# ---- design 1 ----
**Design 1: cell sizes after repair**

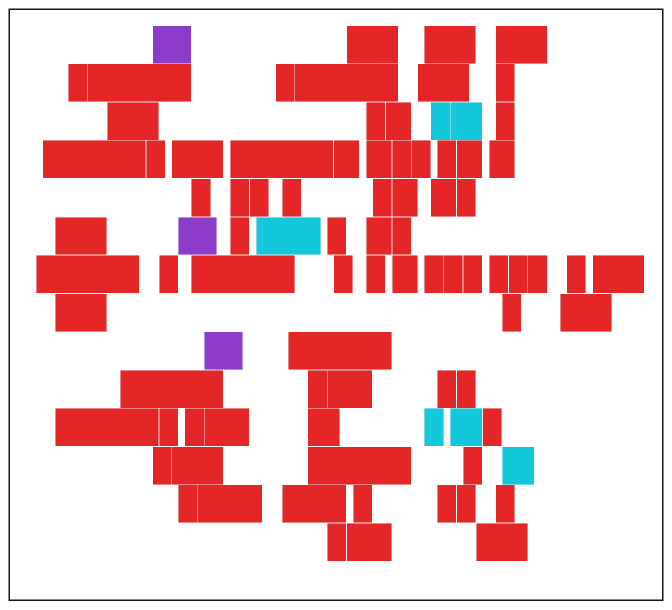

==> src/rtl/alarm_controller.sv <==
// Intrusion alarm FSM: DISARMED -> EXIT -> ARMED -> ENTRY -> ALARM, with tick-driven delays.
// Optional feature macro: ALARM_TIMEOUT_EN (ALARM auto-rearms after ALARM_TICKS ticks).
module alarm_controller #(
  parameter int EXIT_TICKS  = 10,
  parameter int ENTRY_TICKS = 8,
  parameter int ALARM_TICKS = 15,
  parameter int CW          = 4
) (
  input  logic       clk,
  input  logic       rst,
  input  logic       tick,
  input  logic       arm,
  input  logic       disarm,
  input  logic       sensor,
  output logic [2:0] state,
  output logic       armed,
  output logic       siren,
  output logic       chirp
);

  typedef enum logic [2:0] {
    S_DISARMED = 3'd0,
    S_EXIT     = 3'd1,
    S_ARMED    = 3'd2,
    S_ENTRY    = 3'd3,
    S_ALARM    = 3'd4
  } state_e;

`ifdef ALARM_TIMEOUT_EN
  localparam bit TIMEOUT_EN = 1'b1;
`else
  localparam bit TIMEOUT_EN = 1'b0;
`endif

  localparam logic [CW-1:0] EXIT_LAST  = CW'(EXIT_TICKS - 1);
  localparam logic [CW-1:0] ENTRY_LAST = CW'(ENTRY_TICKS - 1);
  localparam logic [CW-1:0] ALARM_LAST = CW'(ALARM_TICKS - 1);

  state_e        state_q, state_d;
  logic [CW-1:0] cnt_q, cnt_d;
  logic          timed;
  logic          armed_q, siren_q, chirp_q;

  always_comb begin
    state_d = S_DISARMED;
    timed   = 1'b0;
    case (state_q)
      S_DISARMED: state_d = arm ? S_EXIT : S_DISARMED;
      S_EXIT: begin
        timed   = 1'b1;
        state_d = (tick && cnt_q == EXIT_LAST) ? S_ARMED : S_EXIT;
      end
      S_ARMED: state_d = sensor ? S_ENTRY : S_ARMED;
      S_ENTRY: begin
        timed   = 1'b1;
        state_d = (tick && cnt_q == ENTRY_LAST) ? S_ALARM : S_ENTRY;
      end
      S_ALARM: begin
        // Without the timeout the counter stays parked at 0 and ALARM latches.
        timed   = TIMEOUT_EN;
        state_d = (TIMEOUT_EN && tick && cnt_q == ALARM_LAST) ? S_ARMED : S_ALARM;
      end
      default: state_d = S_DISARMED;
    endcase

    if (disarm) begin
      state_d = S_DISARMED;
    end

    cnt_d = cnt_q;
    if (state_d != state_q) begin
      cnt_d = '0;
    end else if (tick && timed) begin
      cnt_d = cnt_q + 1'b1;
    end
  end

  // Outputs are registered from the next state so they track state_q exactly.
  always_ff @(posedge clk) begin
    if (rst) begin
      state_q <= S_DISARMED;
      cnt_q   <= '0;
      armed_q <= 1'b0;
      siren_q <= 1'b0;
      chirp_q <= 1'b0;
    end else begin
      state_q <= state_d;
      cnt_q   <= cnt_d;
      armed_q <= (state_d == S_ARMED) || (state_d == S_ENTRY) || (state_d == S_ALARM);
      siren_q <= (state_d == S_ALARM);
      chirp_q <= (state_q == S_EXIT) && (state_d == S_ARMED);
    end
  end

  assign state = state_q;
  assign armed = armed_q;
  assign siren = siren_q;
  assign chirp = chirp_q;

endmodule

==> config.mk <==
export PLATFORM = sky130hd
export DESIGN_NAME = alarm_controller
export DESIGN_NICKNAME = d
export VERILOG_FILES = /design/src/rtl/alarm_controller.sv
export SDC_FILE = /design/constraint.sdc
export NUM_CORES = 1
export LEC_CHECK = 0
export ABC_AREA = 1
export CELL_PAD_IN_SITES_DETAIL_PLACEMENT = 0
export CELL_PAD_IN_SITES_GLOBAL_PLACEMENT = 1
export CORE_ASPECT_RATIO = 0.9
export CORE_UTILIZATION = 29
export CTS_CLUSTER_SIZE = 14
export DETAILED_ROUTE_END_ITERATION = 8
export GPL_TIMING_DRIVEN = 0
export PLACE_DENSITY_LB_ADDON = 0.05
export SLEW_MARGIN = 10
export SYNTH_ARGS = -nofsm -noshare
export SYNTH_HDL_FRONTEND = slang
export SYNTH_SLANG_ARGS = --single-unit
export TNS_END_PERCENT = 20
==> constraint.sdc <==
create_clock -name clk -period 3.9 [get_ports clk]
set_input_delay 0.78 -clock clk [delete_from_list [all_inputs] [get_ports clk]]
set_output_delay 0.78 -clock clk [all_outputs]
set_load 0.01 [all_outputs]
# ---- design 2 ----
### config.mk
export PLATFORM = sky130hd
export DESIGN_NAME = project_period_counter_slave
export DESIGN_NICKNAME = d
export VERILOG_FILES = /design/src/rtl/project_period_counter_slave.sv
export SDC_FILE = /design/constraint.sdc
export NUM_CORES = 1
export LEC_CHECK = 0
export CAP_MARGIN = 20
export CORE_ASPECT_RATIO = 2
export CORE_MARGIN = 2
export CORE_UTILIZATION = 55
export DETAILED_ROUTE_END_ITERATION = 16
export DONT_BUFFER_PORTS = 1
export MAX_ROUTING_LAYER = met4
export PLACE_DENSITY = 0.75
export SYNTH_ARGS = -nofsm -noshare
export SYNTH_HDL_FRONTEND = slang
export SYNTH_SLANG_ARGS = --single-unit
### constraint.sdc
create_clock -name i_clk -period 6.7 [get_ports i_clk]
set_input_delay 1.005 -clock i_clk [delete_from_list [all_inputs] [get_ports i_clk]]
set_output_delay 1.005 -clock i_clk [all_outputs]
set_load 0.005 [all_outputs]
### src/rtl/project_period_counter_slave.sv
// Slave period counter: follows the master's sync pulse by loading a phase value,
// counts UP/DOWN/UP_DOWN against a shadowed period and regenerates a sync output.
module project_period_counter_slave #(
    parameter int WIDTH = 16
) (
    input  logic               i_clk,
    input  logic               i_reset_n,
    input  logic               i_en,
    input  logic [1:0]         i_mode,
    input  logic [WIDTH-1:0]   i_period,
    input  logic               i_sync,
    input  logic               i_sync_in_en,
    input  logic [WIDTH-1:0]   i_phase,
    input  logic               i_phase_dir,
    input  logic               i_sync_out_en,
    input  logic               i_sync_passthru,
    input  logic [1:0]         i_sync_sel,
    input  logic [WIDTH-1:0]   i_compare_b,
    input  logic               i_clear_status,
    output logic [WIDTH-1:0]   o_period,
    output logic [WIDTH-1:0]   o_period_next,
    output logic               o_dir,
    output logic               o_sync,
    output logic               o_synced
);

    localparam logic [1:0] MODE_OFF  = 2'b00;
    localparam logic [1:0] MODE_UP   = 2'b01;
    localparam logic [1:0] MODE_DOWN = 2'b10;
    localparam logic [1:0] MODE_UD   = 2'b11;

    localparam logic [1:0] SEL_ZERO   = 2'b00;
    localparam logic [1:0] SEL_PERIOD = 2'b01;
    localparam logic [1:0] SEL_CB_UP  = 2'b10;
    localparam logic [1:0] SEL_CB_DN  = 2'b11;

    localparam logic [WIDTH-1:0] ZERO_W = {WIDTH{1'b0}};
    localparam logic [WIDTH-1:0] ONE_W  = {{(WIDTH-1){1'b0}}, 1'b1};

    logic [WIDTH-1:0] cnt_q, cnt_d;
    logic [WIDTH-1:0] per_q, per_d;
    logic             dir_q, dir_d;
    logic             sync_q, sync_d;
    logic             synced_q, synced_d;

    logic             accept_s;
    logic             wrap_s;
    logic             match_s;
    logic [WIDTH-1:0] phase_clamp_s;

    // Sync acceptance, clamped phase and end-of-cycle detection for the period shadow
    always_comb begin
        accept_s      = i_sync & i_sync_in_en & i_en & (i_mode != MODE_OFF);
        phase_clamp_s = (i_phase < i_period) ? i_phase : i_period;
        case (i_mode)
            MODE_UP:   wrap_s = (cnt_q == per_q);
            MODE_DOWN: wrap_s = (cnt_q == ZERO_W);
            MODE_UD:   wrap_s = (cnt_q == ZERO_W) & dir_q;
            default:   wrap_s = 1'b0;
        endcase
    end

    // Next counter, direction and active period
    always_comb begin
        cnt_d = cnt_q;
        dir_d = dir_q;
        per_d = per_q;
        if (!i_en) begin
            cnt_d = cnt_q;
            dir_d = dir_q;
            per_d = per_q;
        end else if (accept_s) begin
            cnt_d = phase_clamp_s;
            per_d = i_period;
            if (i_mode == MODE_UD) begin
                dir_d = i_phase_dir;
            end else begin
                dir_d = dir_q;
            end
        end else begin
            if ((i_mode == MODE_OFF) || wrap_s) begin
                per_d = i_period;
            end else begin
                per_d = per_q;
            end
            if (per_q == ZERO_W) begin
                cnt_d = ZERO_W;
                dir_d = 1'b0;
            end else begin
                case (i_mode)
                    MODE_UP: begin
                        cnt_d = (cnt_q == per_q) ? ZERO_W : cnt_q + ONE_W;
                    end
                    MODE_DOWN: begin
                        cnt_d = (cnt_q == ZERO_W) ? per_q : cnt_q - ONE_W;
                    end
                    MODE_UD: begin
                        // Turning points: >= also catches a phase loaded equal to the period
                        if (!dir_q) begin
                            if (cnt_q >= per_q) begin
                                cnt_d = per_q - ONE_W;
                                dir_d = 1'b1;
                            end else begin
                                cnt_d = cnt_q + ONE_W;
                            end
                        end else begin
                            if (cnt_q == ZERO_W) begin
                                cnt_d = ONE_W;
                                dir_d = 1'b0;
                            end else begin
                                cnt_d = cnt_q - ONE_W;
                            end
                        end
                    end
                    default: begin
                        cnt_d = cnt_q;
                    end
                endcase
            end
        end
    end

    // Local sync event match on the upcoming counter state, plus status flag
    always_comb begin
        case (i_sync_sel)
            SEL_ZERO:   match_s = (cnt_d == ZERO_W);
            SEL_PERIOD: match_s = (cnt_d == per_d);
            SEL_CB_UP:  match_s = (cnt_d == i_compare_b) & ~dir_d;
            SEL_CB_DN:  match_s = (cnt_d == i_compare_b) & dir_d;
            default:    match_s = 1'b0;
        endcase
        if (i_sync_passthru) begin
            sync_d = i_sync;
        end else begin
            sync_d = i_en & match_s;
        end
        if (accept_s) begin
            synced_d = 1'b1;
        end else if (i_clear_status) begin
            synced_d = 1'b0;
        end else begin
            synced_d = synced_q;
        end
    end

    // State registers
    always_ff @(posedge i_clk or negedge i_reset_n) begin
        if (!i_reset_n) begin
            cnt_q    <= ZERO_W;
            per_q    <= ZERO_W;
            dir_q    <= 1'b0;
            sync_q   <= 1'b0;
            synced_q <= 1'b0;
        end else begin
            cnt_q    <= cnt_d;
            per_q    <= per_d;
            dir_q    <= dir_d;
            sync_q   <= sync_d;
            synced_q <= synced_d;
        end
    end

    assign o_period      = cnt_q;
    assign o_period_next = cnt_d;
    assign o_dir         = dir_q;
    assign o_sync        = sync_q & i_sync_out_en;
    assign o_synced      = synced_q;

endmodule
# ---- design 3 ----
<file path="config.mk">
export PLATFORM = sky130hd
export DESIGN_NAME = vfpu_stream_engine
export DESIGN_NICKNAME = d
export VERILOG_FILES = /design/src/rtl/vfpu_stream_engine_pkg.sv /design/src/rtl/vfpu_stream_engine_lane_alu.sv /design/src/rtl/vfpu_stream_engine.sv
export SDC_FILE = /design/constraint.sdc
export NUM_CORES = 1
export LEC_CHECK = 0
export ABC_AREA = 1
export CAP_MARGIN = 0
export CORE_MARGIN = 5
export CORE_UTILIZATION = 33
export DETAILED_ROUTE_END_ITERATION = 12
export SLEW_MARGIN = 0
export SYNTH_ARGS = -nofsm -noshare
export SYNTH_HDL_FRONTEND = slang
export SYNTH_SLANG_ARGS = --single-unit
export TNS_END_PERCENT = 50
</file>
<file path="constraint.sdc">
create_clock -name clk_i -period 6.6 [get_ports clk_i]
set_input_delay 0.99 -clock clk_i [delete_from_list [all_inputs] [get_ports clk_i]]
set_output_delay 0.99 -clock clk_i [all_outputs]
set_load 0.02 [all_outputs]
</file>
<file path="src/rtl/vfpu_stream_engine_pkg.sv">
// Shared types and lane arithmetic for the vector stream engine.
// The lane operation is a pure function so every lane and any model use identical semantics.
package vfpu_package;

    localparam int VFPU_LANE_WIDTH = 32;

    typedef enum logic [2:0] {
        ADD = 3'd0,
        SUB = 3'd1,
        AND = 3'd2,
        OR  = 3'd3,
        XOR = 3'd4,
        MIN = 3'd5,
        MAX = 3'd6
    } vfpu_op_t;

    typedef enum logic [1:0] {
        IDLE  = 2'd0,
        RUN   = 2'd1,
        DRAIN = 2'd2
    } vfpu_eng_state_t;

    // Reserved opcodes fall through to zero.
    function automatic logic [VFPU_LANE_WIDTH-1:0] vfpu_lane_op(
        input logic [VFPU_LANE_WIDTH-1:0] a,
        input logic [VFPU_LANE_WIDTH-1:0] b,
        input logic [2:0]                 op
    );
        logic [VFPU_LANE_WIDTH-1:0] r;
        r = '0;
        case (op)
            ADD:     r = a + b;
            SUB:     r = a - b;
            AND:     r = a & b;
            OR:      r = a | b;
            XOR:     r = a ^ b;
            MIN:     r = ($signed(a) < $signed(b)) ? a : b;
            MAX:     r = ($signed(a) > $signed(b)) ? a : b;
            default: r = '0;
        endcase
        return r;
    endfunction

endpackage

</file>
<file path="src/rtl/vfpu_stream_engine_lane_alu.sv">
// One 32-bit lane: operation registered in the first stage, then LATENCY-1 plain delay stages.
// Data stages carry no reset; validity is tracked by the engine's shift register.
module vfpu_lane_alu
    import vfpu_package::*;
#(
    parameter int LATENCY = 2
) (
    input  logic                       clk_i,
    input  logic [VFPU_LANE_WIDTH-1:0] a,
    input  logic [VFPU_LANE_WIDTH-1:0] b,
    input  logic [2:0]                 op,
    output logic [VFPU_LANE_WIDTH-1:0] result
);

    logic [VFPU_LANE_WIDTH-1:0] stage_reg [LATENCY];

    always_ff @(posedge clk_i) begin
        stage_reg[0] <= vfpu_lane_op(a, b, op);
        for (int i = 1; i < LATENCY; i++) begin
            stage_reg[i] <= stage_reg[i-1];
        end
    end

    assign result = stage_reg[LATENCY-1];

endmodule

</file>
<file path="src/rtl/vfpu_stream_engine.sv">
// Joins two operand streams, runs a fixed-latency per-lane op, buffers results in a FIFO
// and reports job completion after a programmed number of elements.
module vfpu_stream_engine
    import vfpu_package::*;
#(
    parameter int DATA_WIDTH  = 32,
    parameter int NB_OPERANDS = 2,
    parameter int LATENCY     = 2,
    parameter int FIFO_DEPTH  = 4
) (
    input  logic                              clk_i,
    input  logic                              rst_ni,
    input  logic                              clear_i,
    input  logic                              start_i,
    input  logic [31:0]                       len_i,
    input  logic [2:0]                        op_i,
    input  logic [NB_OPERANDS-1:0]            operand_valid,
    output logic [NB_OPERANDS-1:0]            operand_ready,
    input  logic [NB_OPERANDS*DATA_WIDTH-1:0] operand_data,
    output logic                              result_valid,
    input  logic                              result_ready,
    output logic [DATA_WIDTH-1:0]             result_data,
    output logic [DATA_WIDTH/8-1:0]           result_strb,
    output logic                              busy_o,
    output logic                              done_o,
    output logic [31:0]                       cnt_o
);

    localparam int NB_LANES = DATA_WIDTH / VFPU_LANE_WIDTH;
    localparam int PTR_W    = (FIFO_DEPTH > 1) ? $clog2(FIFO_DEPTH) : 1;
    localparam int CNT_W    = $clog2(FIFO_DEPTH + 1);

    vfpu_eng_state_t state_reg, state_next;
    logic            done_reg, done_next;
    logic            busy;

    logic [31:0]     len_reg;
    logic [31:0]     issue_cnt_reg;
    logic [31:0]     out_cnt_reg;
    logic [2:0]      op_reg;

    logic [LATENCY-1:0]    valid_reg;
    logic [DATA_WIDTH-1:0] pipe_data;

    logic [DATA_WIDTH-1:0] fifo_mem [FIFO_DEPTH];
    logic [PTR_W-1:0]      wr_ptr_reg, rd_ptr_reg;
    logic [CNT_W-1:0]      fifo_cnt_reg;

    logic soft_rst;
    logic acc;
    logic push;
    logic pop;
    logic start_job;
    int   inflight;

    function automatic logic [PTR_W-1:0] ptr_inc(input logic [PTR_W-1:0] p);
        return (p == PTR_W'(FIFO_DEPTH - 1)) ? '0 : p + PTR_W'(1);
    endfunction

    assign soft_rst = !rst_ni || clear_i;

    always_comb begin
        inflight = 0;
        for (int i = 0; i < LATENCY; i++) begin
            inflight = inflight + 32'(valid_reg[i]);
        end
    end

    // Credit check counts in-flight elements so a pipeline that never stalls cannot overflow the FIFO.
    assign acc = (state_reg == RUN) && (&operand_valid) && !soft_rst &&
                 ((inflight + int'(fifo_cnt_reg)) < FIFO_DEPTH);

    assign operand_ready = {NB_OPERANDS{acc}};
    assign push          = valid_reg[LATENCY-1];
    assign result_valid  = (fifo_cnt_reg != '0);
    assign pop           = result_valid && result_ready;
    assign result_data   = fifo_mem[rd_ptr_reg];
    assign result_strb   = '1;
    assign start_job     = (state_reg == IDLE) && start_i;

    always_comb begin
        state_next = state_reg;
        done_next  = 1'b0;
        busy       = 1'b0;
        case (state_reg)
            IDLE: begin
                if (start_i) begin
                    if (len_i != 32'd0) state_next = RUN;
                    else                done_next  = 1'b1;
                end
            end
            RUN: begin
                busy = 1'b1;
                if (acc && (issue_cnt_reg + 32'd1 == len_reg)) state_next = DRAIN;
            end
            DRAIN: begin
                busy = 1'b1;
                if (pop && (out_cnt_reg + 32'd1 == len_reg)) begin
                    state_next = IDLE;
                    done_next  = 1'b1;
                end
            end
            default: state_next = IDLE;
        endcase
    end

    always_ff @(posedge clk_i) begin
        if (soft_rst) begin
            state_reg <= IDLE;
            done_reg  <= 1'b0;
        end else begin
            state_reg <= state_next;
            done_reg  <= done_next;
        end
    end

    always_ff @(posedge clk_i) begin
        if (soft_rst) begin
            len_reg       <= '0;
            op_reg        <= '0;
            issue_cnt_reg <= '0;
            out_cnt_reg   <= '0;
        end else if (start_job) begin
            len_reg       <= len_i;
            op_reg        <= op_i;
            issue_cnt_reg <= '0;
            out_cnt_reg   <= '0;
        end else begin
            if (acc) issue_cnt_reg <= issue_cnt_reg + 32'd1;
            if (pop) out_cnt_reg   <= out_cnt_reg + 32'd1;
        end
    end

    always_ff @(posedge clk_i) begin
        if (soft_rst) begin
            valid_reg <= '0;
        end else begin
            valid_reg[0] <= acc;
            for (int i = 1; i < LATENCY; i++) begin
                valid_reg[i] <= valid_reg[i-1];
            end
        end
    end

    generate
        for (genvar gi = 0; gi < NB_LANES; gi++) begin : g_lane
            vfpu_lane_alu #(
                .LATENCY(LATENCY)
            ) u_alu (
                .clk_i  (clk_i),
                .a      (operand_data[gi*VFPU_LANE_WIDTH +: VFPU_LANE_WIDTH]),
                .b      (operand_data[DATA_WIDTH + gi*VFPU_LANE_WIDTH +: VFPU_LANE_WIDTH]),
                .op     (op_reg),
                .result (pipe_data[gi*VFPU_LANE_WIDTH +: VFPU_LANE_WIDTH])
            );
        end
    endgenerate

    always_ff @(posedge clk_i) begin
        if (push) fifo_mem[wr_ptr_reg] <= pipe_data;
    end

    always_ff @(posedge clk_i) begin
        if (soft_rst) begin
            wr_ptr_reg   <= '0;
            rd_ptr_reg   <= '0;
            fifo_cnt_reg <= '0;
        end else begin
            if (push) wr_ptr_reg <= ptr_inc(wr_ptr_reg);
            if (pop)  rd_ptr_reg <= ptr_inc(rd_ptr_reg);
            if (push && !pop)      fifo_cnt_reg <= fifo_cnt_reg + CNT_W'(1);
            else if (!push && pop) fifo_cnt_reg <= fifo_cnt_reg - CNT_W'(1);
        end
    end

    assign busy_o = busy;
    assign done_o = done_reg;
    assign cnt_o  = out_cnt_reg;

endmodule

</file>

==> layout pictures side by side <==
M1 wires.
Supply wires on this layer in grey.
(a)
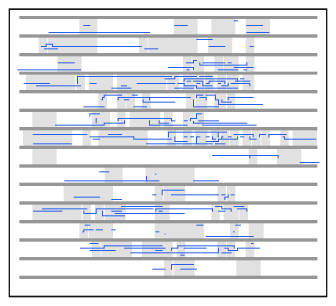
(b)
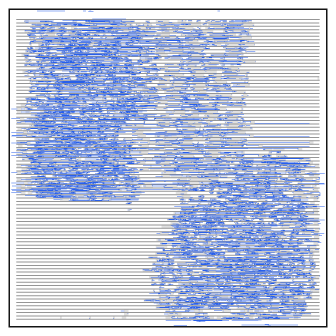
(c)
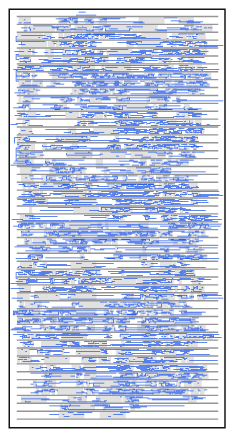
Design 1 is (a).
Design 3 is (b).
Design 2 is (c).

Key to (c):
nets with wire on the layer: 761
main direction: horizontal
longest straight run: 43.2 um
wire length on this layer: 7660 um

**Design 2: clock routing**

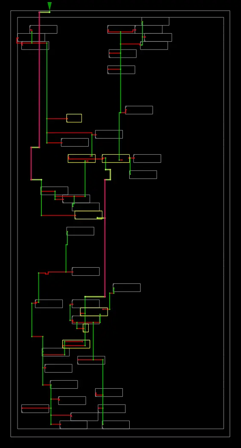
power drawn by the clock network: 0.000239 W
number of clock sinks: 35

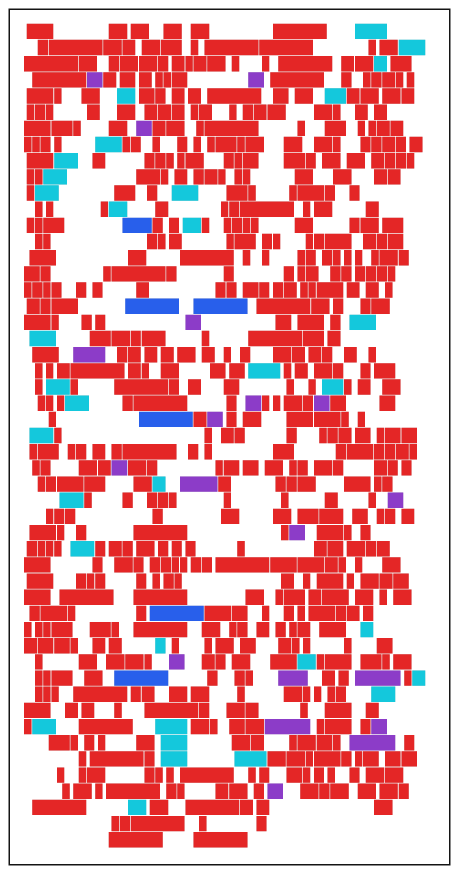
**Above:** design 2 (cell sizes after repair).
[_3 and _4 cells] purple | cells: 19
[_2 cells] cyan | cells: 33
[_0 and _1 cells] red | cells: 641
[_6 and larger] blue | cells: 6
non-clock buffer instance count of the final layout: 13
final cell area excluding filler cells: 0.00548 sq mm
synthesis-to-layout area growth: 2.12%
fin worst setup slack: 1360 ps

==> run_results.csv, design 2 <==
group,metric,value,unit
run_status,outcome,"finished, final reports clean",
setup_path,worstPathMaxFanout,14,
pwr,power.switching_fraction,55.4,%
cts,root_buffer_cell,"sky130_fd_sc_hd__clkbuf_16",
routing,met1_length,7.66,mm
cells_and_area,final_cell_mix,"81 x sky130_fd_sc_hd__nand2_1, 55 x sky130_fd_sc_hd__nor2_1, 52 x sky130_fd_sc_hd__inv_1",
floorplan,well_tap_count,132,
routing,vias,6443,
logic_synthesis,synthDominantAreaCellType,"sky130_fd_sc_hd__dfrtp_1",
pwr,p_sw,0.000911,W
final_timing,setup_repair_after_global_routing_missed_its_margin,"no",
min_path,holdCritPathClass,"primary input to asynchronous set/reset pin",
cells_and_area,diodes,0,
pwr,combPwrFrac,59.7,%
final_timing,timing.hold.ws,408,ps
pwr,fin_total_pwr,0.00165,W
place,dp.final_hpwl,20.3,mm
setup_path,timing.critical_path.slowest_cell_delay,800,ps
cells_and_area,ff_count,35,
cells_and_area,sh_seq_area,16.0,%
floorplan,core,0.00964,sq mm
floorplan,dieWidth,73.8,um
logic_synthesis,commonest_cells_post_synth,"81 x sky130_fd_sc_hd__nand2_1, 55 x sky130_fd_sc_hd__nor2_1, 52 x sky130_fd_sc_hd__inv_1",
routing,wl_met2,12.2,mm
logic_synthesis,yosys-stat-area,0.00537,sq mm
place,pre_cts_ws,1620,ps
final_timing,final_min_period_over_clock_period,79.7,%
cells_and_area,instances_no_fill,831,
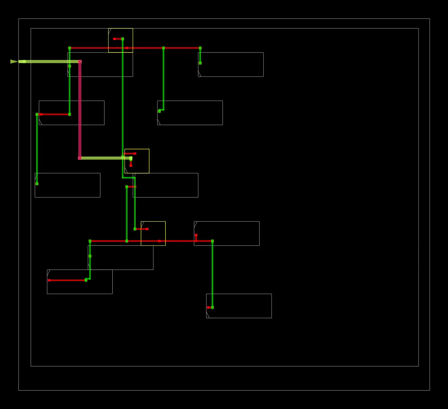
**Above:** design 1 (clock routing).
worst skew pair latency: 250 ps
count of clock buffers in the final design: 3
number of sequential cells in the layout: 10

About 'cell sizes after repair' of design 1:
[_2 cells] cyan | cells: 6
[_3 and _4 cells] purple | cells: 3
[_0 and _1 cells] red | cells: 80
fin worst setup slack: 1880 ps
synthesis-to-layout area growth: 31.7%
non-clock buffer instance count of the final layout: 11
final cell area excluding filler cells: 676 sq um

==> run_results.csv, design 1 <==
group,metric,value,unit
global_routing,grt.overflow.total,0,
global_routing,pin_count_of_the_biggest_net_entering_global_routing,7,
final_timing,fin_crit,2020,ps
cells_and_area,diodes,0,
cells_and_area,final_cell_mix,"18 x sky130_fd_sc_hd__nand2_1, 13 x sky130_fd_sc_hd__inv_1, 12 x sky130_fd_sc_hd__nor2_1",
cts,cts-buffers-inserted,3,
cts,tritoncts,"built",
run_status,outcome,"finished, final reports clean",
global_routing,grt_pass1_wl,1.70,mm
routing,detail_route.wirelength,957,um
cells_and_area,post_route_cells_drive_above_1_share,10.1,%
final_timing,slew_headroom,85.4,%
setup_path,crit_path_start_kind,"flop",
logic_synthesis,top_logic_kind,"simple AND/OR/NAND/NOR gates",
cts,cts-htree-levels,1,
logic_synthesis,netlist_instances,75,
pwr,power_leader,"registers",
final_timing,timing.hold.ws,577,ps
global_routing,globalRouteMet2Util,15.6,%
cts,cts_buffer_depth,2,
routing,drc_errors,0,
setup_path,rr_worst_depth,10,
routing,met1_length,526,um
global_routing,grt_most_used_layer,"met1",
cts,clk_pin_slew,60,ps
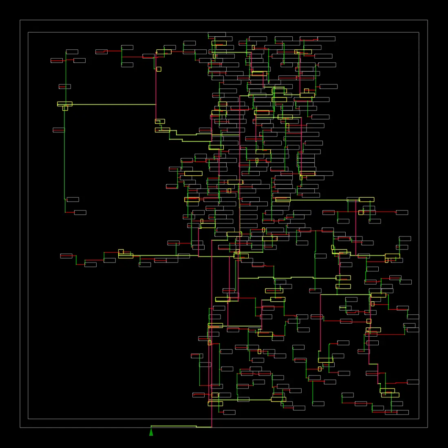
**Above:** design 3 (clock routing).
worst skew pair latency: 550 ps
TritonCTS Buffers: 36

==> run_results.csv, design 3 <==
group,metric,value,unit
final_timing,final_critical_path_setup_slack,2040,ps
cells_and_area,n_multi_input_combinational_cell,2016,
setup_path,crit_type,"primary input to flop",
run,tool_warnings,95,
cts,cts_buffer_depth,3,
cells_and_area,largestClassByArea,"logic gates",
logic_synthesis,top_logic_kind,"simple AND/OR/NAND/NOR gates",
global_routing,pin_count_of_the_biggest_net_entering_global_routing,68,
final_timing,worst_slew_pin_slew,1190,ps
setup_path,worst-endpoint-arrival,4980,ps
routing,drc_errors,0,
routing,detail_route.wirelength,66.8,mm
logic_synthesis,commonest_cells_post_synth,"622 x sky130_fd_sc_hd__nand2_1, 339 x sky130_fd_sc_hd__inv_1, 324 x sky130_fd_sc_hd__nor2_1",
pwr,p_sw,0.00150,W
floorplan,core,0.0592,sq mm
logic_synthesis,yosysWarningCount,0,
final_timing,slew_headroom,20.7,%
place,port_buffers,174,
cts,root_buffer_cell,"sky130_fd_sc_hd__clkbuf_16",
run_status,outcome,"finished, final reports clean",
pwr,static-leakage-power,9.62,nW
logic_synthesis,synthDominantAreaCellType,"sky130_fd_sc_hd__edfxtp_1",
setup_path,crit_path_end,"g_lane[0].u_alu.stage_reg[0][19]$_DFF_P_",
setup_path,timing.critical_path.from,"operand_data[15]",
cts,cts-htree-levels,2,
routing,post_drt_via_cell_ratio,5.14,
cells_and_area,n_all_inverters,367,

# ---- design 4 ----
**Design 4: cell sizes after repair**

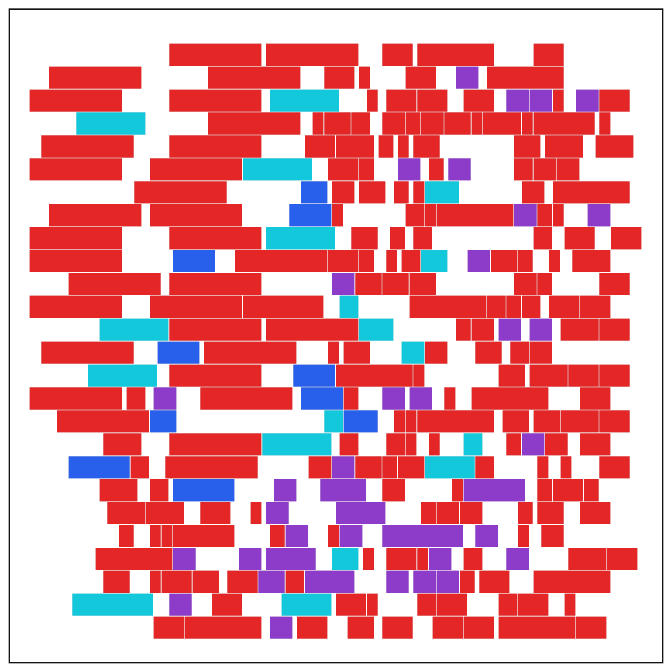

**config.mk**
```make
export PLATFORM = sky130hd
export DESIGN_NAME = pc_sequencer
export DESIGN_NICKNAME = d
export VERILOG_FILES = /design/src/rtl/pc_sequencer_pkg.sv /design/src/rtl/pc_sequencer_ret_stack.sv /design/src/rtl/pc_sequencer.sv
export SDC_FILE = /design/constraint.sdc
export NUM_CORES = 1
export LEC_CHECK = 0
export CAP_MARGIN = 20
export CORE_MARGIN = 2
export CORE_UTILIZATION = 49
export DETAILED_ROUTE_END_ITERATION = 12
export PLACE_DENSITY_LB_ADDON = 0.1
export SLEW_MARGIN = 20
export SYNTH_ARGS = -nofsm -noshare
export SYNTH_HDL_FRONTEND = slang
export SYNTH_SLANG_ARGS = --single-unit
```
**constraint.sdc**
```tcl
create_clock -name CLOCK -period 2.3 [get_ports CLOCK]
set_input_delay 0.345 -clock CLOCK [delete_from_list [all_inputs] [get_ports CLOCK]]
set_output_delay 0.345 -clock CLOCK [all_outputs]
set_load 0.02 [all_outputs]
```
**src/rtl/pc_sequencer_pkg.sv**
```systemverilog
// Shared opcode definitions for the program-counter sequencer
// and any decoder that drives it.
package pc_pkg;

  localparam int OP_W = 3;

  typedef enum logic [OP_W-1:0] {
    OP_INC    = 3'd0,
    OP_HOLD   = 3'd1,
    OP_LOAD   = 3'd2,
    OP_BRANCH = 3'd3,
    OP_CALL   = 3'd4,
    OP_RET    = 3'd5
  } pc_op_t;

endpackage

```
**src/rtl/pc_sequencer_ret_stack.sv**
```systemverilog
// LIFO return-address stack; entry storage is intentionally
// left unreset, only the occupancy level is cleared.
module ret_stack #(
  parameter int WIDTH = 8,
  parameter int DEPTH = 4
) (
  input  logic                       clk,
  input  logic                       rst_n,
  input  logic                       push,
  input  logic                       pop,
  input  logic [WIDTH-1:0]           din,
  output logic [WIDTH-1:0]           dout,
  output logic [$clog2(DEPTH):0]     level
);

  localparam int AW = $clog2(DEPTH);

  logic [WIDTH-1:0] mem [DEPTH];
  logic [AW-1:0]    wr_idx;
  logic [AW-1:0]    rd_idx;

  assign wr_idx = level[AW-1:0];
  assign rd_idx = wr_idx - AW'(1);
  assign dout   = mem[rd_idx];

  always_ff @(posedge clk) begin
    if (push) mem[wr_idx] <= din;
  end

  always_ff @(posedge clk or negedge rst_n) begin
    if (!rst_n) begin
      level <= '0;
    end else if (push) begin
      level <= level + 1'b1;
    end else if (pop) begin
      level <= level - 1'b1;
    end
  end

endmodule

```
**src/rtl/pc_sequencer.sv**
```systemverilog
// Program counter with increment, load, relative branch and
// call/return through a small hardware return stack.
module pc_sequencer
  import pc_pkg::*;
#(
  parameter int              WIDTH        = 8,
  parameter int              STEP         = 1,
  parameter int              DEPTH        = 4,
  parameter logic [WIDTH-1:0] RESET_VECTOR = '0
) (
  input  logic                   CLOCK,
  input  logic                   RESET,
  input  logic                   ENABLE,
  input  logic [OP_W-1:0]        OP,
  input  logic [WIDTH-1:0]       DATA,
  input  logic [WIDTH-1:0]       OFFSET,
  input  logic                   CLR_ERR,
  output logic [WIDTH-1:0]       COUNT,
  output logic                   WRAP,
  output logic [$clog2(DEPTH):0] STACK_LEVEL,
  output logic                   STACK_FULL,
  output logic                   STACK_EMPTY,
  output logic                   ERROR
);

  localparam int LW = $clog2(DEPTH) + 1;

  pc_op_t           op_e;
  logic             is_inc, is_load, is_branch;
  logic             is_call, is_ret;
  logic             push, pop, err_set;
  logic [WIDTH:0]   inc_sum, br_sum;
  logic [WIDTH-1:0] top;

  assign op_e      = pc_op_t'(OP);
  assign is_inc    = op_e == OP_INC;
  assign is_load   = op_e == OP_LOAD;
  assign is_branch = op_e == OP_BRANCH;
  assign is_call   = op_e == OP_CALL;
  assign is_ret    = op_e == OP_RET;

  // One extra bit catches carry out and signed over/underflow.
  assign inc_sum = {1'b0, COUNT} + (WIDTH+1)'(STEP);
  assign br_sum  = {1'b0, COUNT} + {OFFSET[WIDTH-1], OFFSET};

  assign STACK_FULL  = STACK_LEVEL == LW'(DEPTH);
  assign STACK_EMPTY = STACK_LEVEL == '0;

  assign push    = ENABLE & is_call & ~STACK_FULL;
  assign pop     = ENABLE & is_ret & ~STACK_EMPTY;
  assign err_set = ENABLE &
                   ((is_call & STACK_FULL) |
                    (is_ret & STACK_EMPTY));

  ret_stack #(
    .WIDTH (WIDTH),
    .DEPTH (DEPTH)
  ) u_stack (
    .clk   (CLOCK),
    .rst_n (RESET),
    .push  (push),
    .pop   (pop),
    .din   (inc_sum[WIDTH-1:0]),
    .dout  (top),
    .level (STACK_LEVEL)
  );

  always_ff @(posedge CLOCK or negedge RESET) begin
    if (!RESET) begin
      COUNT <= RESET_VECTOR;
      WRAP  <= 1'b0;
      ERROR <= 1'b0;
    end else begin
      WRAP <= 1'b0;
      if (ENABLE) begin
        unique case (1'b1)
          is_inc: begin
            COUNT <= inc_sum[WIDTH-1:0];
            WRAP  <= inc_sum[WIDTH];
          end
          is_branch: begin
            COUNT <= br_sum[WIDTH-1:0];
            WRAP  <= br_sum[WIDTH];
          end
          is_load: COUNT <= DATA;
          push:    COUNT <= DATA;
          pop:     COUNT <= top;
          default: ;
        endcase
      end
      if (err_set) ERROR <= 1'b1;
      else if (CLR_ERR) ERROR <= 1'b0;
    end
  end

endmodule

```
# ---- design 5 ----
==> config.mk <==
export PLATFORM = sky130hd
export DESIGN_NAME = pipelined_oet_sorter_flat
export DESIGN_NICKNAME = d
export VERILOG_FILES = /design/src/rtl/sorter_pkg.sv /design/src/rtl/pipelined_oet_sorter_if.sv /design/src/rtl/sort_cmp_swap.sv /design/src/rtl/pipelined_oet_sorter.sv /design/src/flat_wrapper.sv
export SDC_FILE = /design/constraint.sdc
export NUM_CORES = 2
export LEC_CHECK = 0
export ABC_AREA = 1
export CELL_PAD_IN_SITES_DETAIL_PLACEMENT = 0
export CELL_PAD_IN_SITES_GLOBAL_PLACEMENT = 1
export CORE_AREA = 2 2 275 277
export DETAILED_ROUTE_END_ITERATION = 7
export DIE_AREA = 0 0 277 279
export GPL_TIMING_DRIVEN = 0
export PLACE_DENSITY_LB_ADDON = 0.1
export SLEW_MARGIN = 20
export SYNTH_ARGS = -nofsm -noshare
export SYNTH_HDL_FRONTEND = slang
export SYNTH_SLANG_ARGS = --single-unit
==> constraint.sdc <==
create_clock -name clk -period 2.1 [get_ports clk]
set_input_delay 0.63 -clock clk [delete_from_list [all_inputs] [get_ports clk]]
set_output_delay 0.63 -clock clk [all_outputs]
set_load 0.1 [all_outputs]
==> src/rtl/sorter_pkg.sv <==
// Shared types and helpers for the odd-even transposition sorter.
package sorter_pkg;

  typedef enum logic {Asc = 1'b0, Desc = 1'b1} order_e;

  // Width of an original-lane index; never narrower than one bit.
  function automatic int unsigned tag_w(input int unsigned n);
    return (n < 2) ? 1 : $clog2(n);
  endfunction

endpackage

==> src/rtl/pipelined_oet_sorter_if.sv <==
// Vector handshake bundle for pipelined_oet_sorter.
// out_tag exists only when SORT_TAG_EN is defined.
interface pipelined_oet_sorter_if #(
  parameter int unsigned WIDTH = 8,
  parameter int unsigned N     = 8
) ();
  import sorter_pkg::*;

  logic               in_valid;
  logic               in_ready;
  logic               in_desc;
  logic [N*WIDTH-1:0] in_data;
  logic               out_valid;
  logic               out_ready;
  logic [N*WIDTH-1:0] out_data;
`ifdef SORT_TAG_EN
  localparam int unsigned TagW = tag_w(N);
  logic [N*TagW-1:0]  out_tag;

  modport slave (input in_valid, in_desc, in_data, out_ready,
                 output in_ready, out_valid, out_data, out_tag);
  modport master (output in_valid, in_desc, in_data, out_ready,
                  input in_ready, out_valid, out_data, out_tag);
`else
  modport slave (input in_valid, in_desc, in_data, out_ready,
                 output in_ready, out_valid, out_data);
  modport master (output in_valid, in_desc, in_data, out_ready,
                  input in_ready, out_valid, out_data);
`endif

endinterface

==> src/rtl/sort_cmp_swap.sv <==
// Combinational compare-exchange of one lane pair; swaps only on strict order violation.
module sort_cmp_swap import sorter_pkg::*; #(
  parameter int unsigned WIDTH  = 8,
  parameter bit          SIGNED = 1'b0
) (
  input  logic [WIDTH-1:0] a,
  input  logic [WIDTH-1:0] b,
  input  logic             desc,
  output logic [WIDTH-1:0] lo,
  output logic [WIDTH-1:0] hi,
  output logic             swapped
);

  logic a_gt_b, a_lt_b;

  always_comb begin
    if (SIGNED) begin
      a_gt_b = $signed(a) > $signed(b);
      a_lt_b = $signed(a) < $signed(b);
    end else begin
      a_gt_b = a > b;
      a_lt_b = a < b;
    end
    // Equal keys never swap, which keeps the sort stable.
    swapped = (desc == Desc) ? a_lt_b : a_gt_b;
    lo      = swapped ? b : a;
    hi      = swapped ? a : b;
  end

endmodule

==> src/rtl/pipelined_oet_sorter.sv <==
// N-stage odd-even transposition sorter with valid/ready flow control.
// Define SORT_TAG_EN to carry the original lane index of every element to out_tag.
module pipelined_oet_sorter import sorter_pkg::*; #(
  parameter int unsigned WIDTH  = 8,
  parameter int unsigned N      = 8,
  parameter bit          SIGNED = 1'b0
) (
  input logic                   clk,
  input logic                   rst,
  pipelined_oet_sorter_if.slave bus
);

  logic             valid_q [N];
  logic             desc_q  [N];
  logic [WIDTH-1:0] data_q  [N][N];
  logic             valid_d [N];
  logic             desc_d  [N];
  logic [WIDTH-1:0] data_in [N][N];
  logic [WIDTH-1:0] data_d  [N][N];
  logic             adv;
`ifdef SORT_TAG_EN
  localparam int unsigned TagW = tag_w(N);
  logic [TagW-1:0]  tag_q   [N][N];
  logic [TagW-1:0]  tag_in  [N][N];
  logic [TagW-1:0]  tag_d   [N][N];
`endif

  // The whole pipe moves in lockstep; only a stalled valid output freezes it.
  assign adv           = ~valid_q[N-1] | bus.out_ready;
  assign bus.in_ready  = adv;
  assign bus.out_valid = valid_q[N-1];

  logic unused_desc;
  assign unused_desc = desc_q[N-1];

  always_comb begin
    valid_d[0] = bus.in_valid;
    desc_d[0]  = bus.in_desc;
    for (int unsigned k = 0; k < N; k++) begin
      data_in[0][k] = bus.in_data[k*WIDTH +: WIDTH];
`ifdef SORT_TAG_EN
      tag_in[0][k]  = TagW'(k);
`endif
    end
    for (int unsigned s = 1; s < N; s++) begin
      valid_d[s] = valid_q[s-1];
      desc_d[s]  = desc_q[s-1];
      for (int unsigned k = 0; k < N; k++) begin
        data_in[s][k] = data_q[s-1][k];
`ifdef SORT_TAG_EN
        tag_in[s][k]  = tag_q[s-1][k];
`endif
      end
    end
  end

  for (genvar s = 0; s < N; s++) begin : g_stage
    for (genvar k = 0; k < N; k++) begin : g_lane
      if (((k % 2) == (s % 2)) && (k < int'(N) - 1)) begin : g_pair
        logic             swapped;
        logic [WIDTH-1:0] lo, hi;
        sort_cmp_swap #(
          .WIDTH (WIDTH),
          .SIGNED(SIGNED)
        ) u_cmp (
          .a      (data_in[s][k]),
          .b      (data_in[s][k+1]),
          .desc   (desc_d[s]),
          .lo     (lo),
          .hi     (hi),
          .swapped(swapped)
        );
        assign data_d[s][k]   = lo;
        assign data_d[s][k+1] = hi;
`ifdef SORT_TAG_EN
        assign tag_d[s][k]    = swapped ? tag_in[s][k+1] : tag_in[s][k];
        assign tag_d[s][k+1]  = swapped ? tag_in[s][k]   : tag_in[s][k+1];
`else
        logic unused_swapped;
        assign unused_swapped = swapped;
`endif
      end else if (((k % 2) != (s % 2)) ? (k == 0) : (k == int'(N) - 1)) begin : g_pass
        // Edge lanes left unpaired on odd stages.
        assign data_d[s][k] = data_in[s][k];
`ifdef SORT_TAG_EN
        assign tag_d[s][k]  = tag_in[s][k];
`endif
      end
    end

    always_ff @(posedge clk or negedge rst) begin
      if (!rst) begin
        valid_q[s] <= 1'b0;
        desc_q[s]  <= 1'b0;
        for (int unsigned k = 0; k < N; k++) begin
          data_q[s][k] <= '0;
`ifdef SORT_TAG_EN
          tag_q[s][k]  <= '0;
`endif
        end
      end else if (adv) begin
        valid_q[s] <= valid_d[s];
        desc_q[s]  <= desc_d[s];
        for (int unsigned k = 0; k < N; k++) begin
          data_q[s][k] <= data_d[s][k];
`ifdef SORT_TAG_EN
          tag_q[s][k]  <= tag_d[s][k];
`endif
        end
      end
    end
  end

  always_comb begin
    bus.out_data = '0;
    for (int unsigned k = 0; k < N; k++) begin
      bus.out_data[k*WIDTH +: WIDTH] = data_q[N-1][k];
    end
  end

`ifdef SORT_TAG_EN
  always_comb begin
    bus.out_tag = '0;
    for (int unsigned k = 0; k < N; k++) begin
      bus.out_tag[k*TagW +: TagW] = tag_q[N-1][k];
    end
  end
`endif

endmodule

==> src/flat_wrapper.sv <==
// flat-port wrapper written by rule: the top's interface ports become plain ports
module pipelined_oet_sorter_flat import sorter_pkg::*;
#(
  parameter int unsigned WIDTH  = 8,
  parameter int unsigned N      = 8,
  parameter bit          SIGNED = 1'b0
)
  (clk, rst, bus_in_valid, bus_in_desc, bus_in_data, bus_out_ready, bus_in_ready, bus_out_valid, bus_out_data);
  pipelined_oet_sorter_if #(.WIDTH(WIDTH), .N(N)) bus_i ();
  input logic clk;
  input logic rst;
  input wire logic [$bits(bus_i.in_valid)-1:0] bus_in_valid;
  input wire logic [$bits(bus_i.in_desc)-1:0] bus_in_desc;
  input wire logic [$bits(bus_i.in_data)-1:0] bus_in_data;
  input wire logic [$bits(bus_i.out_ready)-1:0] bus_out_ready;
  output wire logic [$bits(bus_i.in_ready)-1:0] bus_in_ready;
  output wire logic [$bits(bus_i.out_valid)-1:0] bus_out_valid;
  output wire logic [$bits(bus_i.out_data)-1:0] bus_out_data;
  assign bus_i.in_valid = bus_in_valid;
  assign bus_i.in_desc = bus_in_desc;
  assign bus_i.in_data = bus_in_data;
  assign bus_i.out_ready = bus_out_ready;
  assign bus_in_ready = bus_i.in_ready;
  assign bus_out_valid = bus_i.out_valid;
  assign bus_out_data = bus_i.out_data;
  pipelined_oet_sorter #(.WIDTH(WIDTH), .N(N), .SIGNED(SIGNED)) u_core (.clk(clk), .rst(rst), .bus(bus_i));
endmodule
# ---- design 6 ----
`config.mk`:
```
export PLATFORM = sky130hd
export DESIGN_NAME = scs8hd_dfrtp_pipe
export DESIGN_NICKNAME = d
export VERILOG_FILES = /design/src/rtl/scs8hd_pipe_pkg.sv /design/src/rtl/scs8hd_dfrtp_pipe_stage.sv /design/src/rtl/scs8hd_dfrtp_pipe.sv
export SDC_FILE = /design/constraint.sdc
export NUM_CORES = 1
export LEC_CHECK = 0
export ABC_AREA = 1
export ABC_CLOCK_PERIOD_IN_PS = 3800
export CAP_MARGIN = 20
export CORE_AREA = 4 4 63 65
export CTS_BUF_LIST = sky130_fd_sc_hd__clkbuf_4 sky130_fd_sc_hd__clkbuf_8
export DETAILED_ROUTE_END_ITERATION = 6
export DIE_AREA = 0 0 67 69
export PLACE_DENSITY = 0.88
export SYNTH_ARGS = -nofsm -noshare
export SYNTH_HDL_FRONTEND = slang
export SYNTH_SLANG_ARGS = --single-unit
export TNS_END_PERCENT = 5
```
`constraint.sdc`:
```
create_clock -name CLK -period 3.8 [get_ports CLK]
set_clock_uncertainty 0.05 [all_clocks]
set_input_delay 0.76 -clock CLK [delete_from_list [all_inputs] [get_ports CLK]]
set_output_delay 0.76 -clock CLK [all_outputs]
set_load 0.05 [all_outputs]
```
`src/rtl/scs8hd_pipe_pkg.sv`:
```
// Shared helpers for the scs8hd elastic register pipeline:
// occupancy-counter sizing and a population count over the valid bits.
package scs8hd_pipe_pkg;

  // Widest valid vector the popcount helper handles (DEPTH must not exceed this).
  localparam int POP_MAX = 64;

  // Bits needed to hold a count from 0 to depth inclusive.
  function automatic int count_width(input int depth);
    return $clog2(depth + 1);
  endfunction

  // Number of set bits in a zero-extended valid vector.
  function automatic int popcount(input logic [POP_MAX-1:0] bits);
    int n;
    n = 0;
    for (int i = 0; i < POP_MAX; i++) begin
      n = n + {31'd0, bits[i]};
    end
    return n;
  endfunction

endpackage

```
`src/rtl/scs8hd_dfrtp_pipe_stage.sv`:
```
// One pipeline stage: WIDTH data flops plus a valid flop.
// Scan shifts data LSB-first toward the MSB and leaves valid untouched;
// in normal mode the stage either loads its predecessor or holds.
module scs8hd_dfrtp_pipe_stage #(
  parameter int               WIDTH     = 8,
  parameter logic [WIDTH-1:0] RESET_VAL = '0
) (
  input  logic             CLK,
  input  logic             reset,
  input  logic             sce,
  input  logic             load,
  input  logic [WIDTH-1:0] prev_data,
  input  logic             prev_valid,
  input  logic             scan_in,
  output logic [WIDTH-1:0] data,
  output logic             valid,
  output logic             scan_out
);

  logic [WIDTH-1:0] data_reg;
  logic [WIDTH-1:0] data_next;
  logic             valid_reg;
  logic             valid_next;
  logic [WIDTH-1:0] scan_shifted;

  // Scan moves every bit one place up; scan_in enters at bit 0.
  generate
    if (WIDTH == 1) begin : g_scan_1bit
      assign scan_shifted = scan_in;
    end else begin : g_scan_nbit
      assign scan_shifted = {data_reg[WIDTH-2:0], scan_in};
    end
  endgenerate

  // Next state: scan shift beats a normal load; a bubble still copies data.
  always_comb begin
    data_next  = data_reg;
    valid_next = valid_reg;
    if (sce) begin
      data_next = scan_shifted;
    end else if (load) begin
      data_next  = prev_data;
      valid_next = prev_valid;
    end
  end

  // State register with synchronous reset to RESET_VAL / empty.
  always_ff @(posedge CLK) begin
    if (reset) begin
      data_reg  <= RESET_VAL;
      valid_reg <= 1'b0;
    end else begin
      data_reg  <= data_next;
      valid_reg <= valid_next;
    end
  end

  assign data     = data_reg;
  assign valid    = valid_reg;
  assign scan_out = data_reg[WIDTH-1];

endmodule

```
`src/rtl/scs8hd_dfrtp_pipe.sv`:
```
// Elastic DEPTH-stage register pipeline with valid/ready flow control,
// bubble collapsing and a single serial scan chain through every data bit.
module scs8hd_dfrtp_pipe
  import scs8hd_pipe_pkg::*;
#(
  parameter int               WIDTH     = 8,
  parameter int               DEPTH     = 4,
  parameter logic [WIDTH-1:0] RESET_VAL = '0
) (
  input  logic                          CLK,
  input  logic                          RESET,
  input  logic [WIDTH-1:0]              D,
  input  logic                          D_VALID,
  output logic                          D_READY,
  output logic [WIDTH-1:0]              Q,
  output logic                          Q_VALID,
  input  logic                          Q_READY,
  input  logic                          SCE,
  input  logic                          SCD,
  output logic                          SCQ,
  output logic [count_width(DEPTH)-1:0] COUNT
);

  localparam int CW = count_width(DEPTH);

  // acc[i]: stage i may take a new value this edge (empty, or everything
  // downstream of it moves). acc[DEPTH] is the consumer's ready.
  logic [DEPTH:0]     acc;
  logic [DEPTH-1:0]   stage_valid;
  logic [DEPTH-1:0]   stage_scan;
  logic [WIDTH-1:0]   stage_data [DEPTH];
  logic [DEPTH-1:0]   in_valid;
  logic [DEPTH-1:0]   in_scan;
  logic [WIDTH-1:0]   in_data [DEPTH];
  logic               push;
  logic [POP_MAX-1:0] valid_ext;

  assign acc[DEPTH] = Q_READY;
  assign D_READY    = acc[0] && !SCE && !RESET;
  assign push       = D_VALID && D_READY;

  generate
    for (genvar gi = 0; gi < DEPTH; gi++) begin : g_stage
      assign acc[gi] = !stage_valid[gi] || acc[gi+1];

      // Stage 0 is fed by the upstream port and SCD; later stages by their predecessor.
      if (gi == 0) begin : g_head
        assign in_data[gi]  = D;
        assign in_valid[gi] = push;
        assign in_scan[gi]  = SCD;
      end else begin : g_body
        assign in_data[gi]  = stage_data[gi-1];
        assign in_valid[gi] = stage_valid[gi-1];
        assign in_scan[gi]  = stage_scan[gi-1];
      end

      scs8hd_dfrtp_pipe_stage #(
        .WIDTH     (WIDTH),
        .RESET_VAL (RESET_VAL)
      ) u_stage (
        .CLK        (CLK),
        .reset      (RESET),
        .sce        (SCE),
        .load       (acc[gi]),
        .prev_data  (in_data[gi]),
        .prev_valid (in_valid[gi]),
        .scan_in    (in_scan[gi]),
        .data       (stage_data[gi]),
        .valid      (stage_valid[gi]),
        .scan_out   (stage_scan[gi])
      );
    end
  endgenerate

  // Output valid is suppressed during scan so nothing is consumed mid-shift.
  assign Q       = stage_data[DEPTH-1];
  assign Q_VALID = stage_valid[DEPTH-1] && !SCE;
  assign SCQ     = stage_scan[DEPTH-1];

  assign valid_ext = POP_MAX'(stage_valid);
  assign COUNT     = CW'(popcount(valid_ext));

endmodule
```

==> notes/layouts.md <==
Pictures saved along the way, in no particular order.

Cells coloured by class.
panel A
Scale bar: 20 um.
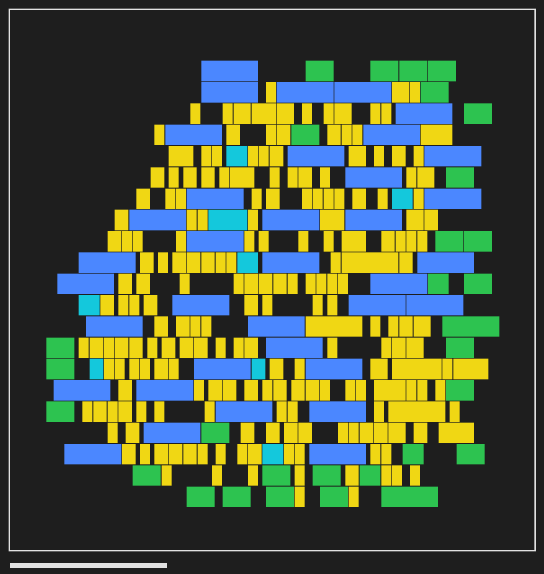
panel B
Scale bar: 100 um.
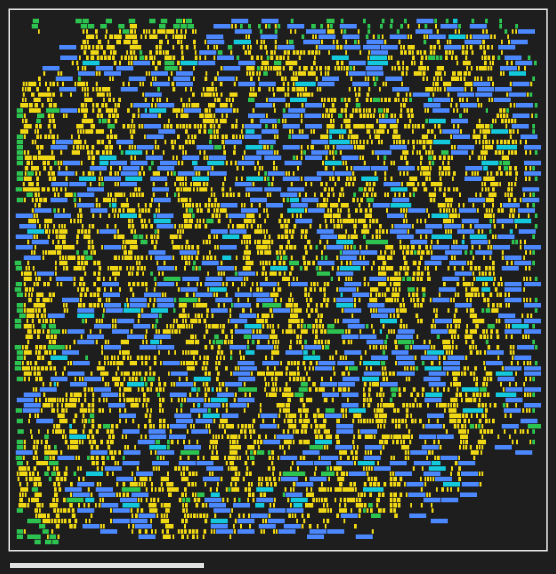
panel C
Scale bar: 20 um.
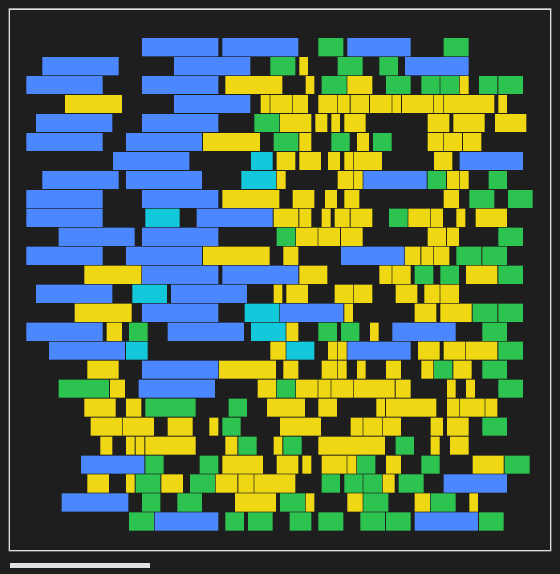
Design 6 is panel A.
Design 4 is panel C.
Design 5 is panel B.

Key to panel B:
[clock drivers and dummy loads] cyan | cells: 110
[sequential cells] blue | cells: 527
[remaining buffers and delay cells] green | cells: 359
[combinational and other logic] yellow | cells: 3770

**Design 6: clock routing**

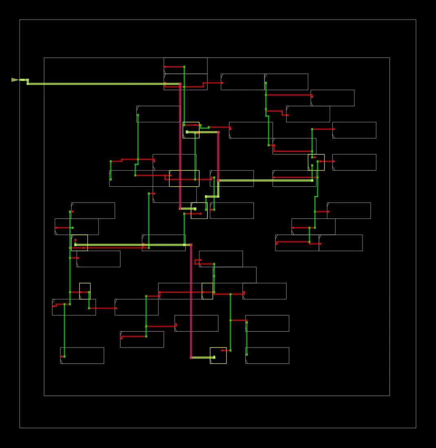
worst skew pair latency: 350 ps
number of sequential cells in the layout: 36
number of clock sinks: 36
count of clock buffers in the final design: 6

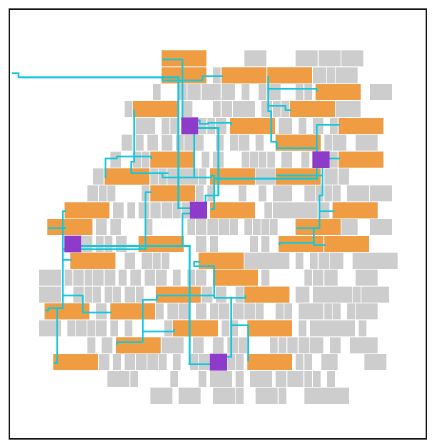
**Above:** design 6 (clock network drawn from the DEF).
[clock drivers] purple | count: 5
[flip-flops] orange | count: 36
[clock wires] cyan | length: 437 um
routed clock nets: 6

==> run_results.csv, design 6 <==
group,metric,value,unit
cells_and_area,logic_area,928,sq um
setup_path,worst_r2r_endpoint,"g_stage[0].u_stage.data[0]$_SDFFE_PP0P_",
global_routing,grt.overflow.total,0,
setup_path,crit_path_start_kind,"flop",
place,post-place-cells,318,
routing,drc_errors,0,
cts,cts.repair.resized,0,
place,postPlaceCellArea,0.00209,sq mm
logic_synthesis,postSynthRegisterBits,36,
place,pre_cts_ws,712,ps
global_routing,grt_pass1_vias,1518,
run_status,outcome,"finished, final reports clean",
logic_synthesis,yosys.area_share.aoi,18.0,%
logic_synthesis,post_synth_fa_ha_maj_area_fraction,2.46,%
cells_and_area,non_clock_buffers_area_share,14.5,%
cells_and_area,sh_seq_area,33.4,%
setup_path,rr_worst_depth,5,
logic_synthesis,synth-xor-area-share,0,%
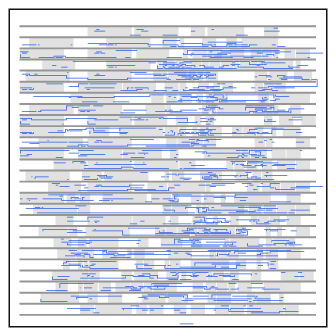
**Above:** design 4 (M1 wires).
Supply wires on this layer in grey.
longest straight run: 38.6 um
share of all routed wire: 47%
wire length on this layer: 2710 um
nets with wire on the layer: 282
main direction: horizontal
overall via count from detail_route: 1901
total wire length after detailed routing: 5.77 mm
met1 usage: 28.2%

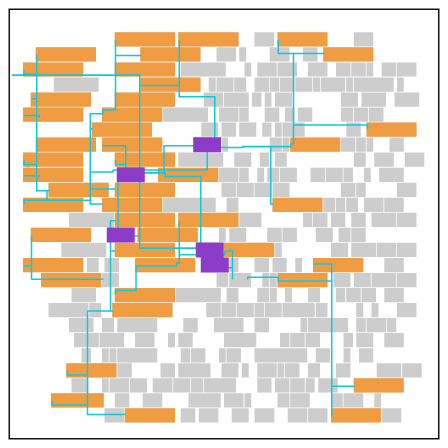
**Above:** design 4 (clock network drawn from the DEF).
[flip-flops] orange | count: 45
[clock wires] cyan | length: 548 um
[clock drivers] purple | count: 5
flops lie: all over the die
routed clock nets: 6
largest clock skew in the final design: 12.7 ps
worst skew pair latency: 300 ps

About 'cell sizes after repair' of design 4:
[_3 and _4 cells] purple | cells: 38
[_2 cells] cyan | cells: 18
[_6 and larger] blue | cells: 10
[_0 and _1 cells] red | cells: 213
non-clock buffer instance count of the final layout: 70
fin worst setup slack: 150 ps

==> run_results.csv, design 4 <==
group,metric,value,unit
run_status,outcome,"finished, final reports clean",
run,tool_warnings,29,
global_routing,groute.layer.met3.usage,3.14,%
routing,ant_nets,0,
global_routing,grt_antenna_before_repair,0,
cts,cts-htree-levels,2,
cts,cts-buffers-inserted,5,
logic_synthesis,post_synth_fa_ha_maj_area_fraction,7.68,%
logic_synthesis,commonest_cells_post_synth,"32 x sky130_fd_sc_hd__edfxtp_1, 14 x sky130_fd_sc_hd__inv_1, 13 x sky130_fd_sc_hd__dfrtp_1, 13 x sky130_fd_sc_hd__ha_1, 12 x sky130_fd_sc_hd__nand2_1",
setup_path,crit_path_end,"STACK_FULL",
routing,first_pass_iters,4,
cells_and_area,finish.utilization,66.6,%
global_routing,grtUsageTotal,20.7,%
floorplan,chip_area,0.00599,sq mm
cells_and_area,sh_seq_area,37.6,%
cells_and_area,ff_count,45,
routing,wl_met2,2.83,mm
logic_synthesis,synth-xor-area-share,4.60,%
global_routing,grt_pass1_vias,2031,
cells_and_area,post-route-cell-area,0.00342,sq mm
setup_path,crit_type,"flop to primary output",
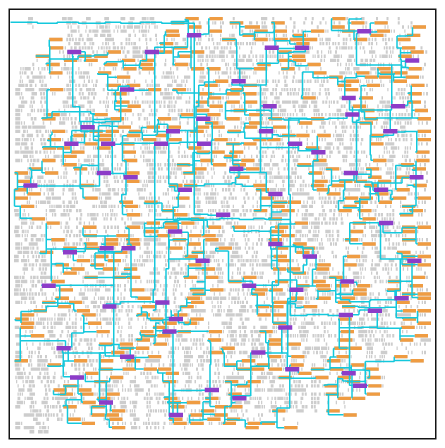
**Above:** design 5 (clock network drawn from the DEF).
[clock drivers] purple | count: 66
[flip-flops] orange | count: 527
[clock wires] cyan | length: 7760 um
flops lie: all over the die
routed clock nets: 67
largest clock skew in the final design: 22.9 ps
worst skew pair latency: 600 ps

==> run_results.csv, design 5 <==
group,metric,value,unit
run_status,outcome,"finished, violations left",
run_status,failed_checks,"hold timing, setup timing",
logic_synthesis,yosys.area_share.aoi,2.51,%
final_timing,fin_crit,2340,ps
final_timing,final_critical_path_setup_slack,-237,ps
setup_path,critical_path_cell_count,6,
logic_synthesis,mappedNetlistNets,4792,
setup_path,worstPathMaxFanout,4,
final_timing,timing.hold.ws,-76.9,ps
setup_path,crit_path_end,"bus_in_ready",
routing,post_drt_via_cell_ratio,5.06,
place,post-place-cells,5607,
global_routing,grt_antenna_before_repair,1,
logic_synthesis,netlist_instances,4499,
logic_synthesis,synth-xor-area-share,0,%
logic_synthesis,mappedNetlistArea,0.0333,sq mm
final_timing,final-setup-viol-count,13,
final_timing,final-hold-violation-count,60,
floorplan,core,0.0741,sq mm

# ---- design 7 ----
**Design 7: clock routing**

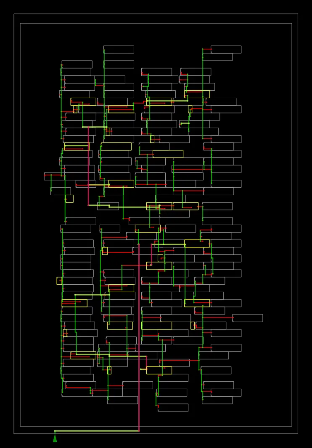

`src/rtl/writeback_queue.sv`:
```
// In-order writeback queue that merges load and ALU results into one register-file write port.
// Optional decode forwarding from queued entries is enabled by defining WB_QUEUE_FORWARD_EN.
module writeback_queue #(
  parameter int DEPTH  = 4,
  parameter int DATA_W = 32,
  parameter int ADDR_W = 5
) (
  input  logic                         clock,
  input  logic                         Reset,
  input  logic                         mem_valid,
  input  logic [ADDR_W-1:0]            mem_addr,
  input  logic [DATA_W-1:0]            mem_data,
  output logic                         mem_ready,
  input  logic                         alu_valid,
  input  logic [ADDR_W-1:0]            alu_addr,
  input  logic [DATA_W-1:0]            alu_data,
  output logic                         alu_ready,
  output logic                         reg_write_enable,
  output logic [ADDR_W-1:0]            reg_write_address,
  output logic [DATA_W-1:0]            write_data,
  input  logic [ADDR_W-1:0]            read_register_1,
  input  logic [ADDR_W-1:0]            read_register_2,
  output logic                         fwd_hit_1,
  output logic [DATA_W-1:0]            fwd_data_1,
  output logic                         fwd_hit_2,
  output logic [DATA_W-1:0]            fwd_data_2,
  output logic [$clog2(DEPTH+1)-1:0]   pending_count
);

  localparam int PTR_W = $clog2(DEPTH);
  localparam int CNT_W = $clog2(DEPTH+1);

  logic [PTR_W-1:0]  head_q, head_d;
  logic [PTR_W-1:0]  tail_q, tail_d;
  logic [CNT_W-1:0]  count_q, count_d;
  logic [ADDR_W-1:0] addr_q [DEPTH];
  logic [ADDR_W-1:0] addr_d [DEPTH];
  logic [DATA_W-1:0] data_q [DEPTH];
  logic [DATA_W-1:0] data_d [DEPTH];

  logic              not_full;
  logic              push_fire;
  logic              do_push;
  logic              do_pop;
  logic [ADDR_W-1:0] push_addr;
  logic [DATA_W-1:0] push_data;

  assign not_full  = (count_q < CNT_W'(DEPTH));
  assign mem_ready = !Reset && not_full;
  assign alu_ready = !Reset && not_full && !mem_valid;

  // Loads win arbitration; a register-0 write is acknowledged but never stored.
  assign push_fire = (mem_valid && mem_ready) || (alu_valid && alu_ready);
  assign push_addr = mem_valid ? mem_addr : alu_addr;
  assign push_data = mem_valid ? mem_data : alu_data;
  assign do_push   = push_fire && (push_addr != '0);
  assign do_pop    = (count_q != '0);

  assign reg_write_enable  = do_pop;
  assign reg_write_address = do_pop ? addr_q[head_q] : '0;
  assign write_data        = do_pop ? data_q[head_q] : '0;
  assign pending_count     = count_q;

  always_comb begin
    head_d  = head_q;
    tail_d  = tail_q;
    count_d = count_q;
    addr_d  = addr_q;
    data_d  = data_q;
    if (do_push) begin
      addr_d[tail_q] = push_addr;
      data_d[tail_q] = push_data;
      tail_d         = tail_q + 1'b1;
    end
    if (do_pop) begin
      head_d = head_q + 1'b1;
    end
    if (do_push && !do_pop) begin
      count_d = count_q + 1'b1;
    end else if (!do_push && do_pop) begin
      count_d = count_q - 1'b1;
    end
  end

  always_ff @(posedge clock) begin
    if (Reset) begin
      head_q  <= '0;
      tail_q  <= '0;
      count_q <= '0;
    end else begin
      head_q  <= head_d;
      tail_q  <= tail_d;
      count_q <= count_d;
    end
  end

  // Storage needs no reset: entries are only observable while counted as occupied.
  always_ff @(posedge clock) begin
    addr_q <= addr_d;
    data_q <= data_d;
  end

`ifdef WB_QUEUE_FORWARD_EN
  // Walk oldest to youngest so the last match found is the youngest queued write.
  always_comb begin
    logic [PTR_W-1:0] idx;
    idx        = '0;
    fwd_hit_1  = 1'b0;
    fwd_data_1 = '0;
    fwd_hit_2  = 1'b0;
    fwd_data_2 = '0;
    for (int i = 0; i < DEPTH; i++) begin
      idx = head_q + PTR_W'(i);
      if (CNT_W'(i) < count_q) begin
        if ((read_register_1 != '0) && (addr_q[idx] == read_register_1)) begin
          fwd_hit_1  = 1'b1;
          fwd_data_1 = data_q[idx];
        end
        if ((read_register_2 != '0) && (addr_q[idx] == read_register_2)) begin
          fwd_hit_2  = 1'b1;
          fwd_data_2 = data_q[idx];
        end
      end
    end
  end
`else
  logic unused_read_regs;
  assign unused_read_regs = ^{read_register_1, read_register_2};
  assign fwd_hit_1  = 1'b0;
  assign fwd_data_1 = '0;
  assign fwd_hit_2  = 1'b0;
  assign fwd_data_2 = '0;
`endif

endmodule
```
`config.mk`:
```
export PLATFORM = sky130hd
export DESIGN_NAME = writeback_queue
export DESIGN_NICKNAME = d
export VERILOG_FILES = /design/src/rtl/writeback_queue.sv
export SDC_FILE = /design/constraint.sdc
export NUM_CORES = 1
export LEC_CHECK = 0
export ABC_AREA = 1
export CAP_MARGIN = 10
export CORE_ASPECT_RATIO = 1.5
export CORE_MARGIN = 2
export CORE_UTILIZATION = 48
export CTS_CLUSTER_DIAMETER = 150
export CTS_CLUSTER_SIZE = 10
export DETAILED_ROUTE_END_ITERATION = 10
export PLACE_DENSITY = 0.8
export SKIP_CTS_REPAIR_TIMING = 1
export SYNTH_ARGS = -nofsm -noshare
export SYNTH_HDL_FRONTEND = slang
export SYNTH_SLANG_ARGS = --single-unit
```
`constraint.sdc`:
```
create_clock -name clock -period 3.48 [get_ports clock]
set_clock_uncertainty 0.1 [all_clocks]
set_input_delay 0.522 -clock clock [delete_from_list [all_inputs] [get_ports clock]]
set_output_delay 0.522 -clock clock [all_outputs]
set_load 0.01 [all_outputs]
```
# ---- design 8 ----
==> config.mk <==
export PLATFORM = sky130hd
export DESIGN_NAME = sram_multiport_arbiter
export DESIGN_NICKNAME = d
export VERILOG_FILES = /design/src/rtl/sram_multiport_arbiter.sv
export SDC_FILE = /design/constraint.sdc
export NUM_CORES = 1
export LEC_CHECK = 0
export CORE_MARGIN = 2
export CORE_UTILIZATION = 35
export CTS_CLUSTER_DIAMETER = 120
export DETAILED_ROUTE_END_ITERATION = 8
export GPL_ROUTABILITY_DRIVEN = 0
export PLACE_DENSITY_LB_ADDON = 0.08
export SETUP_SLACK_MARGIN = 0.2
export SYNTH_ARGS = -nofsm -noshare
export SYNTH_HDL_FRONTEND = slang
export SYNTH_SLANG_ARGS = --single-unit
==> constraint.sdc <==
create_clock -name clk_clk -period 1.5 [get_ports clk_clk]
set_input_delay 0.3 -clock clk_clk [delete_from_list [all_inputs] [get_ports clk_clk]]
set_output_delay 0.3 -clock clk_clk [all_outputs]
set_load 0.02 [all_outputs]
==> src/rtl/sram_multiport_arbiter.sv <==
// Multi-channel arbiter in front of a single asynchronous 16-bit SRAM (IDLE/ACCESS/RECOVER).
// Round-robin by default; define SRAM_ARB_FIXED_PRIO_EN for fixed priority (channel 0 highest).
module sram_multiport_arbiter #(
  parameter int NUM_CH   = 2,
  parameter int WAIT_CYC = 1
) (
  input  logic                 clk_clk,
  input  logic                 reset_reset_n,
  input  logic [NUM_CH-1:0]    ch_req,
  input  logic [NUM_CH-1:0]    ch_we,
  output logic [NUM_CH-1:0]    ch_gnt,
  output logic [NUM_CH-1:0]    ch_rvalid,
  input  logic [NUM_CH*20-1:0] ch_addr,
  input  logic [NUM_CH*16-1:0] ch_wdata,
  input  logic [NUM_CH*2-1:0]  ch_be,
  output logic [15:0]          ch_rdata,
  output logic [19:0]          sram_addr,
  output logic [15:0]          sram_dq_o,
  output logic                 sram_dq_oe,
  input  logic [15:0]          sram_dq_i,
  output logic                 sram_ce_n,
  output logic                 sram_oe_n,
  output logic                 sram_we_n,
  output logic                 sram_lb_n,
  output logic                 sram_ub_n
);

  localparam int          IW          = 2;
  localparam logic [2:0]  LP_WAIT_LAST = 3'(WAIT_CYC);

  typedef enum logic [1:0] {IDLE, ACCESS, RECOVER} state_t;

  state_t              r_state;
  logic [2:0]          r_cnt;
  logic [NUM_CH-1:0]   r_win_oh;
  logic                r_we;
  logic [19:0]         r_addr;
  logic [15:0]         r_wdata;
  logic [15:0]         r_rdata;
  logic [NUM_CH-1:0]   r_gnt;
  logic [NUM_CH-1:0]   r_rvalid;
  logic                r_ce_n;
  logic                r_oe_n;
  logic                r_we_n;
  logic                r_lb_n;
  logic                r_ub_n;
  logic                r_dq_oe;

  logic                w_any;
  logic [IW-1:0]       w_win;
  logic [NUM_CH-1:0]   w_win_oh;
  logic [19:0]         w_addr;
  logic [15:0]         w_wdata;
  logic                w_we;
  logic [1:0]          w_be;

`ifdef SRAM_ARB_FIXED_PRIO_EN
  // Scanning downwards leaves the lowest requesting index as the winner.
  always_comb begin
    w_any = 1'b0;
    w_win = '0;
    for (int i = NUM_CH - 1; i >= 0; i--) begin
      if (ch_req[i]) begin
        w_any = 1'b1;
        w_win = IW'(i);
      end
    end
  end
`else
  logic [IW-1:0] r_rr_ptr;

  function automatic int rr_slot(input logic [IW-1:0] ptr, input int k);
    int s;
    s = int'(ptr) + k;
    if (s >= NUM_CH) s = s - NUM_CH;
    return s;
  endfunction

  // r_rr_ptr is the first channel searched; the closest requester after it wins.
  always_comb begin
    w_any = 1'b0;
    w_win = '0;
    for (int k = NUM_CH - 1; k >= 0; k--) begin
      for (int i = 0; i < NUM_CH; i++) begin
        if (ch_req[i] && (rr_slot(r_rr_ptr, k) == i)) begin
          w_any = 1'b1;
          w_win = IW'(i);
        end
      end
    end
  end

  always_ff @(posedge clk_clk or negedge reset_reset_n) begin
    if (!reset_reset_n) begin
      r_rr_ptr <= '0;
    end else if (r_state == IDLE && w_any) begin
      r_rr_ptr <= (int'(w_win) == NUM_CH - 1) ? '0 : w_win + IW'(1);
    end
  end
`endif

  always_comb begin
    w_win_oh = '0;
    w_addr   = '0;
    w_wdata  = '0;
    w_we     = 1'b0;
    w_be     = '0;
    for (int i = 0; i < NUM_CH; i++) begin
      if (w_win == IW'(i)) begin
        w_win_oh[i] = 1'b1;
        w_addr      = ch_addr[i*20 +: 20];
        w_wdata     = ch_wdata[i*16 +: 16];
        w_we        = ch_we[i];
        w_be        = ch_be[i*2 +: 2];
      end
    end
  end

  always_ff @(posedge clk_clk or negedge reset_reset_n) begin
    if (!reset_reset_n) begin
      r_state  <= IDLE;
      r_cnt    <= '0;
      r_win_oh <= '0;
      r_we     <= 1'b0;
      r_addr   <= '0;
      r_wdata  <= '0;
      r_rdata  <= '0;
      r_gnt    <= '0;
      r_rvalid <= '0;
      r_ce_n   <= 1'b1;
      r_oe_n   <= 1'b1;
      r_we_n   <= 1'b1;
      r_lb_n   <= 1'b1;
      r_ub_n   <= 1'b1;
      r_dq_oe  <= 1'b0;
    end else begin
      r_gnt    <= '0;
      r_rvalid <= '0;
      case (r_state)
        // IDLE: arbitrate and launch the strobes for the first ACCESS cycle
        IDLE: begin
          if (w_any) begin
            r_state  <= ACCESS;
            r_cnt    <= '0;
            r_win_oh <= w_win_oh;
            r_we     <= w_we;
            r_addr   <= w_addr;
            r_wdata  <= w_wdata;
            r_gnt    <= w_win_oh;
            r_ce_n   <= 1'b0;
            r_we_n   <= ~w_we;
            r_oe_n   <= w_we;
            r_dq_oe  <= w_we;
            r_lb_n   <= ~w_be[0];
            r_ub_n   <= ~w_be[1];
          end
        end
        // ACCESS: WAIT_CYC+1 cycles; read data is captured on the closing edge
        ACCESS: begin
          if (r_cnt == LP_WAIT_LAST) begin
            r_state <= RECOVER;
            r_cnt   <= '0;
            r_ce_n  <= 1'b1;
            r_oe_n  <= 1'b1;
            r_we_n  <= 1'b1;
            r_lb_n  <= 1'b1;
            r_ub_n  <= 1'b1;
            if (!r_we) begin
              r_rdata  <= sram_dq_i;
              r_rvalid <= r_win_oh;
            end
          end else begin
            r_cnt <= r_cnt + 3'd1;
          end
        end
        // RECOVER: strobes released while write data keeps driving for hold time
        RECOVER: begin
          r_state <= IDLE;
          r_dq_oe <= 1'b0;
        end
        default: begin
          r_state <= IDLE;
        end
      endcase
    end
  end

  assign ch_gnt     = r_gnt;
  assign ch_rvalid  = r_rvalid;
  assign ch_rdata   = r_rdata;
  assign sram_addr  = r_addr;
  assign sram_dq_o  = r_wdata;
  assign sram_dq_oe = r_dq_oe;
  assign sram_ce_n  = r_ce_n;
  assign sram_oe_n  = r_oe_n;
  assign sram_we_n  = r_we_n;
  assign sram_lb_n  = r_lb_n;
  assign sram_ub_n  = r_ub_n;

endmodule
# ---- design 9 ----
`src/rtl/alu_pkg.sv`:
```
// Shared types and helpers for the accumulator ALU: opcode and operand-select
// encodings, the control FSM states and a signed clamp used for saturation.
package alu_pkg;

  typedef enum logic [1:0] {OP_LOAD, OP_ADD, OP_SUB, OP_MUL} op_t;
  typedef enum logic [1:0] {SEL_IMM, SEL_SW, SEL_REG, SEL_ZERO} opsel_t;
  typedef enum logic {IDLE, MUL} state_t;

  // Wide enough for any intermediate result at WIDTH=32 (2*32+1 bits).
  localparam int WIDE_W = 65;

  function automatic logic signed [WIDE_W-1:0] sat_clip(input logic signed [WIDE_W-1:0] v,
                                                        input int w);
    logic signed [WIDE_W-1:0] one, hi, lo;
    one = 1;
    hi  = (one <<< (w - 1)) - one;
    lo  = -(one <<< (w - 1));
    if (v > hi)      return hi;
    else if (v < lo) return lo;
    return v;
  endfunction

endpackage

```
`src/rtl/seq_mul.sv`:
```
// Iterative sign-magnitude shift-add multiplier: one partial product per cycle,
// WIDTH cycles per operation, exact 2*WIDTH-bit signed product.
module seq_mul #(
  parameter int WIDTH = 8
) (
  input  logic                      clk,
  input  logic                      rst_n,
  input  logic                      start,
  input  logic                      abort,
  input  logic signed [WIDTH-1:0]   a,
  input  logic signed [WIDTH-1:0]   b,
  output logic                      busy,
  output logic                      done,
  output logic signed [2*WIDTH-1:0] product
);

  localparam int PW = 2 * WIDTH;
  localparam int CW = $clog2(WIDTH);

  logic signed [WIDTH:0] a_ext, b_ext;
  logic [WIDTH:0]        a_mag, b_mag, pb;
  logic [PW-1:0]         pa, psum, step_sum;
  logic                  neg;
  logic [CW-1:0]         cnt;

  // One extra bit so that |-2^(WIDTH-1)| is representable as a magnitude.
  assign a_ext = {a[WIDTH-1], a};
  assign b_ext = {b[WIDTH-1], b};
  assign a_mag = a[WIDTH-1] ? $unsigned(-a_ext) : $unsigned(a_ext);
  assign b_mag = b[WIDTH-1] ? $unsigned(-b_ext) : $unsigned(b_ext);

  // The last step is folded in combinationally so the result is ready at the
  // edge that ends the WIDTH-th busy cycle.
  assign step_sum = psum + (pb[0] ? pa : '0);
  assign done     = busy && (cnt == CW'(WIDTH - 1));
  assign product  = neg ? -$signed(step_sum) : $signed(step_sum);

  // NOTE: sequential state uses non-blocking (<=) so every register samples
  // pre-edge values; datapath registers are reset too, keeping X out of product.
  always_ff @(posedge clk or negedge rst_n) begin
    if (!rst_n) begin
      busy <= 1'b0;
      cnt  <= '0;
      pa   <= '0;
      pb   <= '0;
      psum <= '0;
      neg  <= 1'b0;
    end else if (abort) begin
      busy <= 1'b0;
      cnt  <= '0;
    end else if (start && !busy) begin
      busy <= 1'b1;
      cnt  <= '0;
      psum <= '0;
      pa   <= PW'(a_mag);
      pb   <= b_mag;
      neg  <= a[WIDTH-1] ^ b[WIDTH-1];
    end else if (busy) begin
      psum <= step_sum;
      pa   <= pa << 1;
      pb   <= pb >> 1;
      if (done) begin
        busy <= 1'b0;
        cnt  <= '0;
      end else begin
        cnt <= cnt + CW'(1);
      end
    end
  end

endmodule

```
`src/rtl/acc_alu_seq.sv`:
```
// Accumulator ALU with Q-format scaling, optional saturation and an iterative
// multiplier behind a Start/Busy/Done handshake with abort.
module acc_alu_seq
  import alu_pkg::*;
#(
  parameter int WIDTH = 8,
  parameter int FRAC  = 4,
  parameter int SAT   = 1
) (
  input  logic             Clock,
  input  logic             nReset,
  input  logic             Start,
  input  op_t              Op,
  input  opsel_t           OpSel,
  input  logic             Abort,
  input  logic [WIDTH-1:0] Imm,
  input  logic [WIDTH-1:0] SW,
  input  logic [WIDTH-1:0] RegData,
  output logic             Busy,
  output logic             Done,
  output logic [WIDTH-1:0] ACC,
  output logic             Ovf,
  output logic             Zero
);

  state_t                    state_q, state_d;
  logic signed [WIDTH-1:0]   acc_q, operand, result;
  logic signed [2*WIDTH-1:0] product, scaled;
  logic signed [WIDE_W-1:0]  wide, clipped;
  logic                      accept, mul_start, mul_abort, mul_busy, mul_done;
  logic                      done_q, ovf_q, ovf_d;

  assign accept    = Start && (state_q == IDLE) && !mul_busy;
  assign mul_start = accept && (Op == OP_MUL);
  assign mul_abort = Abort && (state_q == MUL);

  // NOTE: every always_comb output gets a default first so no latch is inferred.
  always_comb begin
    operand = '0;
    case (OpSel)
      SEL_IMM:  operand = Imm;
      SEL_SW:   operand = SW;
      SEL_REG:  operand = RegData;
      default:  operand = '0;
    endcase
  end

  seq_mul #(.WIDTH(WIDTH)) u_mul (
    .clk     (Clock),
    .rst_n   (nReset),
    .start   (mul_start),
    .abort   (mul_abort),
    .a       (acc_q),
    .b       (operand),
    .busy    (mul_busy),
    .done    (mul_done),
    .product (product)
  );

  always_ff @(posedge Clock or negedge nReset) begin
    if (!nReset) state_q <= IDLE;
    else         state_q <= state_d;
  end

  always_comb begin
    state_d = state_q;
    case (state_q)
      IDLE:    if (mul_start) state_d = MUL;
      MUL:     if (Abort || mul_done) state_d = IDLE;
      default: state_d = IDLE;
    endcase
  end

  // Full-precision result before clamping or wrapping; size casts sign-extend.
  assign scaled = product >>> FRAC;

  always_comb begin
    wide = '0;
    if (state_q == MUL) begin
      wide = WIDE_W'(scaled);
    end else begin
      case (Op)
        OP_LOAD: wide = WIDE_W'(operand);
        OP_ADD:  wide = WIDE_W'(acc_q) + WIDE_W'(operand);
        OP_SUB:  wide = WIDE_W'(acc_q) - WIDE_W'(operand);
        default: wide = '0;
      endcase
    end
  end

  assign clipped = sat_clip(wide, WIDTH);
  assign result  = (SAT != 0) ? clipped[WIDTH-1:0] : wide[WIDTH-1:0];
  assign ovf_d   = (clipped != wide);

  always_ff @(posedge Clock or negedge nReset) begin
    if (!nReset) begin
      acc_q  <= '0;
      ovf_q  <= 1'b0;
      done_q <= 1'b0;
    end else begin
      done_q <= 1'b0;
      if (accept && (Op != OP_MUL)) begin
        acc_q  <= result;
        ovf_q  <= ovf_d;
        done_q <= 1'b1;
      end else if ((state_q == MUL) && !Abort && mul_done) begin
        acc_q  <= result;
        ovf_q  <= ovf_d;
        done_q <= 1'b1;
      end
    end
  end

  assign Busy = (state_q == MUL);
  assign Done = done_q;
  assign ACC  = acc_q;
  assign Ovf  = ovf_q;
  assign Zero = (acc_q == '0);

endmodule
```
`config.mk`:
```
export PLATFORM = sky130hd
export DESIGN_NAME = acc_alu_seq
export DESIGN_NICKNAME = d
export VERILOG_FILES = /design/src/rtl/alu_pkg.sv /design/src/rtl/seq_mul.sv /design/src/rtl/acc_alu_seq.sv
export SDC_FILE = /design/constraint.sdc
export NUM_CORES = 1
export LEC_CHECK = 0
export ABC_AREA = 1
export ABC_CLOCK_PERIOD_IN_PS = 4500
export CAP_MARGIN = 20
export CORE_MARGIN = 2
export CORE_UTILIZATION = 57
export DETAILED_ROUTE_END_ITERATION = 12
export HOLD_SLACK_MARGIN = 0.03
export PLACE_DENSITY = 0.81
export SYNTH_ARGS = -nofsm -noshare
export SYNTH_HDL_FRONTEND = slang
export SYNTH_SLANG_ARGS = --single-unit
```
`constraint.sdc`:
```
create_clock -name Clock -period 4.5 [get_ports Clock]
set_input_delay 0.9 -clock Clock [delete_from_list [all_inputs] [get_ports Clock]]
set_output_delay 0.9 -clock Clock [all_outputs]
set_load 0.1 [all_outputs]
```
**Design 7: M1 wires**

Supply wires on this layer in grey.
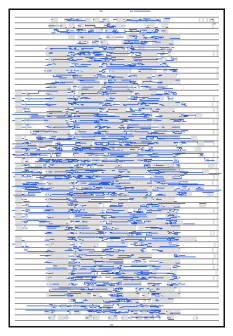
wire length on this layer: 5410 um
longest straight run: 35.4 um
share of all routed wire: 37%
main direction: horizontal
overall via count from detail_route: 4877
met1 usage: 21.0%
total wire length after detailed routing: 14.7 mm

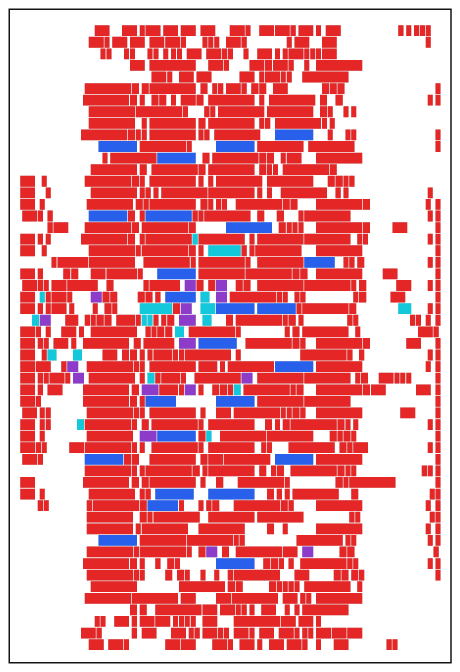
**Above:** design 7 (cell sizes after repair).
[_3 and _4 cells] purple | cells: 16
[_0 and _1 cells] red | cells: 759
[_6 and larger] blue | cells: 24
[_2 cells] cyan | cells: 18
synthesis-to-layout area growth: 24.8%
non-clock buffer instance count of the final layout: 135
fin worst setup slack: 236 ps
final cell area excluding filler cells: 0.00888 sq mm

About 'clock routing' of design 7:
worst skew pair latency: 410 ps
power drawn by the clock network: 0.00174 W

==> run_results.csv, design 7 <==
group,metric,value,unit
routing,drt-wirelength-per-cell,14.5,um
cells_and_area,clock_tree_area_fraction,6.36,%
global_routing,grt_pass1_wl,22.6,mm
logic_synthesis,commonest_cells_post_synth,"158 x sky130_fd_sc_hd__nor2_1, 148 x sky130_fd_sc_hd__edfxtp_1, 114 x sky130_fd_sc_hd__nand2_1",
logic_synthesis,post_synth_fa_ha_maj_area_fraction,0.880,%
final_timing,finalMaxSlewViolations,0,
run_status,outcome,"finished, final reports clean",
pwr,pwr.group.sequential,0.00233,W
pwr,power.switching_fraction,32.5,%
floorplan,floorplan.io_pins,197,
cells_and_area,final_common_cell,"sky130_fd_sc_hd__nor2_1",
setup_path,critical_path_cell_count,5,
cells_and_area,flip_flop_count_of_the_largest_register_all_copies_and_words_added,128,
logic_synthesis,netlist_instances,687,
pwr,power.internal,0.00440,W
pwr,combPwrFrac,37.6,%
cts,cts-htree-levels,4,
setup_path,worst_r2r_endpoint,"data_q[30]$_DFFE_PP_",
floorplan,well_tap_count,196,
routing,post_drt_via_cell_ratio,4.81,
cells_and_area,final_cell_mix,"154 x sky130_fd_sc_hd__nor2_1, 148 x sky130_fd_sc_hd__edfxtp_1, 119 x sky130_fd_sc_hd__clkdlybuf4s50_1",
min_path,timing.hold.worst.start,"pending_count[1]$_SDFFE_PP0P_",
global_routing,grt_most_used_layer,"met2",
logic_synthesis,post_synth.cell_area_avg,10.4,sq um
pwr,fin_total_pwr,0.00652,W
place,pre_cts_ws,671,ps
logic_synthesis,ys_async_sr_fraction,0,%
min_path,holdCritPathClass,"flop to flop",
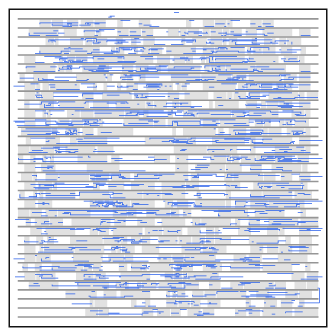
**Above:** design 8 (M1 wires).
Supply wires on this layer in grey.
share of all routed wire: 42%
wire length on this layer: 4040 um
nets with wire on the layer: 481
total wire length after detailed routing: 9.67 mm
overall via count from detail_route: 2756
met1 usage: 27.0%

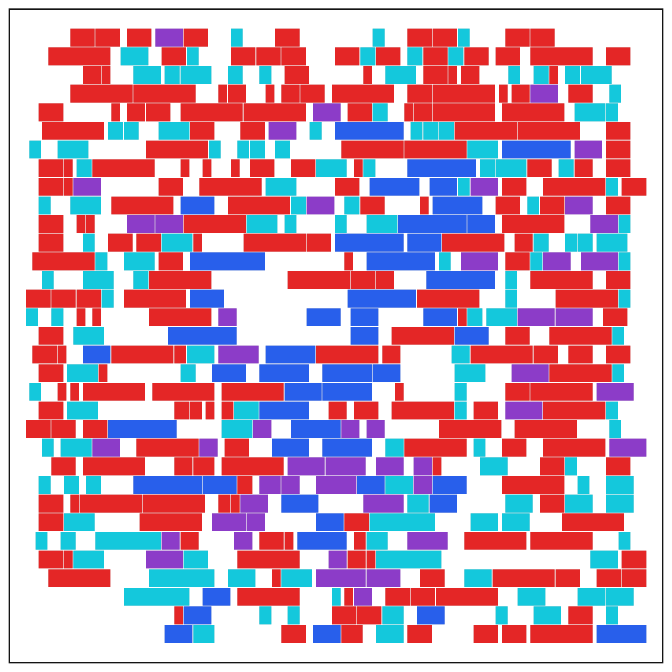
**Above:** design 8 (cell sizes after repair).
[_6 and larger] blue | cells: 49
[_0 and _1 cells] red | cells: 224
[_2 cells] cyan | cells: 139
[_3 and _4 cells] purple | cells: 48
synthesis-to-layout area growth: 94.9%
final cell area excluding filler cells: 0.00567 sq mm
fin worst setup slack: -110 ps
non-clock buffer instance count of the final layout: 206

==> run_results.csv, design 8 <==
group,metric,value,unit
final_timing,skew,8.22,ps
cts,root_buffer_cell,"sky130_fd_sc_hd__clkbuf_8",
cts,number_of_clock_sinks,70,
routing,wl_met2,4.88,mm
cells_and_area,comb_share,25.6,%
setup_path,timing.critical_path.cells,"nor3b_2 > and3_4 > nor2b_4 > buf_12 > mux2_2",
logic_synthesis,commonest_cells_post_synth,"73 x sky130_fd_sc_hd__nand2_1, 65 x sky130_fd_sc_hd__dfrtp_1, 36 x sky130_fd_sc_hd__a22oi_1",
cells_and_area,n_clock_buffer,12,
run_status,failed_checks,"setup timing",
floorplan,fp_util,35.8,%
routing,first_pass_iters,4,
final_timing,setup_repair_after_global_routing_missed_its_margin,"yes",
run_status,outcome,"finished, violations left",
logic_synthesis,netlist_instances,255,
pwr,power_per_cell_area,2090,mW/mm^2
final_timing,final_critical_path_setup_slack,-110,ps
logic_synthesis,mappedNetlistNets,353,
floorplan,core.rowCount,33,
setup_path,critical_path.n_buffers_inverters,1,
final_timing,final-setup-viol-count,49,
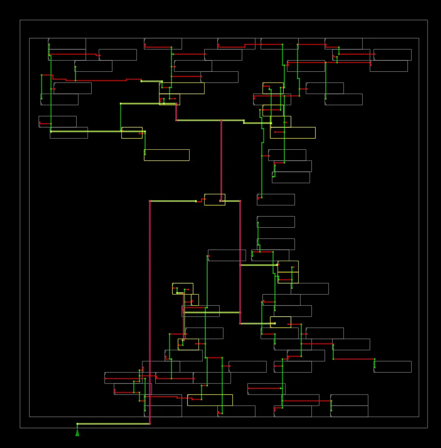
**Above:** design 9 (clock routing).
TritonCTS Buffers: 9
largest clock skew in the final design: 10.2 ps
count of clock buffers in the final design: 11
number of sequential cells in the layout: 57

==> run_results.csv, design 9 <==
group,metric,value,unit
cells_and_area,nFillCells,611,
run_status,failed_checks,"setup timing",
logic_synthesis,synthDominantAreaCellType,"sky130_fd_sc_hd__dfrtp_1",
min_path,timing.hold.worst.start,"u_mul.pa[15]$_DFFE_PN0P_",
cts,clkLatencyLatePin,350,ps
pwr,clockPowerShare,12.9,%
final_timing,final_critical_path_setup_slack,-112,ps
final_timing,final-setup-viol-count,2,
logic_synthesis,netlist_instances,819,
pwr,power.internal,0.00245,W
logic_synthesis,post_synth.cell_area_avg,6.36,sq um
setup_path,timing.critical_path.to_type,"flop",
run_status,outcome,"finished, violations left",
cts,cts_buffer_depth,2,
cells_and_area,largestClassByArea,"logic gates",
logic_synthesis,yosys-stat-cells,819,
logic_synthesis,synth.area.top_cells,"sky130_fd_sc_hd__dfrtp_1 27%, sky130_fd_sc_hd__nand2_1 20%, sky130_fd_sc_hd__inv_1 8.4%",

## Gallery

Clock network drawn from the DEF.
picture 1
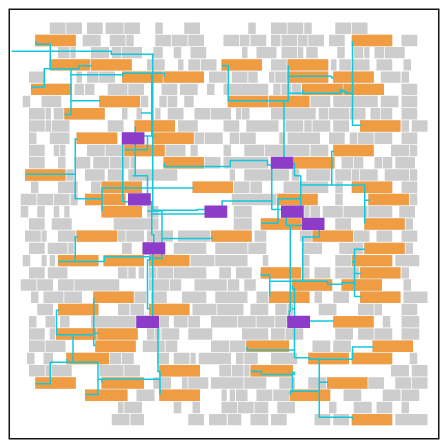
picture 2
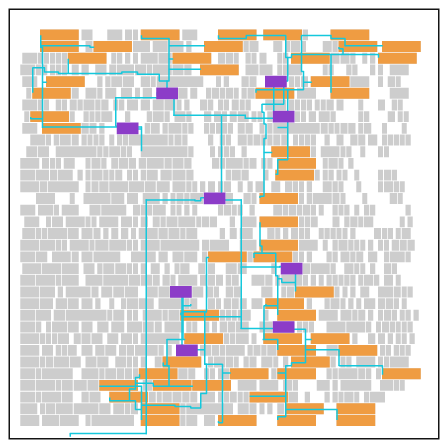
picture 3
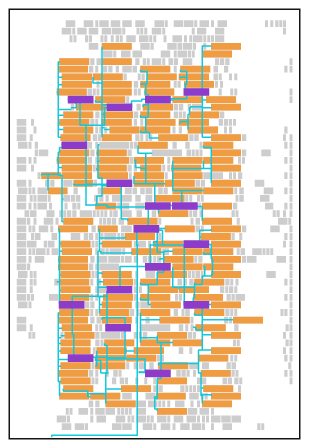
Picture 3 is design 7.
Picture 2 is design 9.
Picture 1 is design 8.
Of these, fewest sequential cells: picture 2
Of these, most sequential cells: picture 3


# ---- design 10 ----
**Design 10: cells coloured by class**

Scale bar: 50 um.
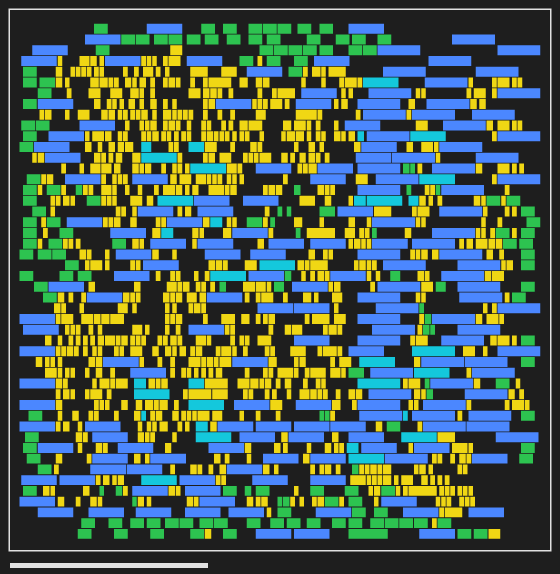

===== src/rtl/prefetch_queue.sv =====
// Sequential byte prefetcher feeding the decoder: one MMU read in flight at a time,
// returned bytes buffered in a DEPTH-entry FIFO, redirect flushes and restarts fetch.
module prefetch_queue #(
  parameter int ADDRESS_WIDTH = 32,
  parameter int BUS_WIDTH = 8,
  parameter int DEPTH = 8,
  parameter logic [ADDRESS_WIDTH-1:0] RESET_VECTOR = '0
) (
  input  logic                     clk,
  input  logic                     reset,
  input  logic                     redirect,
  input  logic [ADDRESS_WIDTH-1:0] redirectAddr,
  output logic                     memRequest,
  output logic [ADDRESS_WIDTH-1:0] memAddr,
  input  logic                     memBusy,
  input  logic [BUS_WIDTH-1:0]     memData,
  output logic [BUS_WIDTH-1:0]     outByte,
  output logic [ADDRESS_WIDTH-1:0] outAddr,
  output logic                     outValid,
  input  logic                     outReady,
  output logic [1:0]               dbgState,
  output logic [$clog2(DEPTH):0]   dbgCount
);
  // Decoder handshake: the head byte transfers on any posedge where outValid and
  // outReady are both high; outValid depends only on FIFO occupancy, never on outReady.
  localparam int PTR_W = $clog2(DEPTH);

  typedef enum logic [1:0] {IDLE, ISSUE, WAIT, DRAIN} stateT;

  stateT                    state, stateNext;
  logic                     doIssue, doPush, doPop;
  logic [ADDRESS_WIDTH-1:0] fetchPtr;
  logic [PTR_W-1:0]         head, tail;
  logic [PTR_W:0]           count;
  logic [BUS_WIDTH-1:0]     fifo [DEPTH];

  assign outValid = (count != '0);
  assign outByte  = outValid ? fifo[head] : '0;
  assign doPop    = outValid & outReady & ~redirect;
  assign dbgState = state;
  assign dbgCount = count;

  always_ff @(posedge clk or posedge reset) begin
    if (reset) state <= IDLE;
    else       state <= stateNext;
  end

  // Only one read is ever outstanding, so reserving a slot at issue time means a
  // completing read always finds room in the FIFO.
  always_comb begin
    stateNext = state;
    doIssue   = 1'b0;
    doPush    = 1'b0;
    case (state)
      IDLE: begin
        if (count < (PTR_W+1)'(DEPTH)) begin
          doIssue   = 1'b1;
          stateNext = ISSUE;
        end
      end
      ISSUE: stateNext = WAIT;
      WAIT: begin
        if (!memBusy) begin
          doPush    = 1'b1;
          stateNext = IDLE;
        end
      end
      DRAIN: begin
        if (!memBusy) stateNext = IDLE;
      end
      default: stateNext = IDLE;
    endcase
    // A read accepted by the MMU but not yet returned must be swallowed in DRAIN.
    if (redirect) begin
      doIssue = 1'b0;
      doPush  = 1'b0;
      case (state)
        IDLE:    stateNext = IDLE;
        WAIT:    stateNext = memBusy ? DRAIN : IDLE;
        DRAIN:   stateNext = memBusy ? DRAIN : IDLE;
        default: stateNext = DRAIN;
      endcase
    end
  end

  always_ff @(posedge clk or posedge reset) begin
    if (reset) begin
      memRequest <= 1'b0;
      memAddr    <= '0;
      fetchPtr   <= RESET_VECTOR;
      outAddr    <= RESET_VECTOR;
      head       <= '0;
      tail       <= '0;
      count      <= '0;
    end else begin
      memRequest <= doIssue;
      if (doIssue) memAddr <= fetchPtr;
      if (redirect) begin
        fetchPtr <= redirectAddr;
        outAddr  <= redirectAddr;
        head     <= '0;
        tail     <= '0;
        count    <= '0;
      end else begin
        if (doPush) begin
          tail     <= tail + PTR_W'(1);
          fetchPtr <= fetchPtr + ADDRESS_WIDTH'(1);
        end
        if (doPop) begin
          head    <= head + PTR_W'(1);
          outAddr <= outAddr + ADDRESS_WIDTH'(1);
        end
        case ({doPush, doPop})
          2'b10:   count <= count + (PTR_W+1)'(1);
          2'b01:   count <= count - (PTR_W+1)'(1);
          default: count <= count;
        endcase
      end
    end
  end

  always_ff @(posedge clk) begin
    if (doPush) fifo[tail] <= memData;
  end

endmodule


===== config.mk =====
export PLATFORM = sky130hd
export DESIGN_NAME = prefetch_queue
export DESIGN_NICKNAME = d
export VERILOG_FILES = /design/src/rtl/prefetch_queue.sv
export SDC_FILE = /design/constraint.sdc
export NUM_CORES = 1
export LEC_CHECK = 0
export ABC_AREA = 1
export CAP_MARGIN = 20
export CORE_MARGIN = 2
export CORE_UTILIZATION = 50
export DETAILED_ROUTE_END_ITERATION = 16
export GPL_TIMING_DRIVEN = 0
export PLACE_DENSITY_LB_ADDON = 0.05
export SYNTH_ARGS = -nofsm -noshare
export SYNTH_HDL_FRONTEND = slang
export SYNTH_SLANG_ARGS = --single-unit

===== constraint.sdc =====
create_clock -name clk -period 10.35 [get_ports clk]
set_input_delay 2.07 -clock clk [delete_from_list [all_inputs] [get_ports clk]]
set_output_delay 2.07 -clock clk [all_outputs]
set_load 0.05 [all_outputs]

# ---- design 11 ----
--- src/rtl/serial_pkg.sv ---
// Shared types and constants for the serial_collector receiver.
package serial_pkg;

    localparam int DEFAULT_WIDTH = 8;
    // Parity bit, when present, arrives right after the last data bit.
    localparam int PARITY_POS    = DEFAULT_WIDTH;

    typedef enum logic {
        DATA = 1'b0,
        PAR  = 1'b1
    } state_t;

endpackage

--- src/rtl/serial_bit_counter.sv ---
// Modulo-WIDTH bit counter with synchronous clear and enable; tc flags the last bit of a word.
module serial_bit_counter
    import serial_pkg::*;
#(
    parameter int WIDTH = DEFAULT_WIDTH,
    parameter int CW    = $clog2(WIDTH)
) (
    input  logic Clk,
    input  logic clear,
    input  logic enable,
    output logic tc
);

    logic [CW-1:0] count;

    always_ff @(posedge Clk) begin
        if (clear) begin
            count <= '0;
        end else if (enable) begin
            if (tc) count <= '0;
            else    count <= count + 1'b1;
        end
    end

    assign tc = (count == CW'(WIDTH - 1));

endmodule

--- src/rtl/serial_collector.sv ---
// Serial-in, parallel-out receiver (LSB first) with a valid/ready holding register.
// Optional even-parity bit per frame when PARITY_EN is defined.
//
// state | meaning
// DATA  | collecting data bits
// PAR   | awaiting the parity bit (PARITY_EN only)
module serial_collector
    import serial_pkg::*;
#(
    parameter int WIDTH = DEFAULT_WIDTH
) (
    input  logic             Clk,
    input  logic             Reset,
    input  logic             SerialIn,
    input  logic             BitValid,
    input  logic             Flush,
    input  logic             OutReady,
    output logic [WIDTH-1:0] OutData,
    output logic             OutValid,
    output logic             Overflow,
    output logic             ParityErr
);

    state_t           state_q, state_d;
    logic [WIDTH-1:0] sr, sr_next, word;
    logic             bit_acc, data_acc, tc, frame_done, hold_free;

    // Flush wins over a bit presented on the same edge.
    assign bit_acc   = BitValid && !Flush;
    assign data_acc  = bit_acc && (state_q == DATA);
    assign sr_next   = {SerialIn, sr[WIDTH-1:1]};
    assign hold_free = !OutValid || OutReady;

    serial_bit_counter #(.WIDTH(WIDTH)) u_bit_counter (
        .Clk    (Clk),
        .clear  (Reset || Flush),
        .enable (data_acc),
        .tc     (tc)
    );

`ifdef PARITY_EN
    logic par_err_d;

    assign frame_done = bit_acc && (state_q == PAR);
    assign word       = sr;
    assign par_err_d  = (^sr) ^ SerialIn;

    always_comb begin
        state_d = state_q;
        if (Flush) begin
            state_d = DATA;
        end else if (bit_acc) begin
            case (state_q)
                DATA:    if (tc) state_d = PAR;
                PAR:     state_d = DATA;
                default: state_d = DATA;
            endcase
        end
    end
`else
    assign frame_done = data_acc && tc;
    assign word       = sr_next;
    assign ParityErr  = 1'b0;

    always_comb begin
        state_d = DATA;
    end
`endif

    always_ff @(posedge Clk) begin
        if (Reset) state_q <= DATA;
        else       state_q <= state_d;
    end

    always_ff @(posedge Clk) begin
        if (Reset) begin
            sr       <= '0;
            OutData  <= '0;
            OutValid <= 1'b0;
            Overflow <= 1'b0;
`ifdef PARITY_EN
            ParityErr <= 1'b0;
`endif
        end else begin
            if (data_acc) sr <= sr_next;
            if (OutValid && OutReady) OutValid <= 1'b0;
            if (frame_done) begin
                if (hold_free) begin
                    OutData  <= word;
                    OutValid <= 1'b1;
`ifdef PARITY_EN
                    ParityErr <= par_err_d;
`endif
                end else begin
                    Overflow <= 1'b1;
                end
            end
        end
    end

endmodule

--- config.mk ---
export PLATFORM = sky130hd
export DESIGN_NAME = serial_collector
export DESIGN_NICKNAME = d
export VERILOG_FILES = /design/src/rtl/serial_pkg.sv /design/src/rtl/serial_bit_counter.sv /design/src/rtl/serial_collector.sv
export SDC_FILE = /design/constraint.sdc
export NUM_CORES = 1
export LEC_CHECK = 0
export ABC_AREA = 1
export CAP_MARGIN = 30
export CELL_PAD_IN_SITES_DETAIL_PLACEMENT = 1
export CELL_PAD_IN_SITES_GLOBAL_PLACEMENT = 1
export CORE_MARGIN = 3
export CORE_UTILIZATION = 38
export CTS_CLUSTER_SIZE = 10
export DETAILED_ROUTE_END_ITERATION = 8
export HOLD_SLACK_MARGIN = 0.03
export PLACE_DENSITY = 0.81
export SYNTH_ARGS = -nofsm -noshare
export SYNTH_HDL_FRONTEND = slang
export SYNTH_SLANG_ARGS = --single-unit
--- constraint.sdc ---
create_clock -name Clk -period 2 [get_ports Clk]
set_clock_uncertainty 0.15 [all_clocks]
set_input_delay 0.3 -clock Clk [delete_from_list [all_inputs] [get_ports Clk]]
set_output_delay 0.3 -clock Clk [all_outputs]
set_load 0.05 [all_outputs]
# ---- design 12 ----
==> src/rtl/switch_debouncer.sv <==
// Two-flop synchronizer plus whole-vector debouncer for the data/select switches.
// A new value commits only after STABLE_CYCLES identical synchronized samples.
module switch_debouncer_sync (
  input  logic clk,
  input  logic rst_n,
  input  logic i_d,
  output logic o_q
);
  logic r_ff1, r_ff2;

  always_ff @(posedge clk or negedge rst_n) begin
    if (!rst_n) begin
      r_ff1 <= 1'b0;
      r_ff2 <= 1'b0;
    end else begin
      r_ff1 <= i_d;
      r_ff2 <= r_ff1;
    end
  end

  assign o_q = r_ff2;
endmodule

module switch_debouncer #(
  parameter int DATA_W        = 4,
  parameter int STABLE_CYCLES = 16
) (
  input  logic              clk,
  input  logic              rst_n,
  input  logic [DATA_W-1:0] sw_data,
  input  logic              sw_select,
  output logic [DATA_W-1:0] data,
  output logic              select,
  output logic              changed,
  output logic              busy
);
  localparam int VW = DATA_W + 1;
  localparam int CW = $clog2(STABLE_CYCLES + 1);

  typedef enum logic {S_IDLE, S_COUNT} state_t;

  state_t          r_state, w_state_nxt;
  logic [VW-1:0]   w_raw, w_sync;
  logic [VW-1:0]   r_cand, w_cand_nxt, r_commit;
  logic [CW-1:0]   r_cnt, w_cnt_nxt;
  logic            r_changed, w_commit;

  assign w_raw = {sw_select, sw_data};

  genvar g;
  generate
    for (g = 0; g < VW; g++) begin : g_sync
      switch_debouncer_sync u_sync (
        .clk   (clk),
        .rst_n (rst_n),
        .i_d   (w_raw[g]),
        .o_q   (w_sync[g])
      );
    end
  endgenerate

  always_ff @(posedge clk or negedge rst_n) begin
    if (!rst_n) r_state <= S_IDLE;
    else        r_state <= w_state_nxt;
  end

  // Any bit differing from the candidate restarts qualification of the whole vector.
  always_comb begin
    w_state_nxt = r_state;
    w_cand_nxt  = r_cand;
    w_cnt_nxt   = r_cnt;
    w_commit    = 1'b0;
    case (r_state)
      S_IDLE: begin
        if (w_sync != r_commit) begin
          w_cand_nxt  = w_sync;
          w_cnt_nxt   = CW'(1);
          w_state_nxt = S_COUNT;
        end else begin
          w_cnt_nxt   = '0;
        end
      end
      S_COUNT: begin
        if (w_sync != r_cand) begin
          if (w_sync == r_commit) begin
            w_cnt_nxt   = '0;
            w_state_nxt = S_IDLE;
          end else begin
            w_cand_nxt  = w_sync;
            w_cnt_nxt   = CW'(1);
          end
        end else if (r_cnt == CW'(STABLE_CYCLES - 1)) begin
          w_commit    = 1'b1;
          w_cnt_nxt   = '0;
          w_state_nxt = S_IDLE;
        end else begin
          w_cnt_nxt   = r_cnt + 1'b1;
        end
      end
      default: w_state_nxt = S_IDLE;
    endcase
  end

  always_comb begin
    busy = (r_state == S_COUNT);
  end

  always_ff @(posedge clk or negedge rst_n) begin
    if (!rst_n) begin
      r_cand    <= '0;
      r_cnt     <= '0;
      r_commit  <= '0;
      r_changed <= 1'b0;
    end else begin
      r_cand    <= w_cand_nxt;
      r_cnt     <= w_cnt_nxt;
      r_commit  <= w_commit ? r_cand : r_commit;
      r_changed <= w_commit;
    end
  end

  assign data    = r_commit[DATA_W-1:0];
  assign select  = r_commit[DATA_W];
  assign changed = r_changed;
endmodule

==> config.mk <==
export PLATFORM = sky130hd
export DESIGN_NAME = switch_debouncer
export DESIGN_NICKNAME = d
export VERILOG_FILES = /design/src/rtl/switch_debouncer.sv
export SDC_FILE = /design/constraint.sdc
export NUM_CORES = 1
export LEC_CHECK = 0
export ABC_CLOCK_PERIOD_IN_PS = 4900
export CAP_MARGIN = 40
export CELL_PAD_IN_SITES_DETAIL_PLACEMENT = 1
export CELL_PAD_IN_SITES_GLOBAL_PLACEMENT = 2
export CORE_MARGIN = 2
export CORE_UTILIZATION = 39
export CTS_CLUSTER_DIAMETER = 50
export DETAILED_ROUTE_END_ITERATION = 12
export HOLD_SLACK_MARGIN = 0.06
export PLACE_DENSITY = 0.91
export SYNTH_ARGS = -nofsm -noshare
export SYNTH_HDL_FRONTEND = slang
export SYNTH_SLANG_ARGS = --single-unit
==> constraint.sdc <==
create_clock -name clk -period 4.9 [get_ports clk]
set_input_delay 1.225 -clock clk [delete_from_list [all_inputs] [get_ports clk]]
set_output_delay 1.225 -clock clk [all_outputs]
set_load 0.01 [all_outputs]

==> screenshots <==
Cell sizes after repair.
shot_01.png
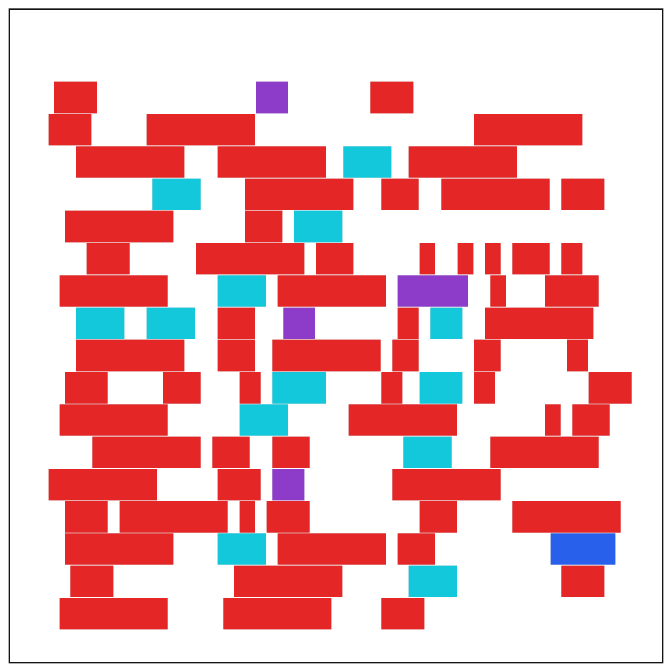
shot_02.png
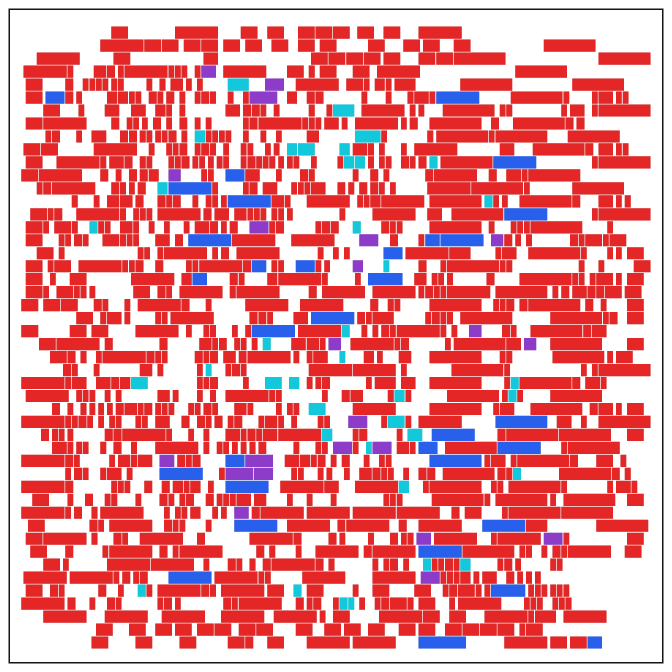
shot_03.png
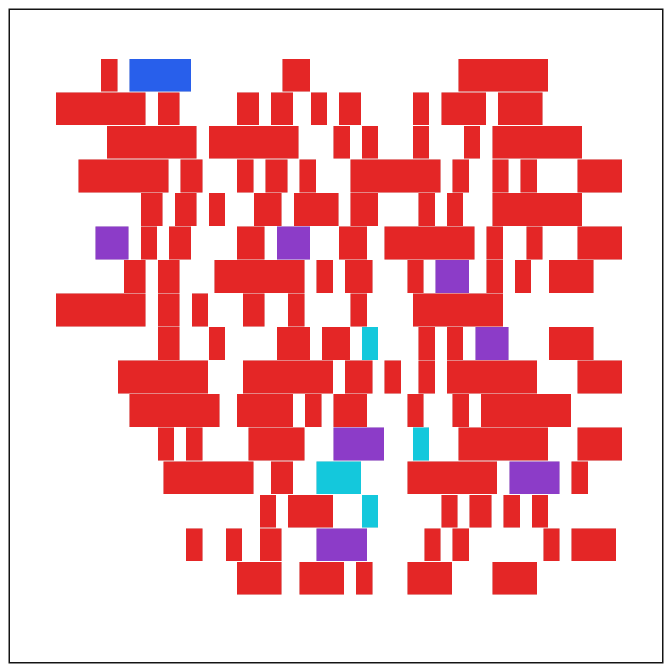
Of these, most cells: shot_02.png
Of these, fewest cells: shot_01.png
| from | picture |
|---|---|
| design 10 | shot_02.png |
| design 12 | shot_01.png |
| design 11 | shot_03.png |

**Design 10: M1 wires**

Supply wires on this layer in grey.
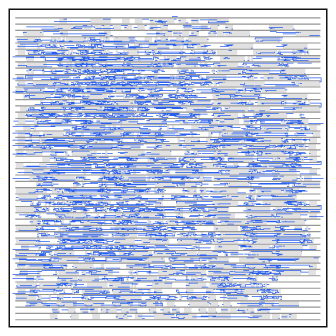
share of all routed wire: 41%
main direction: horizontal
nets with wire on the layer: 1124
longest straight run: 35.4 um
overall via count from detail_route: 7774
met1 usage: 36.7%
total wire length after detailed routing: 26.1 mm

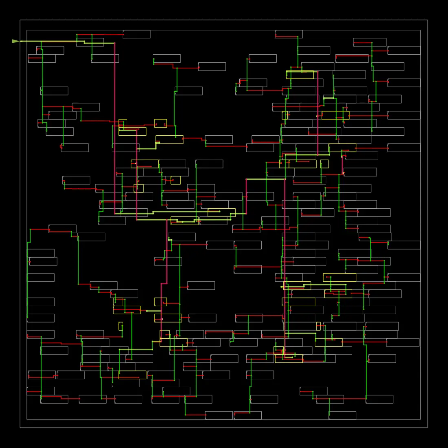
**Above:** design 10 (clock routing).
count of clock buffers in the final design: 18
largest clock skew in the final design: 12.0 ps
power drawn by the clock network: 0.000651 W

## Picture notes: 'cells coloured by class' of design 10
[remaining buffers and delay cells] green | cells: 160
[combinational and other logic] yellow | cells: 824
[sequential cells] blue | cells: 173
[clock drivers and dummy loads] cyan | cells: 32
row count: 48
core area: 0.0172 sq mm
share of the final layout cell area in sequential cells: 42.4%
final cell area excluding filler cells: 0.0110 sq mm
Final Util: 63.6%

==> run_results.csv, design 10 <==
group,metric,value,unit
setup_path,crit_type,"flop to primary output",
global_routing,globalRouteMet2Util,50.1,%
cells_and_area,post_route_cells_drive_above_1_share,7.74,%
setup_path,timing.critical_path.to_type,"primary output",
logic_synthesis,enable_flop_cells,64,
global_routing,grtUsageTotal,28.9,%
logic_synthesis,yosys-stat-area,0.00880,sq mm
logic_synthesis,yosys-stat-cells,1030,
pwr,combPwrFrac,44.8,%
final_timing,maxClockFrequency,0.200,GHz
global_routing,pin_count_of_the_biggest_net_entering_global_routing,84,
logic_synthesis,synthMostInstantiatedCell,"sky130_fd_sc_hd__nand2_1",
run_status,outcome,"finished, final reports clean",
cells_and_area,clock_tree_area_fraction,5.37,%
cells_and_area,register_area,0.00465,sq mm
cts,number_of_clock_sinks,173,
logic_synthesis,mux_area_share,0,%
pwr,p_sw,0.00135,W
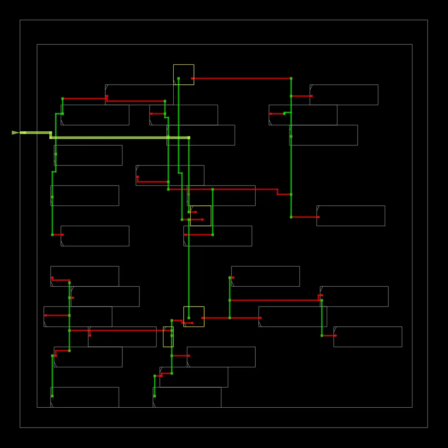
**Above:** design 12 (clock routing).
worst skew pair latency: 320 ps
number of sequential cells in the layout: 27
largest clock skew in the final design: 10.4 ps
number of clock sinks: 27

==> run_results.csv, design 12 <==
group,metric,value,unit
setup_path,timing.critical_path.cells,"clkdlybuf4s50_1",
final_timing,final_min_period_over_clock_period,51.2,%
cells_and_area,n_clock_buffer,4,
setup_path,slowest_cell_on_the_critical_path,"sky130_fd_sc_hd__clkdlybuf4s50_1",
setup_path,required_time_of_the_worst_setup_path,3670,ps
pwr,fin_total_pwr,0.000356,W
logic_synthesis,yosys-stat-area,0.00101,sq mm
logic_synthesis,yosys.area_share.aoi,1.60,%
cts,cts-buffers-inserted,3,
place,post-place-cells,111,
routing,top_signal_layer_used,"met3",
pwr,power.switching_fraction,22.2,%
setup_path,worstPathMaxFanout,3,
setup_path,rr_worst_depth,5,
cells_and_area,n_multi_input_combinational_cell,39,
logic_synthesis,commonest_cells_post_synth,"27 x sky130_fd_sc_hd__dfrtp_1, 10 x sky130_fd_sc_hd__mux2_2, 7 x sky130_fd_sc_hd__xor2_1",
run,timing.max_cap.violations,0,
final_timing,final_critical_path_setup_slack,2390,ps
cts,cts_setup_buffers,0,
run_status,outcome,"finished, final reports clean",
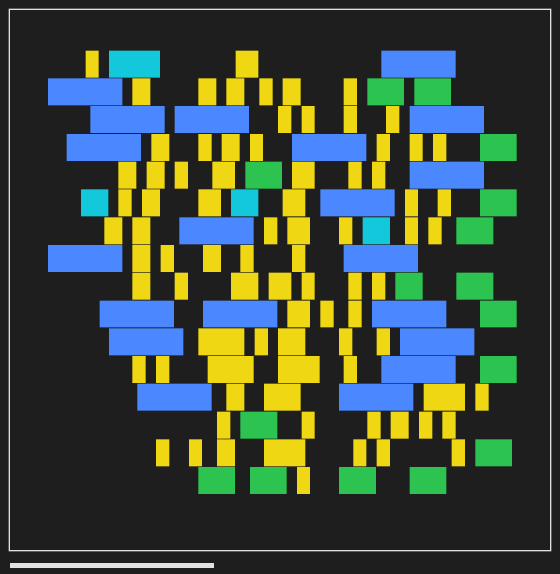
**Above:** design 11 (cells coloured by class).
Scale bar: 20 um.
[remaining buffers and delay cells] green | cells: 16
[sequential cells] blue | cells: 20
[clock drivers and dummy loads] cyan | cells: 4
[combinational and other logic] yellow | cells: 82
Final Util: 51.0%
final cell area excluding filler cells: 0.00103 sq mm
share of the final layout cell area in sequential cells: 38.8%
row count: 16
core area: 0.00202 sq mm

==> run_results.csv, design 11 <==
group,metric,value,unit
run_status,outcome,"finished, final reports clean",
place,post-place-cells,145,
pwr,combPwrFrac,8.6,%
routing,first_pass_iters,2,
setup_path,worst_r2r_endpoint,"OutData[0]$_SDFFE_PP0P_",
floorplan,fp_util,41.3,%
cts,number_of_clock_sinks,20,
cells_and_area,largestRegisters,"OutData (8), sr (7), u_bit_counter.count (3)",
cells_and_area,nFillCells,256,
cts,cts-htree-levels,1,
final_timing,slew_headroom,66.5,%
final_timing,setup_repair_after_global_routing_missed_its_margin,"no",
place,dp.final_hpwl,1.37,mm
final_timing,final-hold-violation-count,0,
routing,post_drt_via_cell_ratio,4.81,
routing,drc_errors,0,
run,tool_warnings,26,
run,timing.max_cap.violations,0,

# ---- design 13 ----
**Design 13: M1 wires**

Supply wires on this layer in grey.
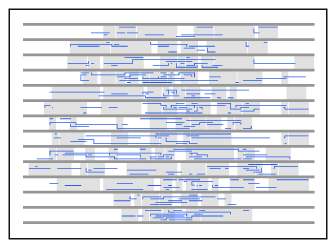
**Design 13: clock routing**

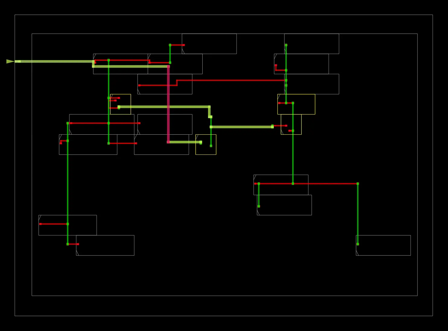
File: config.mk
export PLATFORM = sky130hd
export DESIGN_NAME = la_deglitch
export DESIGN_NICKNAME = d
export VERILOG_FILES = /design/src/rtl/la_deglitch.sv
export SDC_FILE = /design/constraint.sdc
export NUM_CORES = 1
export LEC_CHECK = 0
export CAP_MARGIN = 20
export CORE_ASPECT_RATIO = 0.7
export CORE_MARGIN = 2
export CORE_UTILIZATION = 40
export DETAILED_ROUTE_END_ITERATION = 8
export GPL_ROUTABILITY_DRIVEN = 1
export GPL_TIMING_DRIVEN = 0
export PLACE_DENSITY = 0.64
export SKIP_LAST_GASP = 1
export SYNTH_ARGS = -nofsm -noshare
export SYNTH_HDL_FRONTEND = slang
export SYNTH_SLANG_ARGS = --single-unit
File: constraint.sdc
create_clock -name clk -period 1.9 [get_ports clk]
set_input_delay 0.38 -clock clk [delete_from_list [all_inputs] [get_ports clk]]
set_output_delay 0.38 -clock clk [all_outputs]
set_load 0.01 [all_outputs]
File: src/rtl/la_deglitch.sv
// Synchronizes an asynchronous level and accepts each change only after it stays stable for cfg_cnt+2 cycles.
// Latency: SYNC+2+cfg_cnt clocks from a to z. No backpressure; rise/fall/glitch are one-cycle event pulses.
module la_deglitch #(
    parameter     PROP = "DEFAULT",
    parameter int SYNC = 2,
    parameter int CW   = 8
) (
    input  logic          clk,
    input  logic          reset,
    input  logic          a,
    input  logic [CW-1:0] cfg_cnt,
    output logic          z,
    output logic          rise,
    output logic          fall,
    output logic          glitch,
    output logic          busy
);

    typedef enum logic [1:0] {ST0, CHK1, ST1, CHK0} state_t;

    logic [SYNC-1:0] sync;
    logic            s;
    state_t          state, state_nxt;
    logic [CW-1:0]   cnt, cnt_nxt;
    logic            z_nxt, rise_nxt, fall_nxt, glitch_nxt, busy_nxt;

    assign s = sync[SYNC-1];

    always_ff @(posedge clk) begin
        if (reset) begin
            sync   <= '0;
            state  <= ST0;
            cnt    <= '0;
            z      <= 1'b0;
            rise   <= 1'b0;
            fall   <= 1'b0;
            glitch <= 1'b0;
            busy   <= 1'b0;
        end else begin
            sync   <= {sync[SYNC-2:0], a};
            state  <= state_nxt;
            cnt    <= cnt_nxt;
            z      <= z_nxt;
            rise   <= rise_nxt;
            fall   <= fall_nxt;
            glitch <= glitch_nxt;
            busy   <= busy_nxt;
        end
    end

    // cnt only advances while below cfg_cnt, so it can never wrap
    always_comb begin
        state_nxt = state;
        cnt_nxt   = cnt;
        case (state)
            ST0: begin
                cnt_nxt = '0;
                if (s) state_nxt = CHK1;
            end
            CHK1: begin
                if (!s) begin
                    state_nxt = ST0;
                    cnt_nxt   = '0;
                end else if (cnt >= cfg_cnt) begin
                    state_nxt = ST1;
                    cnt_nxt   = '0;
                end else begin
                    cnt_nxt = cnt + 1'b1;
                end
            end
            ST1: begin
                cnt_nxt = '0;
                if (!s) state_nxt = CHK0;
            end
            CHK0: begin
                if (s) begin
                    state_nxt = ST1;
                    cnt_nxt   = '0;
                end else if (cnt >= cfg_cnt) begin
                    state_nxt = ST0;
                    cnt_nxt   = '0;
                end else begin
                    cnt_nxt = cnt + 1'b1;
                end
            end
            default: begin
                state_nxt = ST0;
                cnt_nxt   = '0;
            end
        endcase
    end

    // Outputs are derived from the upcoming state so they register alongside it
    always_comb begin
        z_nxt      = (state_nxt == ST1) || (state_nxt == CHK0);
        busy_nxt   = (state_nxt == CHK1) || (state_nxt == CHK0);
        rise_nxt   = (state == CHK1) && (state_nxt == ST1);
        fall_nxt   = (state == CHK0) && (state_nxt == ST0);
        glitch_nxt = ((state == CHK1) && (state_nxt == ST0)) ||
                     ((state == CHK0) && (state_nxt == ST1));
    end

endmodule

==> run_results.csv <==
group,metric,value,unit
run_status,outcome,"finished, final reports clean",
global_routing,grt_most_used_layer,"met2",
routing,met3RoutedLength,74,um
cts,tritoncts,"built",
place,port_buffers,15,
logic_synthesis,area_fraction_of_the_dominant_cell_type_after_synthesis,41.8,%
cts,cts_hold_buffers,0,
cells_and_area,comb_share,41.6,%
pwr,power_per_cell_area,564,mW/mm^2
cells_and_area,non_clock_buffers_area_share,18.8,%
floorplan,core,0.00184,sq mm
setup_path,worst_r2r_endpoint,"cnt[0]$_SDFF_PP0_",
final_timing,timing.hold.ws,445,ps
logic_synthesis,mux_area_share,0,%
logic_synthesis,postSynthRegisterBits,16,
routing,post_drt_via_cell_ratio,4.83,
global_routing,pin_count_of_the_biggest_net_entering_global_routing,10,
floorplan,core.rowCount,13,
pwr,combPwrFrac,9.1,%
logic_synthesis,ys_async_sr_fraction,0,%
logic_synthesis,post_synth.cell_area_avg,8.92,sq um
final_timing,finalMaxSlewViolations,0,
pwr,ir_worst_vdd,0.468,mV
pwr,p_comb,0.0000562,W
setup_path,slowest_cell_on_the_critical_path,"sky130_fd_sc_hd__a2111o_1",
min_path,holdCritPathClass,"flop to flop",
cells_and_area,buffers,23,
## Picture notes: 'M1 wires' of design 13
longest straight run: 17.5 um
main direction: horizontal
met1 usage: 18.3%
overall via count from detail_route: 652
total wire length after detailed routing: 1.51 mm

## Picture notes: 'clock routing' of design 13
power drawn by the clock network: 0.000221 W
number of sequential cells in the layout: 16
TritonCTS Buffers: 3



==> screenshots <==
Clock network drawn from the DEF.
image #1
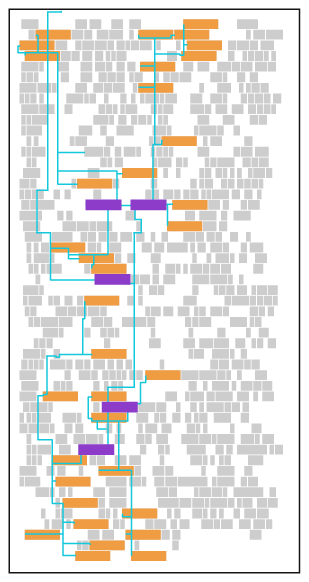
image #2
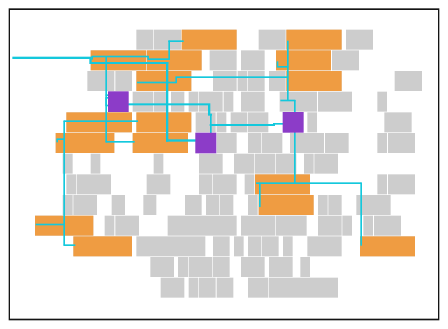
image #3
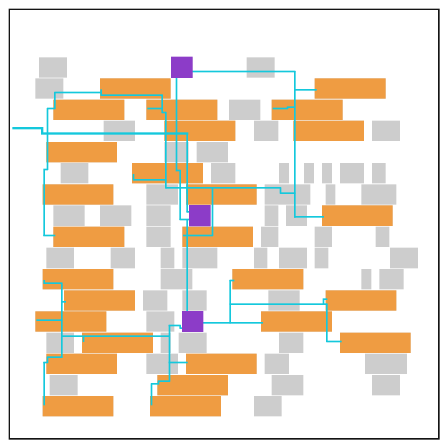
image #4
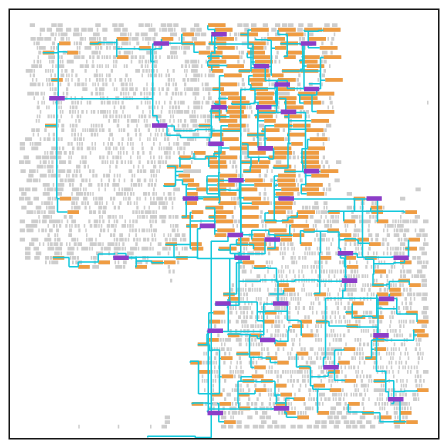
image #5
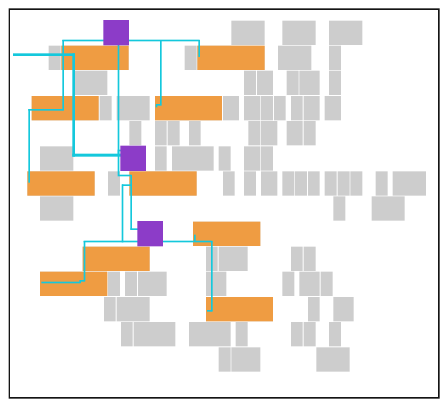
image #6
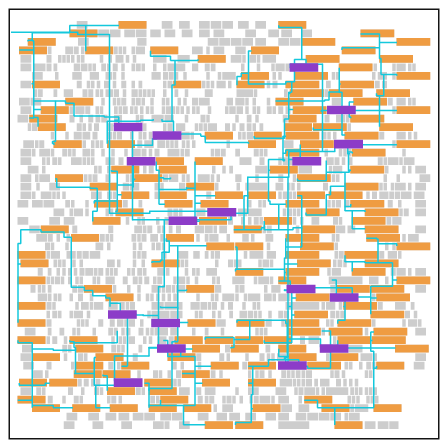
The one with the fewest sequential cells is image #5.
- design 10 = image #6
- design 1 = image #5
- design 3 = image #4
- design 12 = image #3
- design 2 = image #1
- design 13 = image #2

Key to image #5:
[clock drivers] purple | count: 3
[clock wires] cyan | length: 132 um
[flip-flops] orange | count: 10
routed clock nets: 4


==> notes/layouts.md <==
Pictures saved along the way, in no particular order.

M1 wires.
Supply wires on this layer in grey.
Plate I
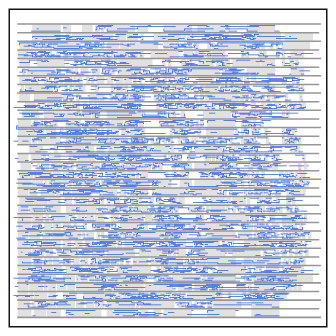
Plate II
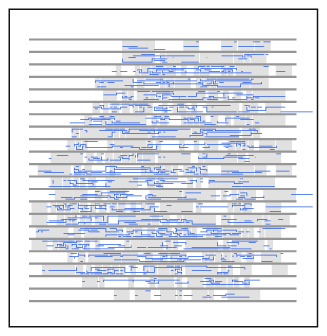
Plate III
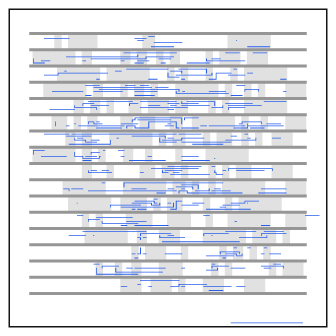
Plate IV
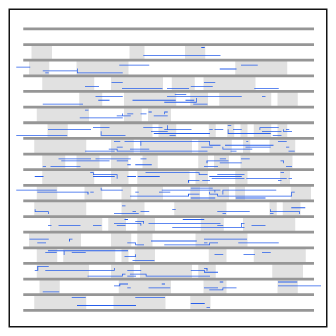
Plate V
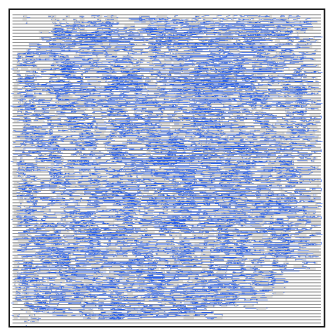
| from | picture |
|---|---|
| design 9 | Plate I |
| design 11 | Plate III |
| design 5 | Plate V |
| design 6 | Plate II |
| design 12 | Plate IV |

Key to Plate III:
nets with wire on the layer: 120
longest straight run: 17.5 um

Power and IR drop assume default switching activity.
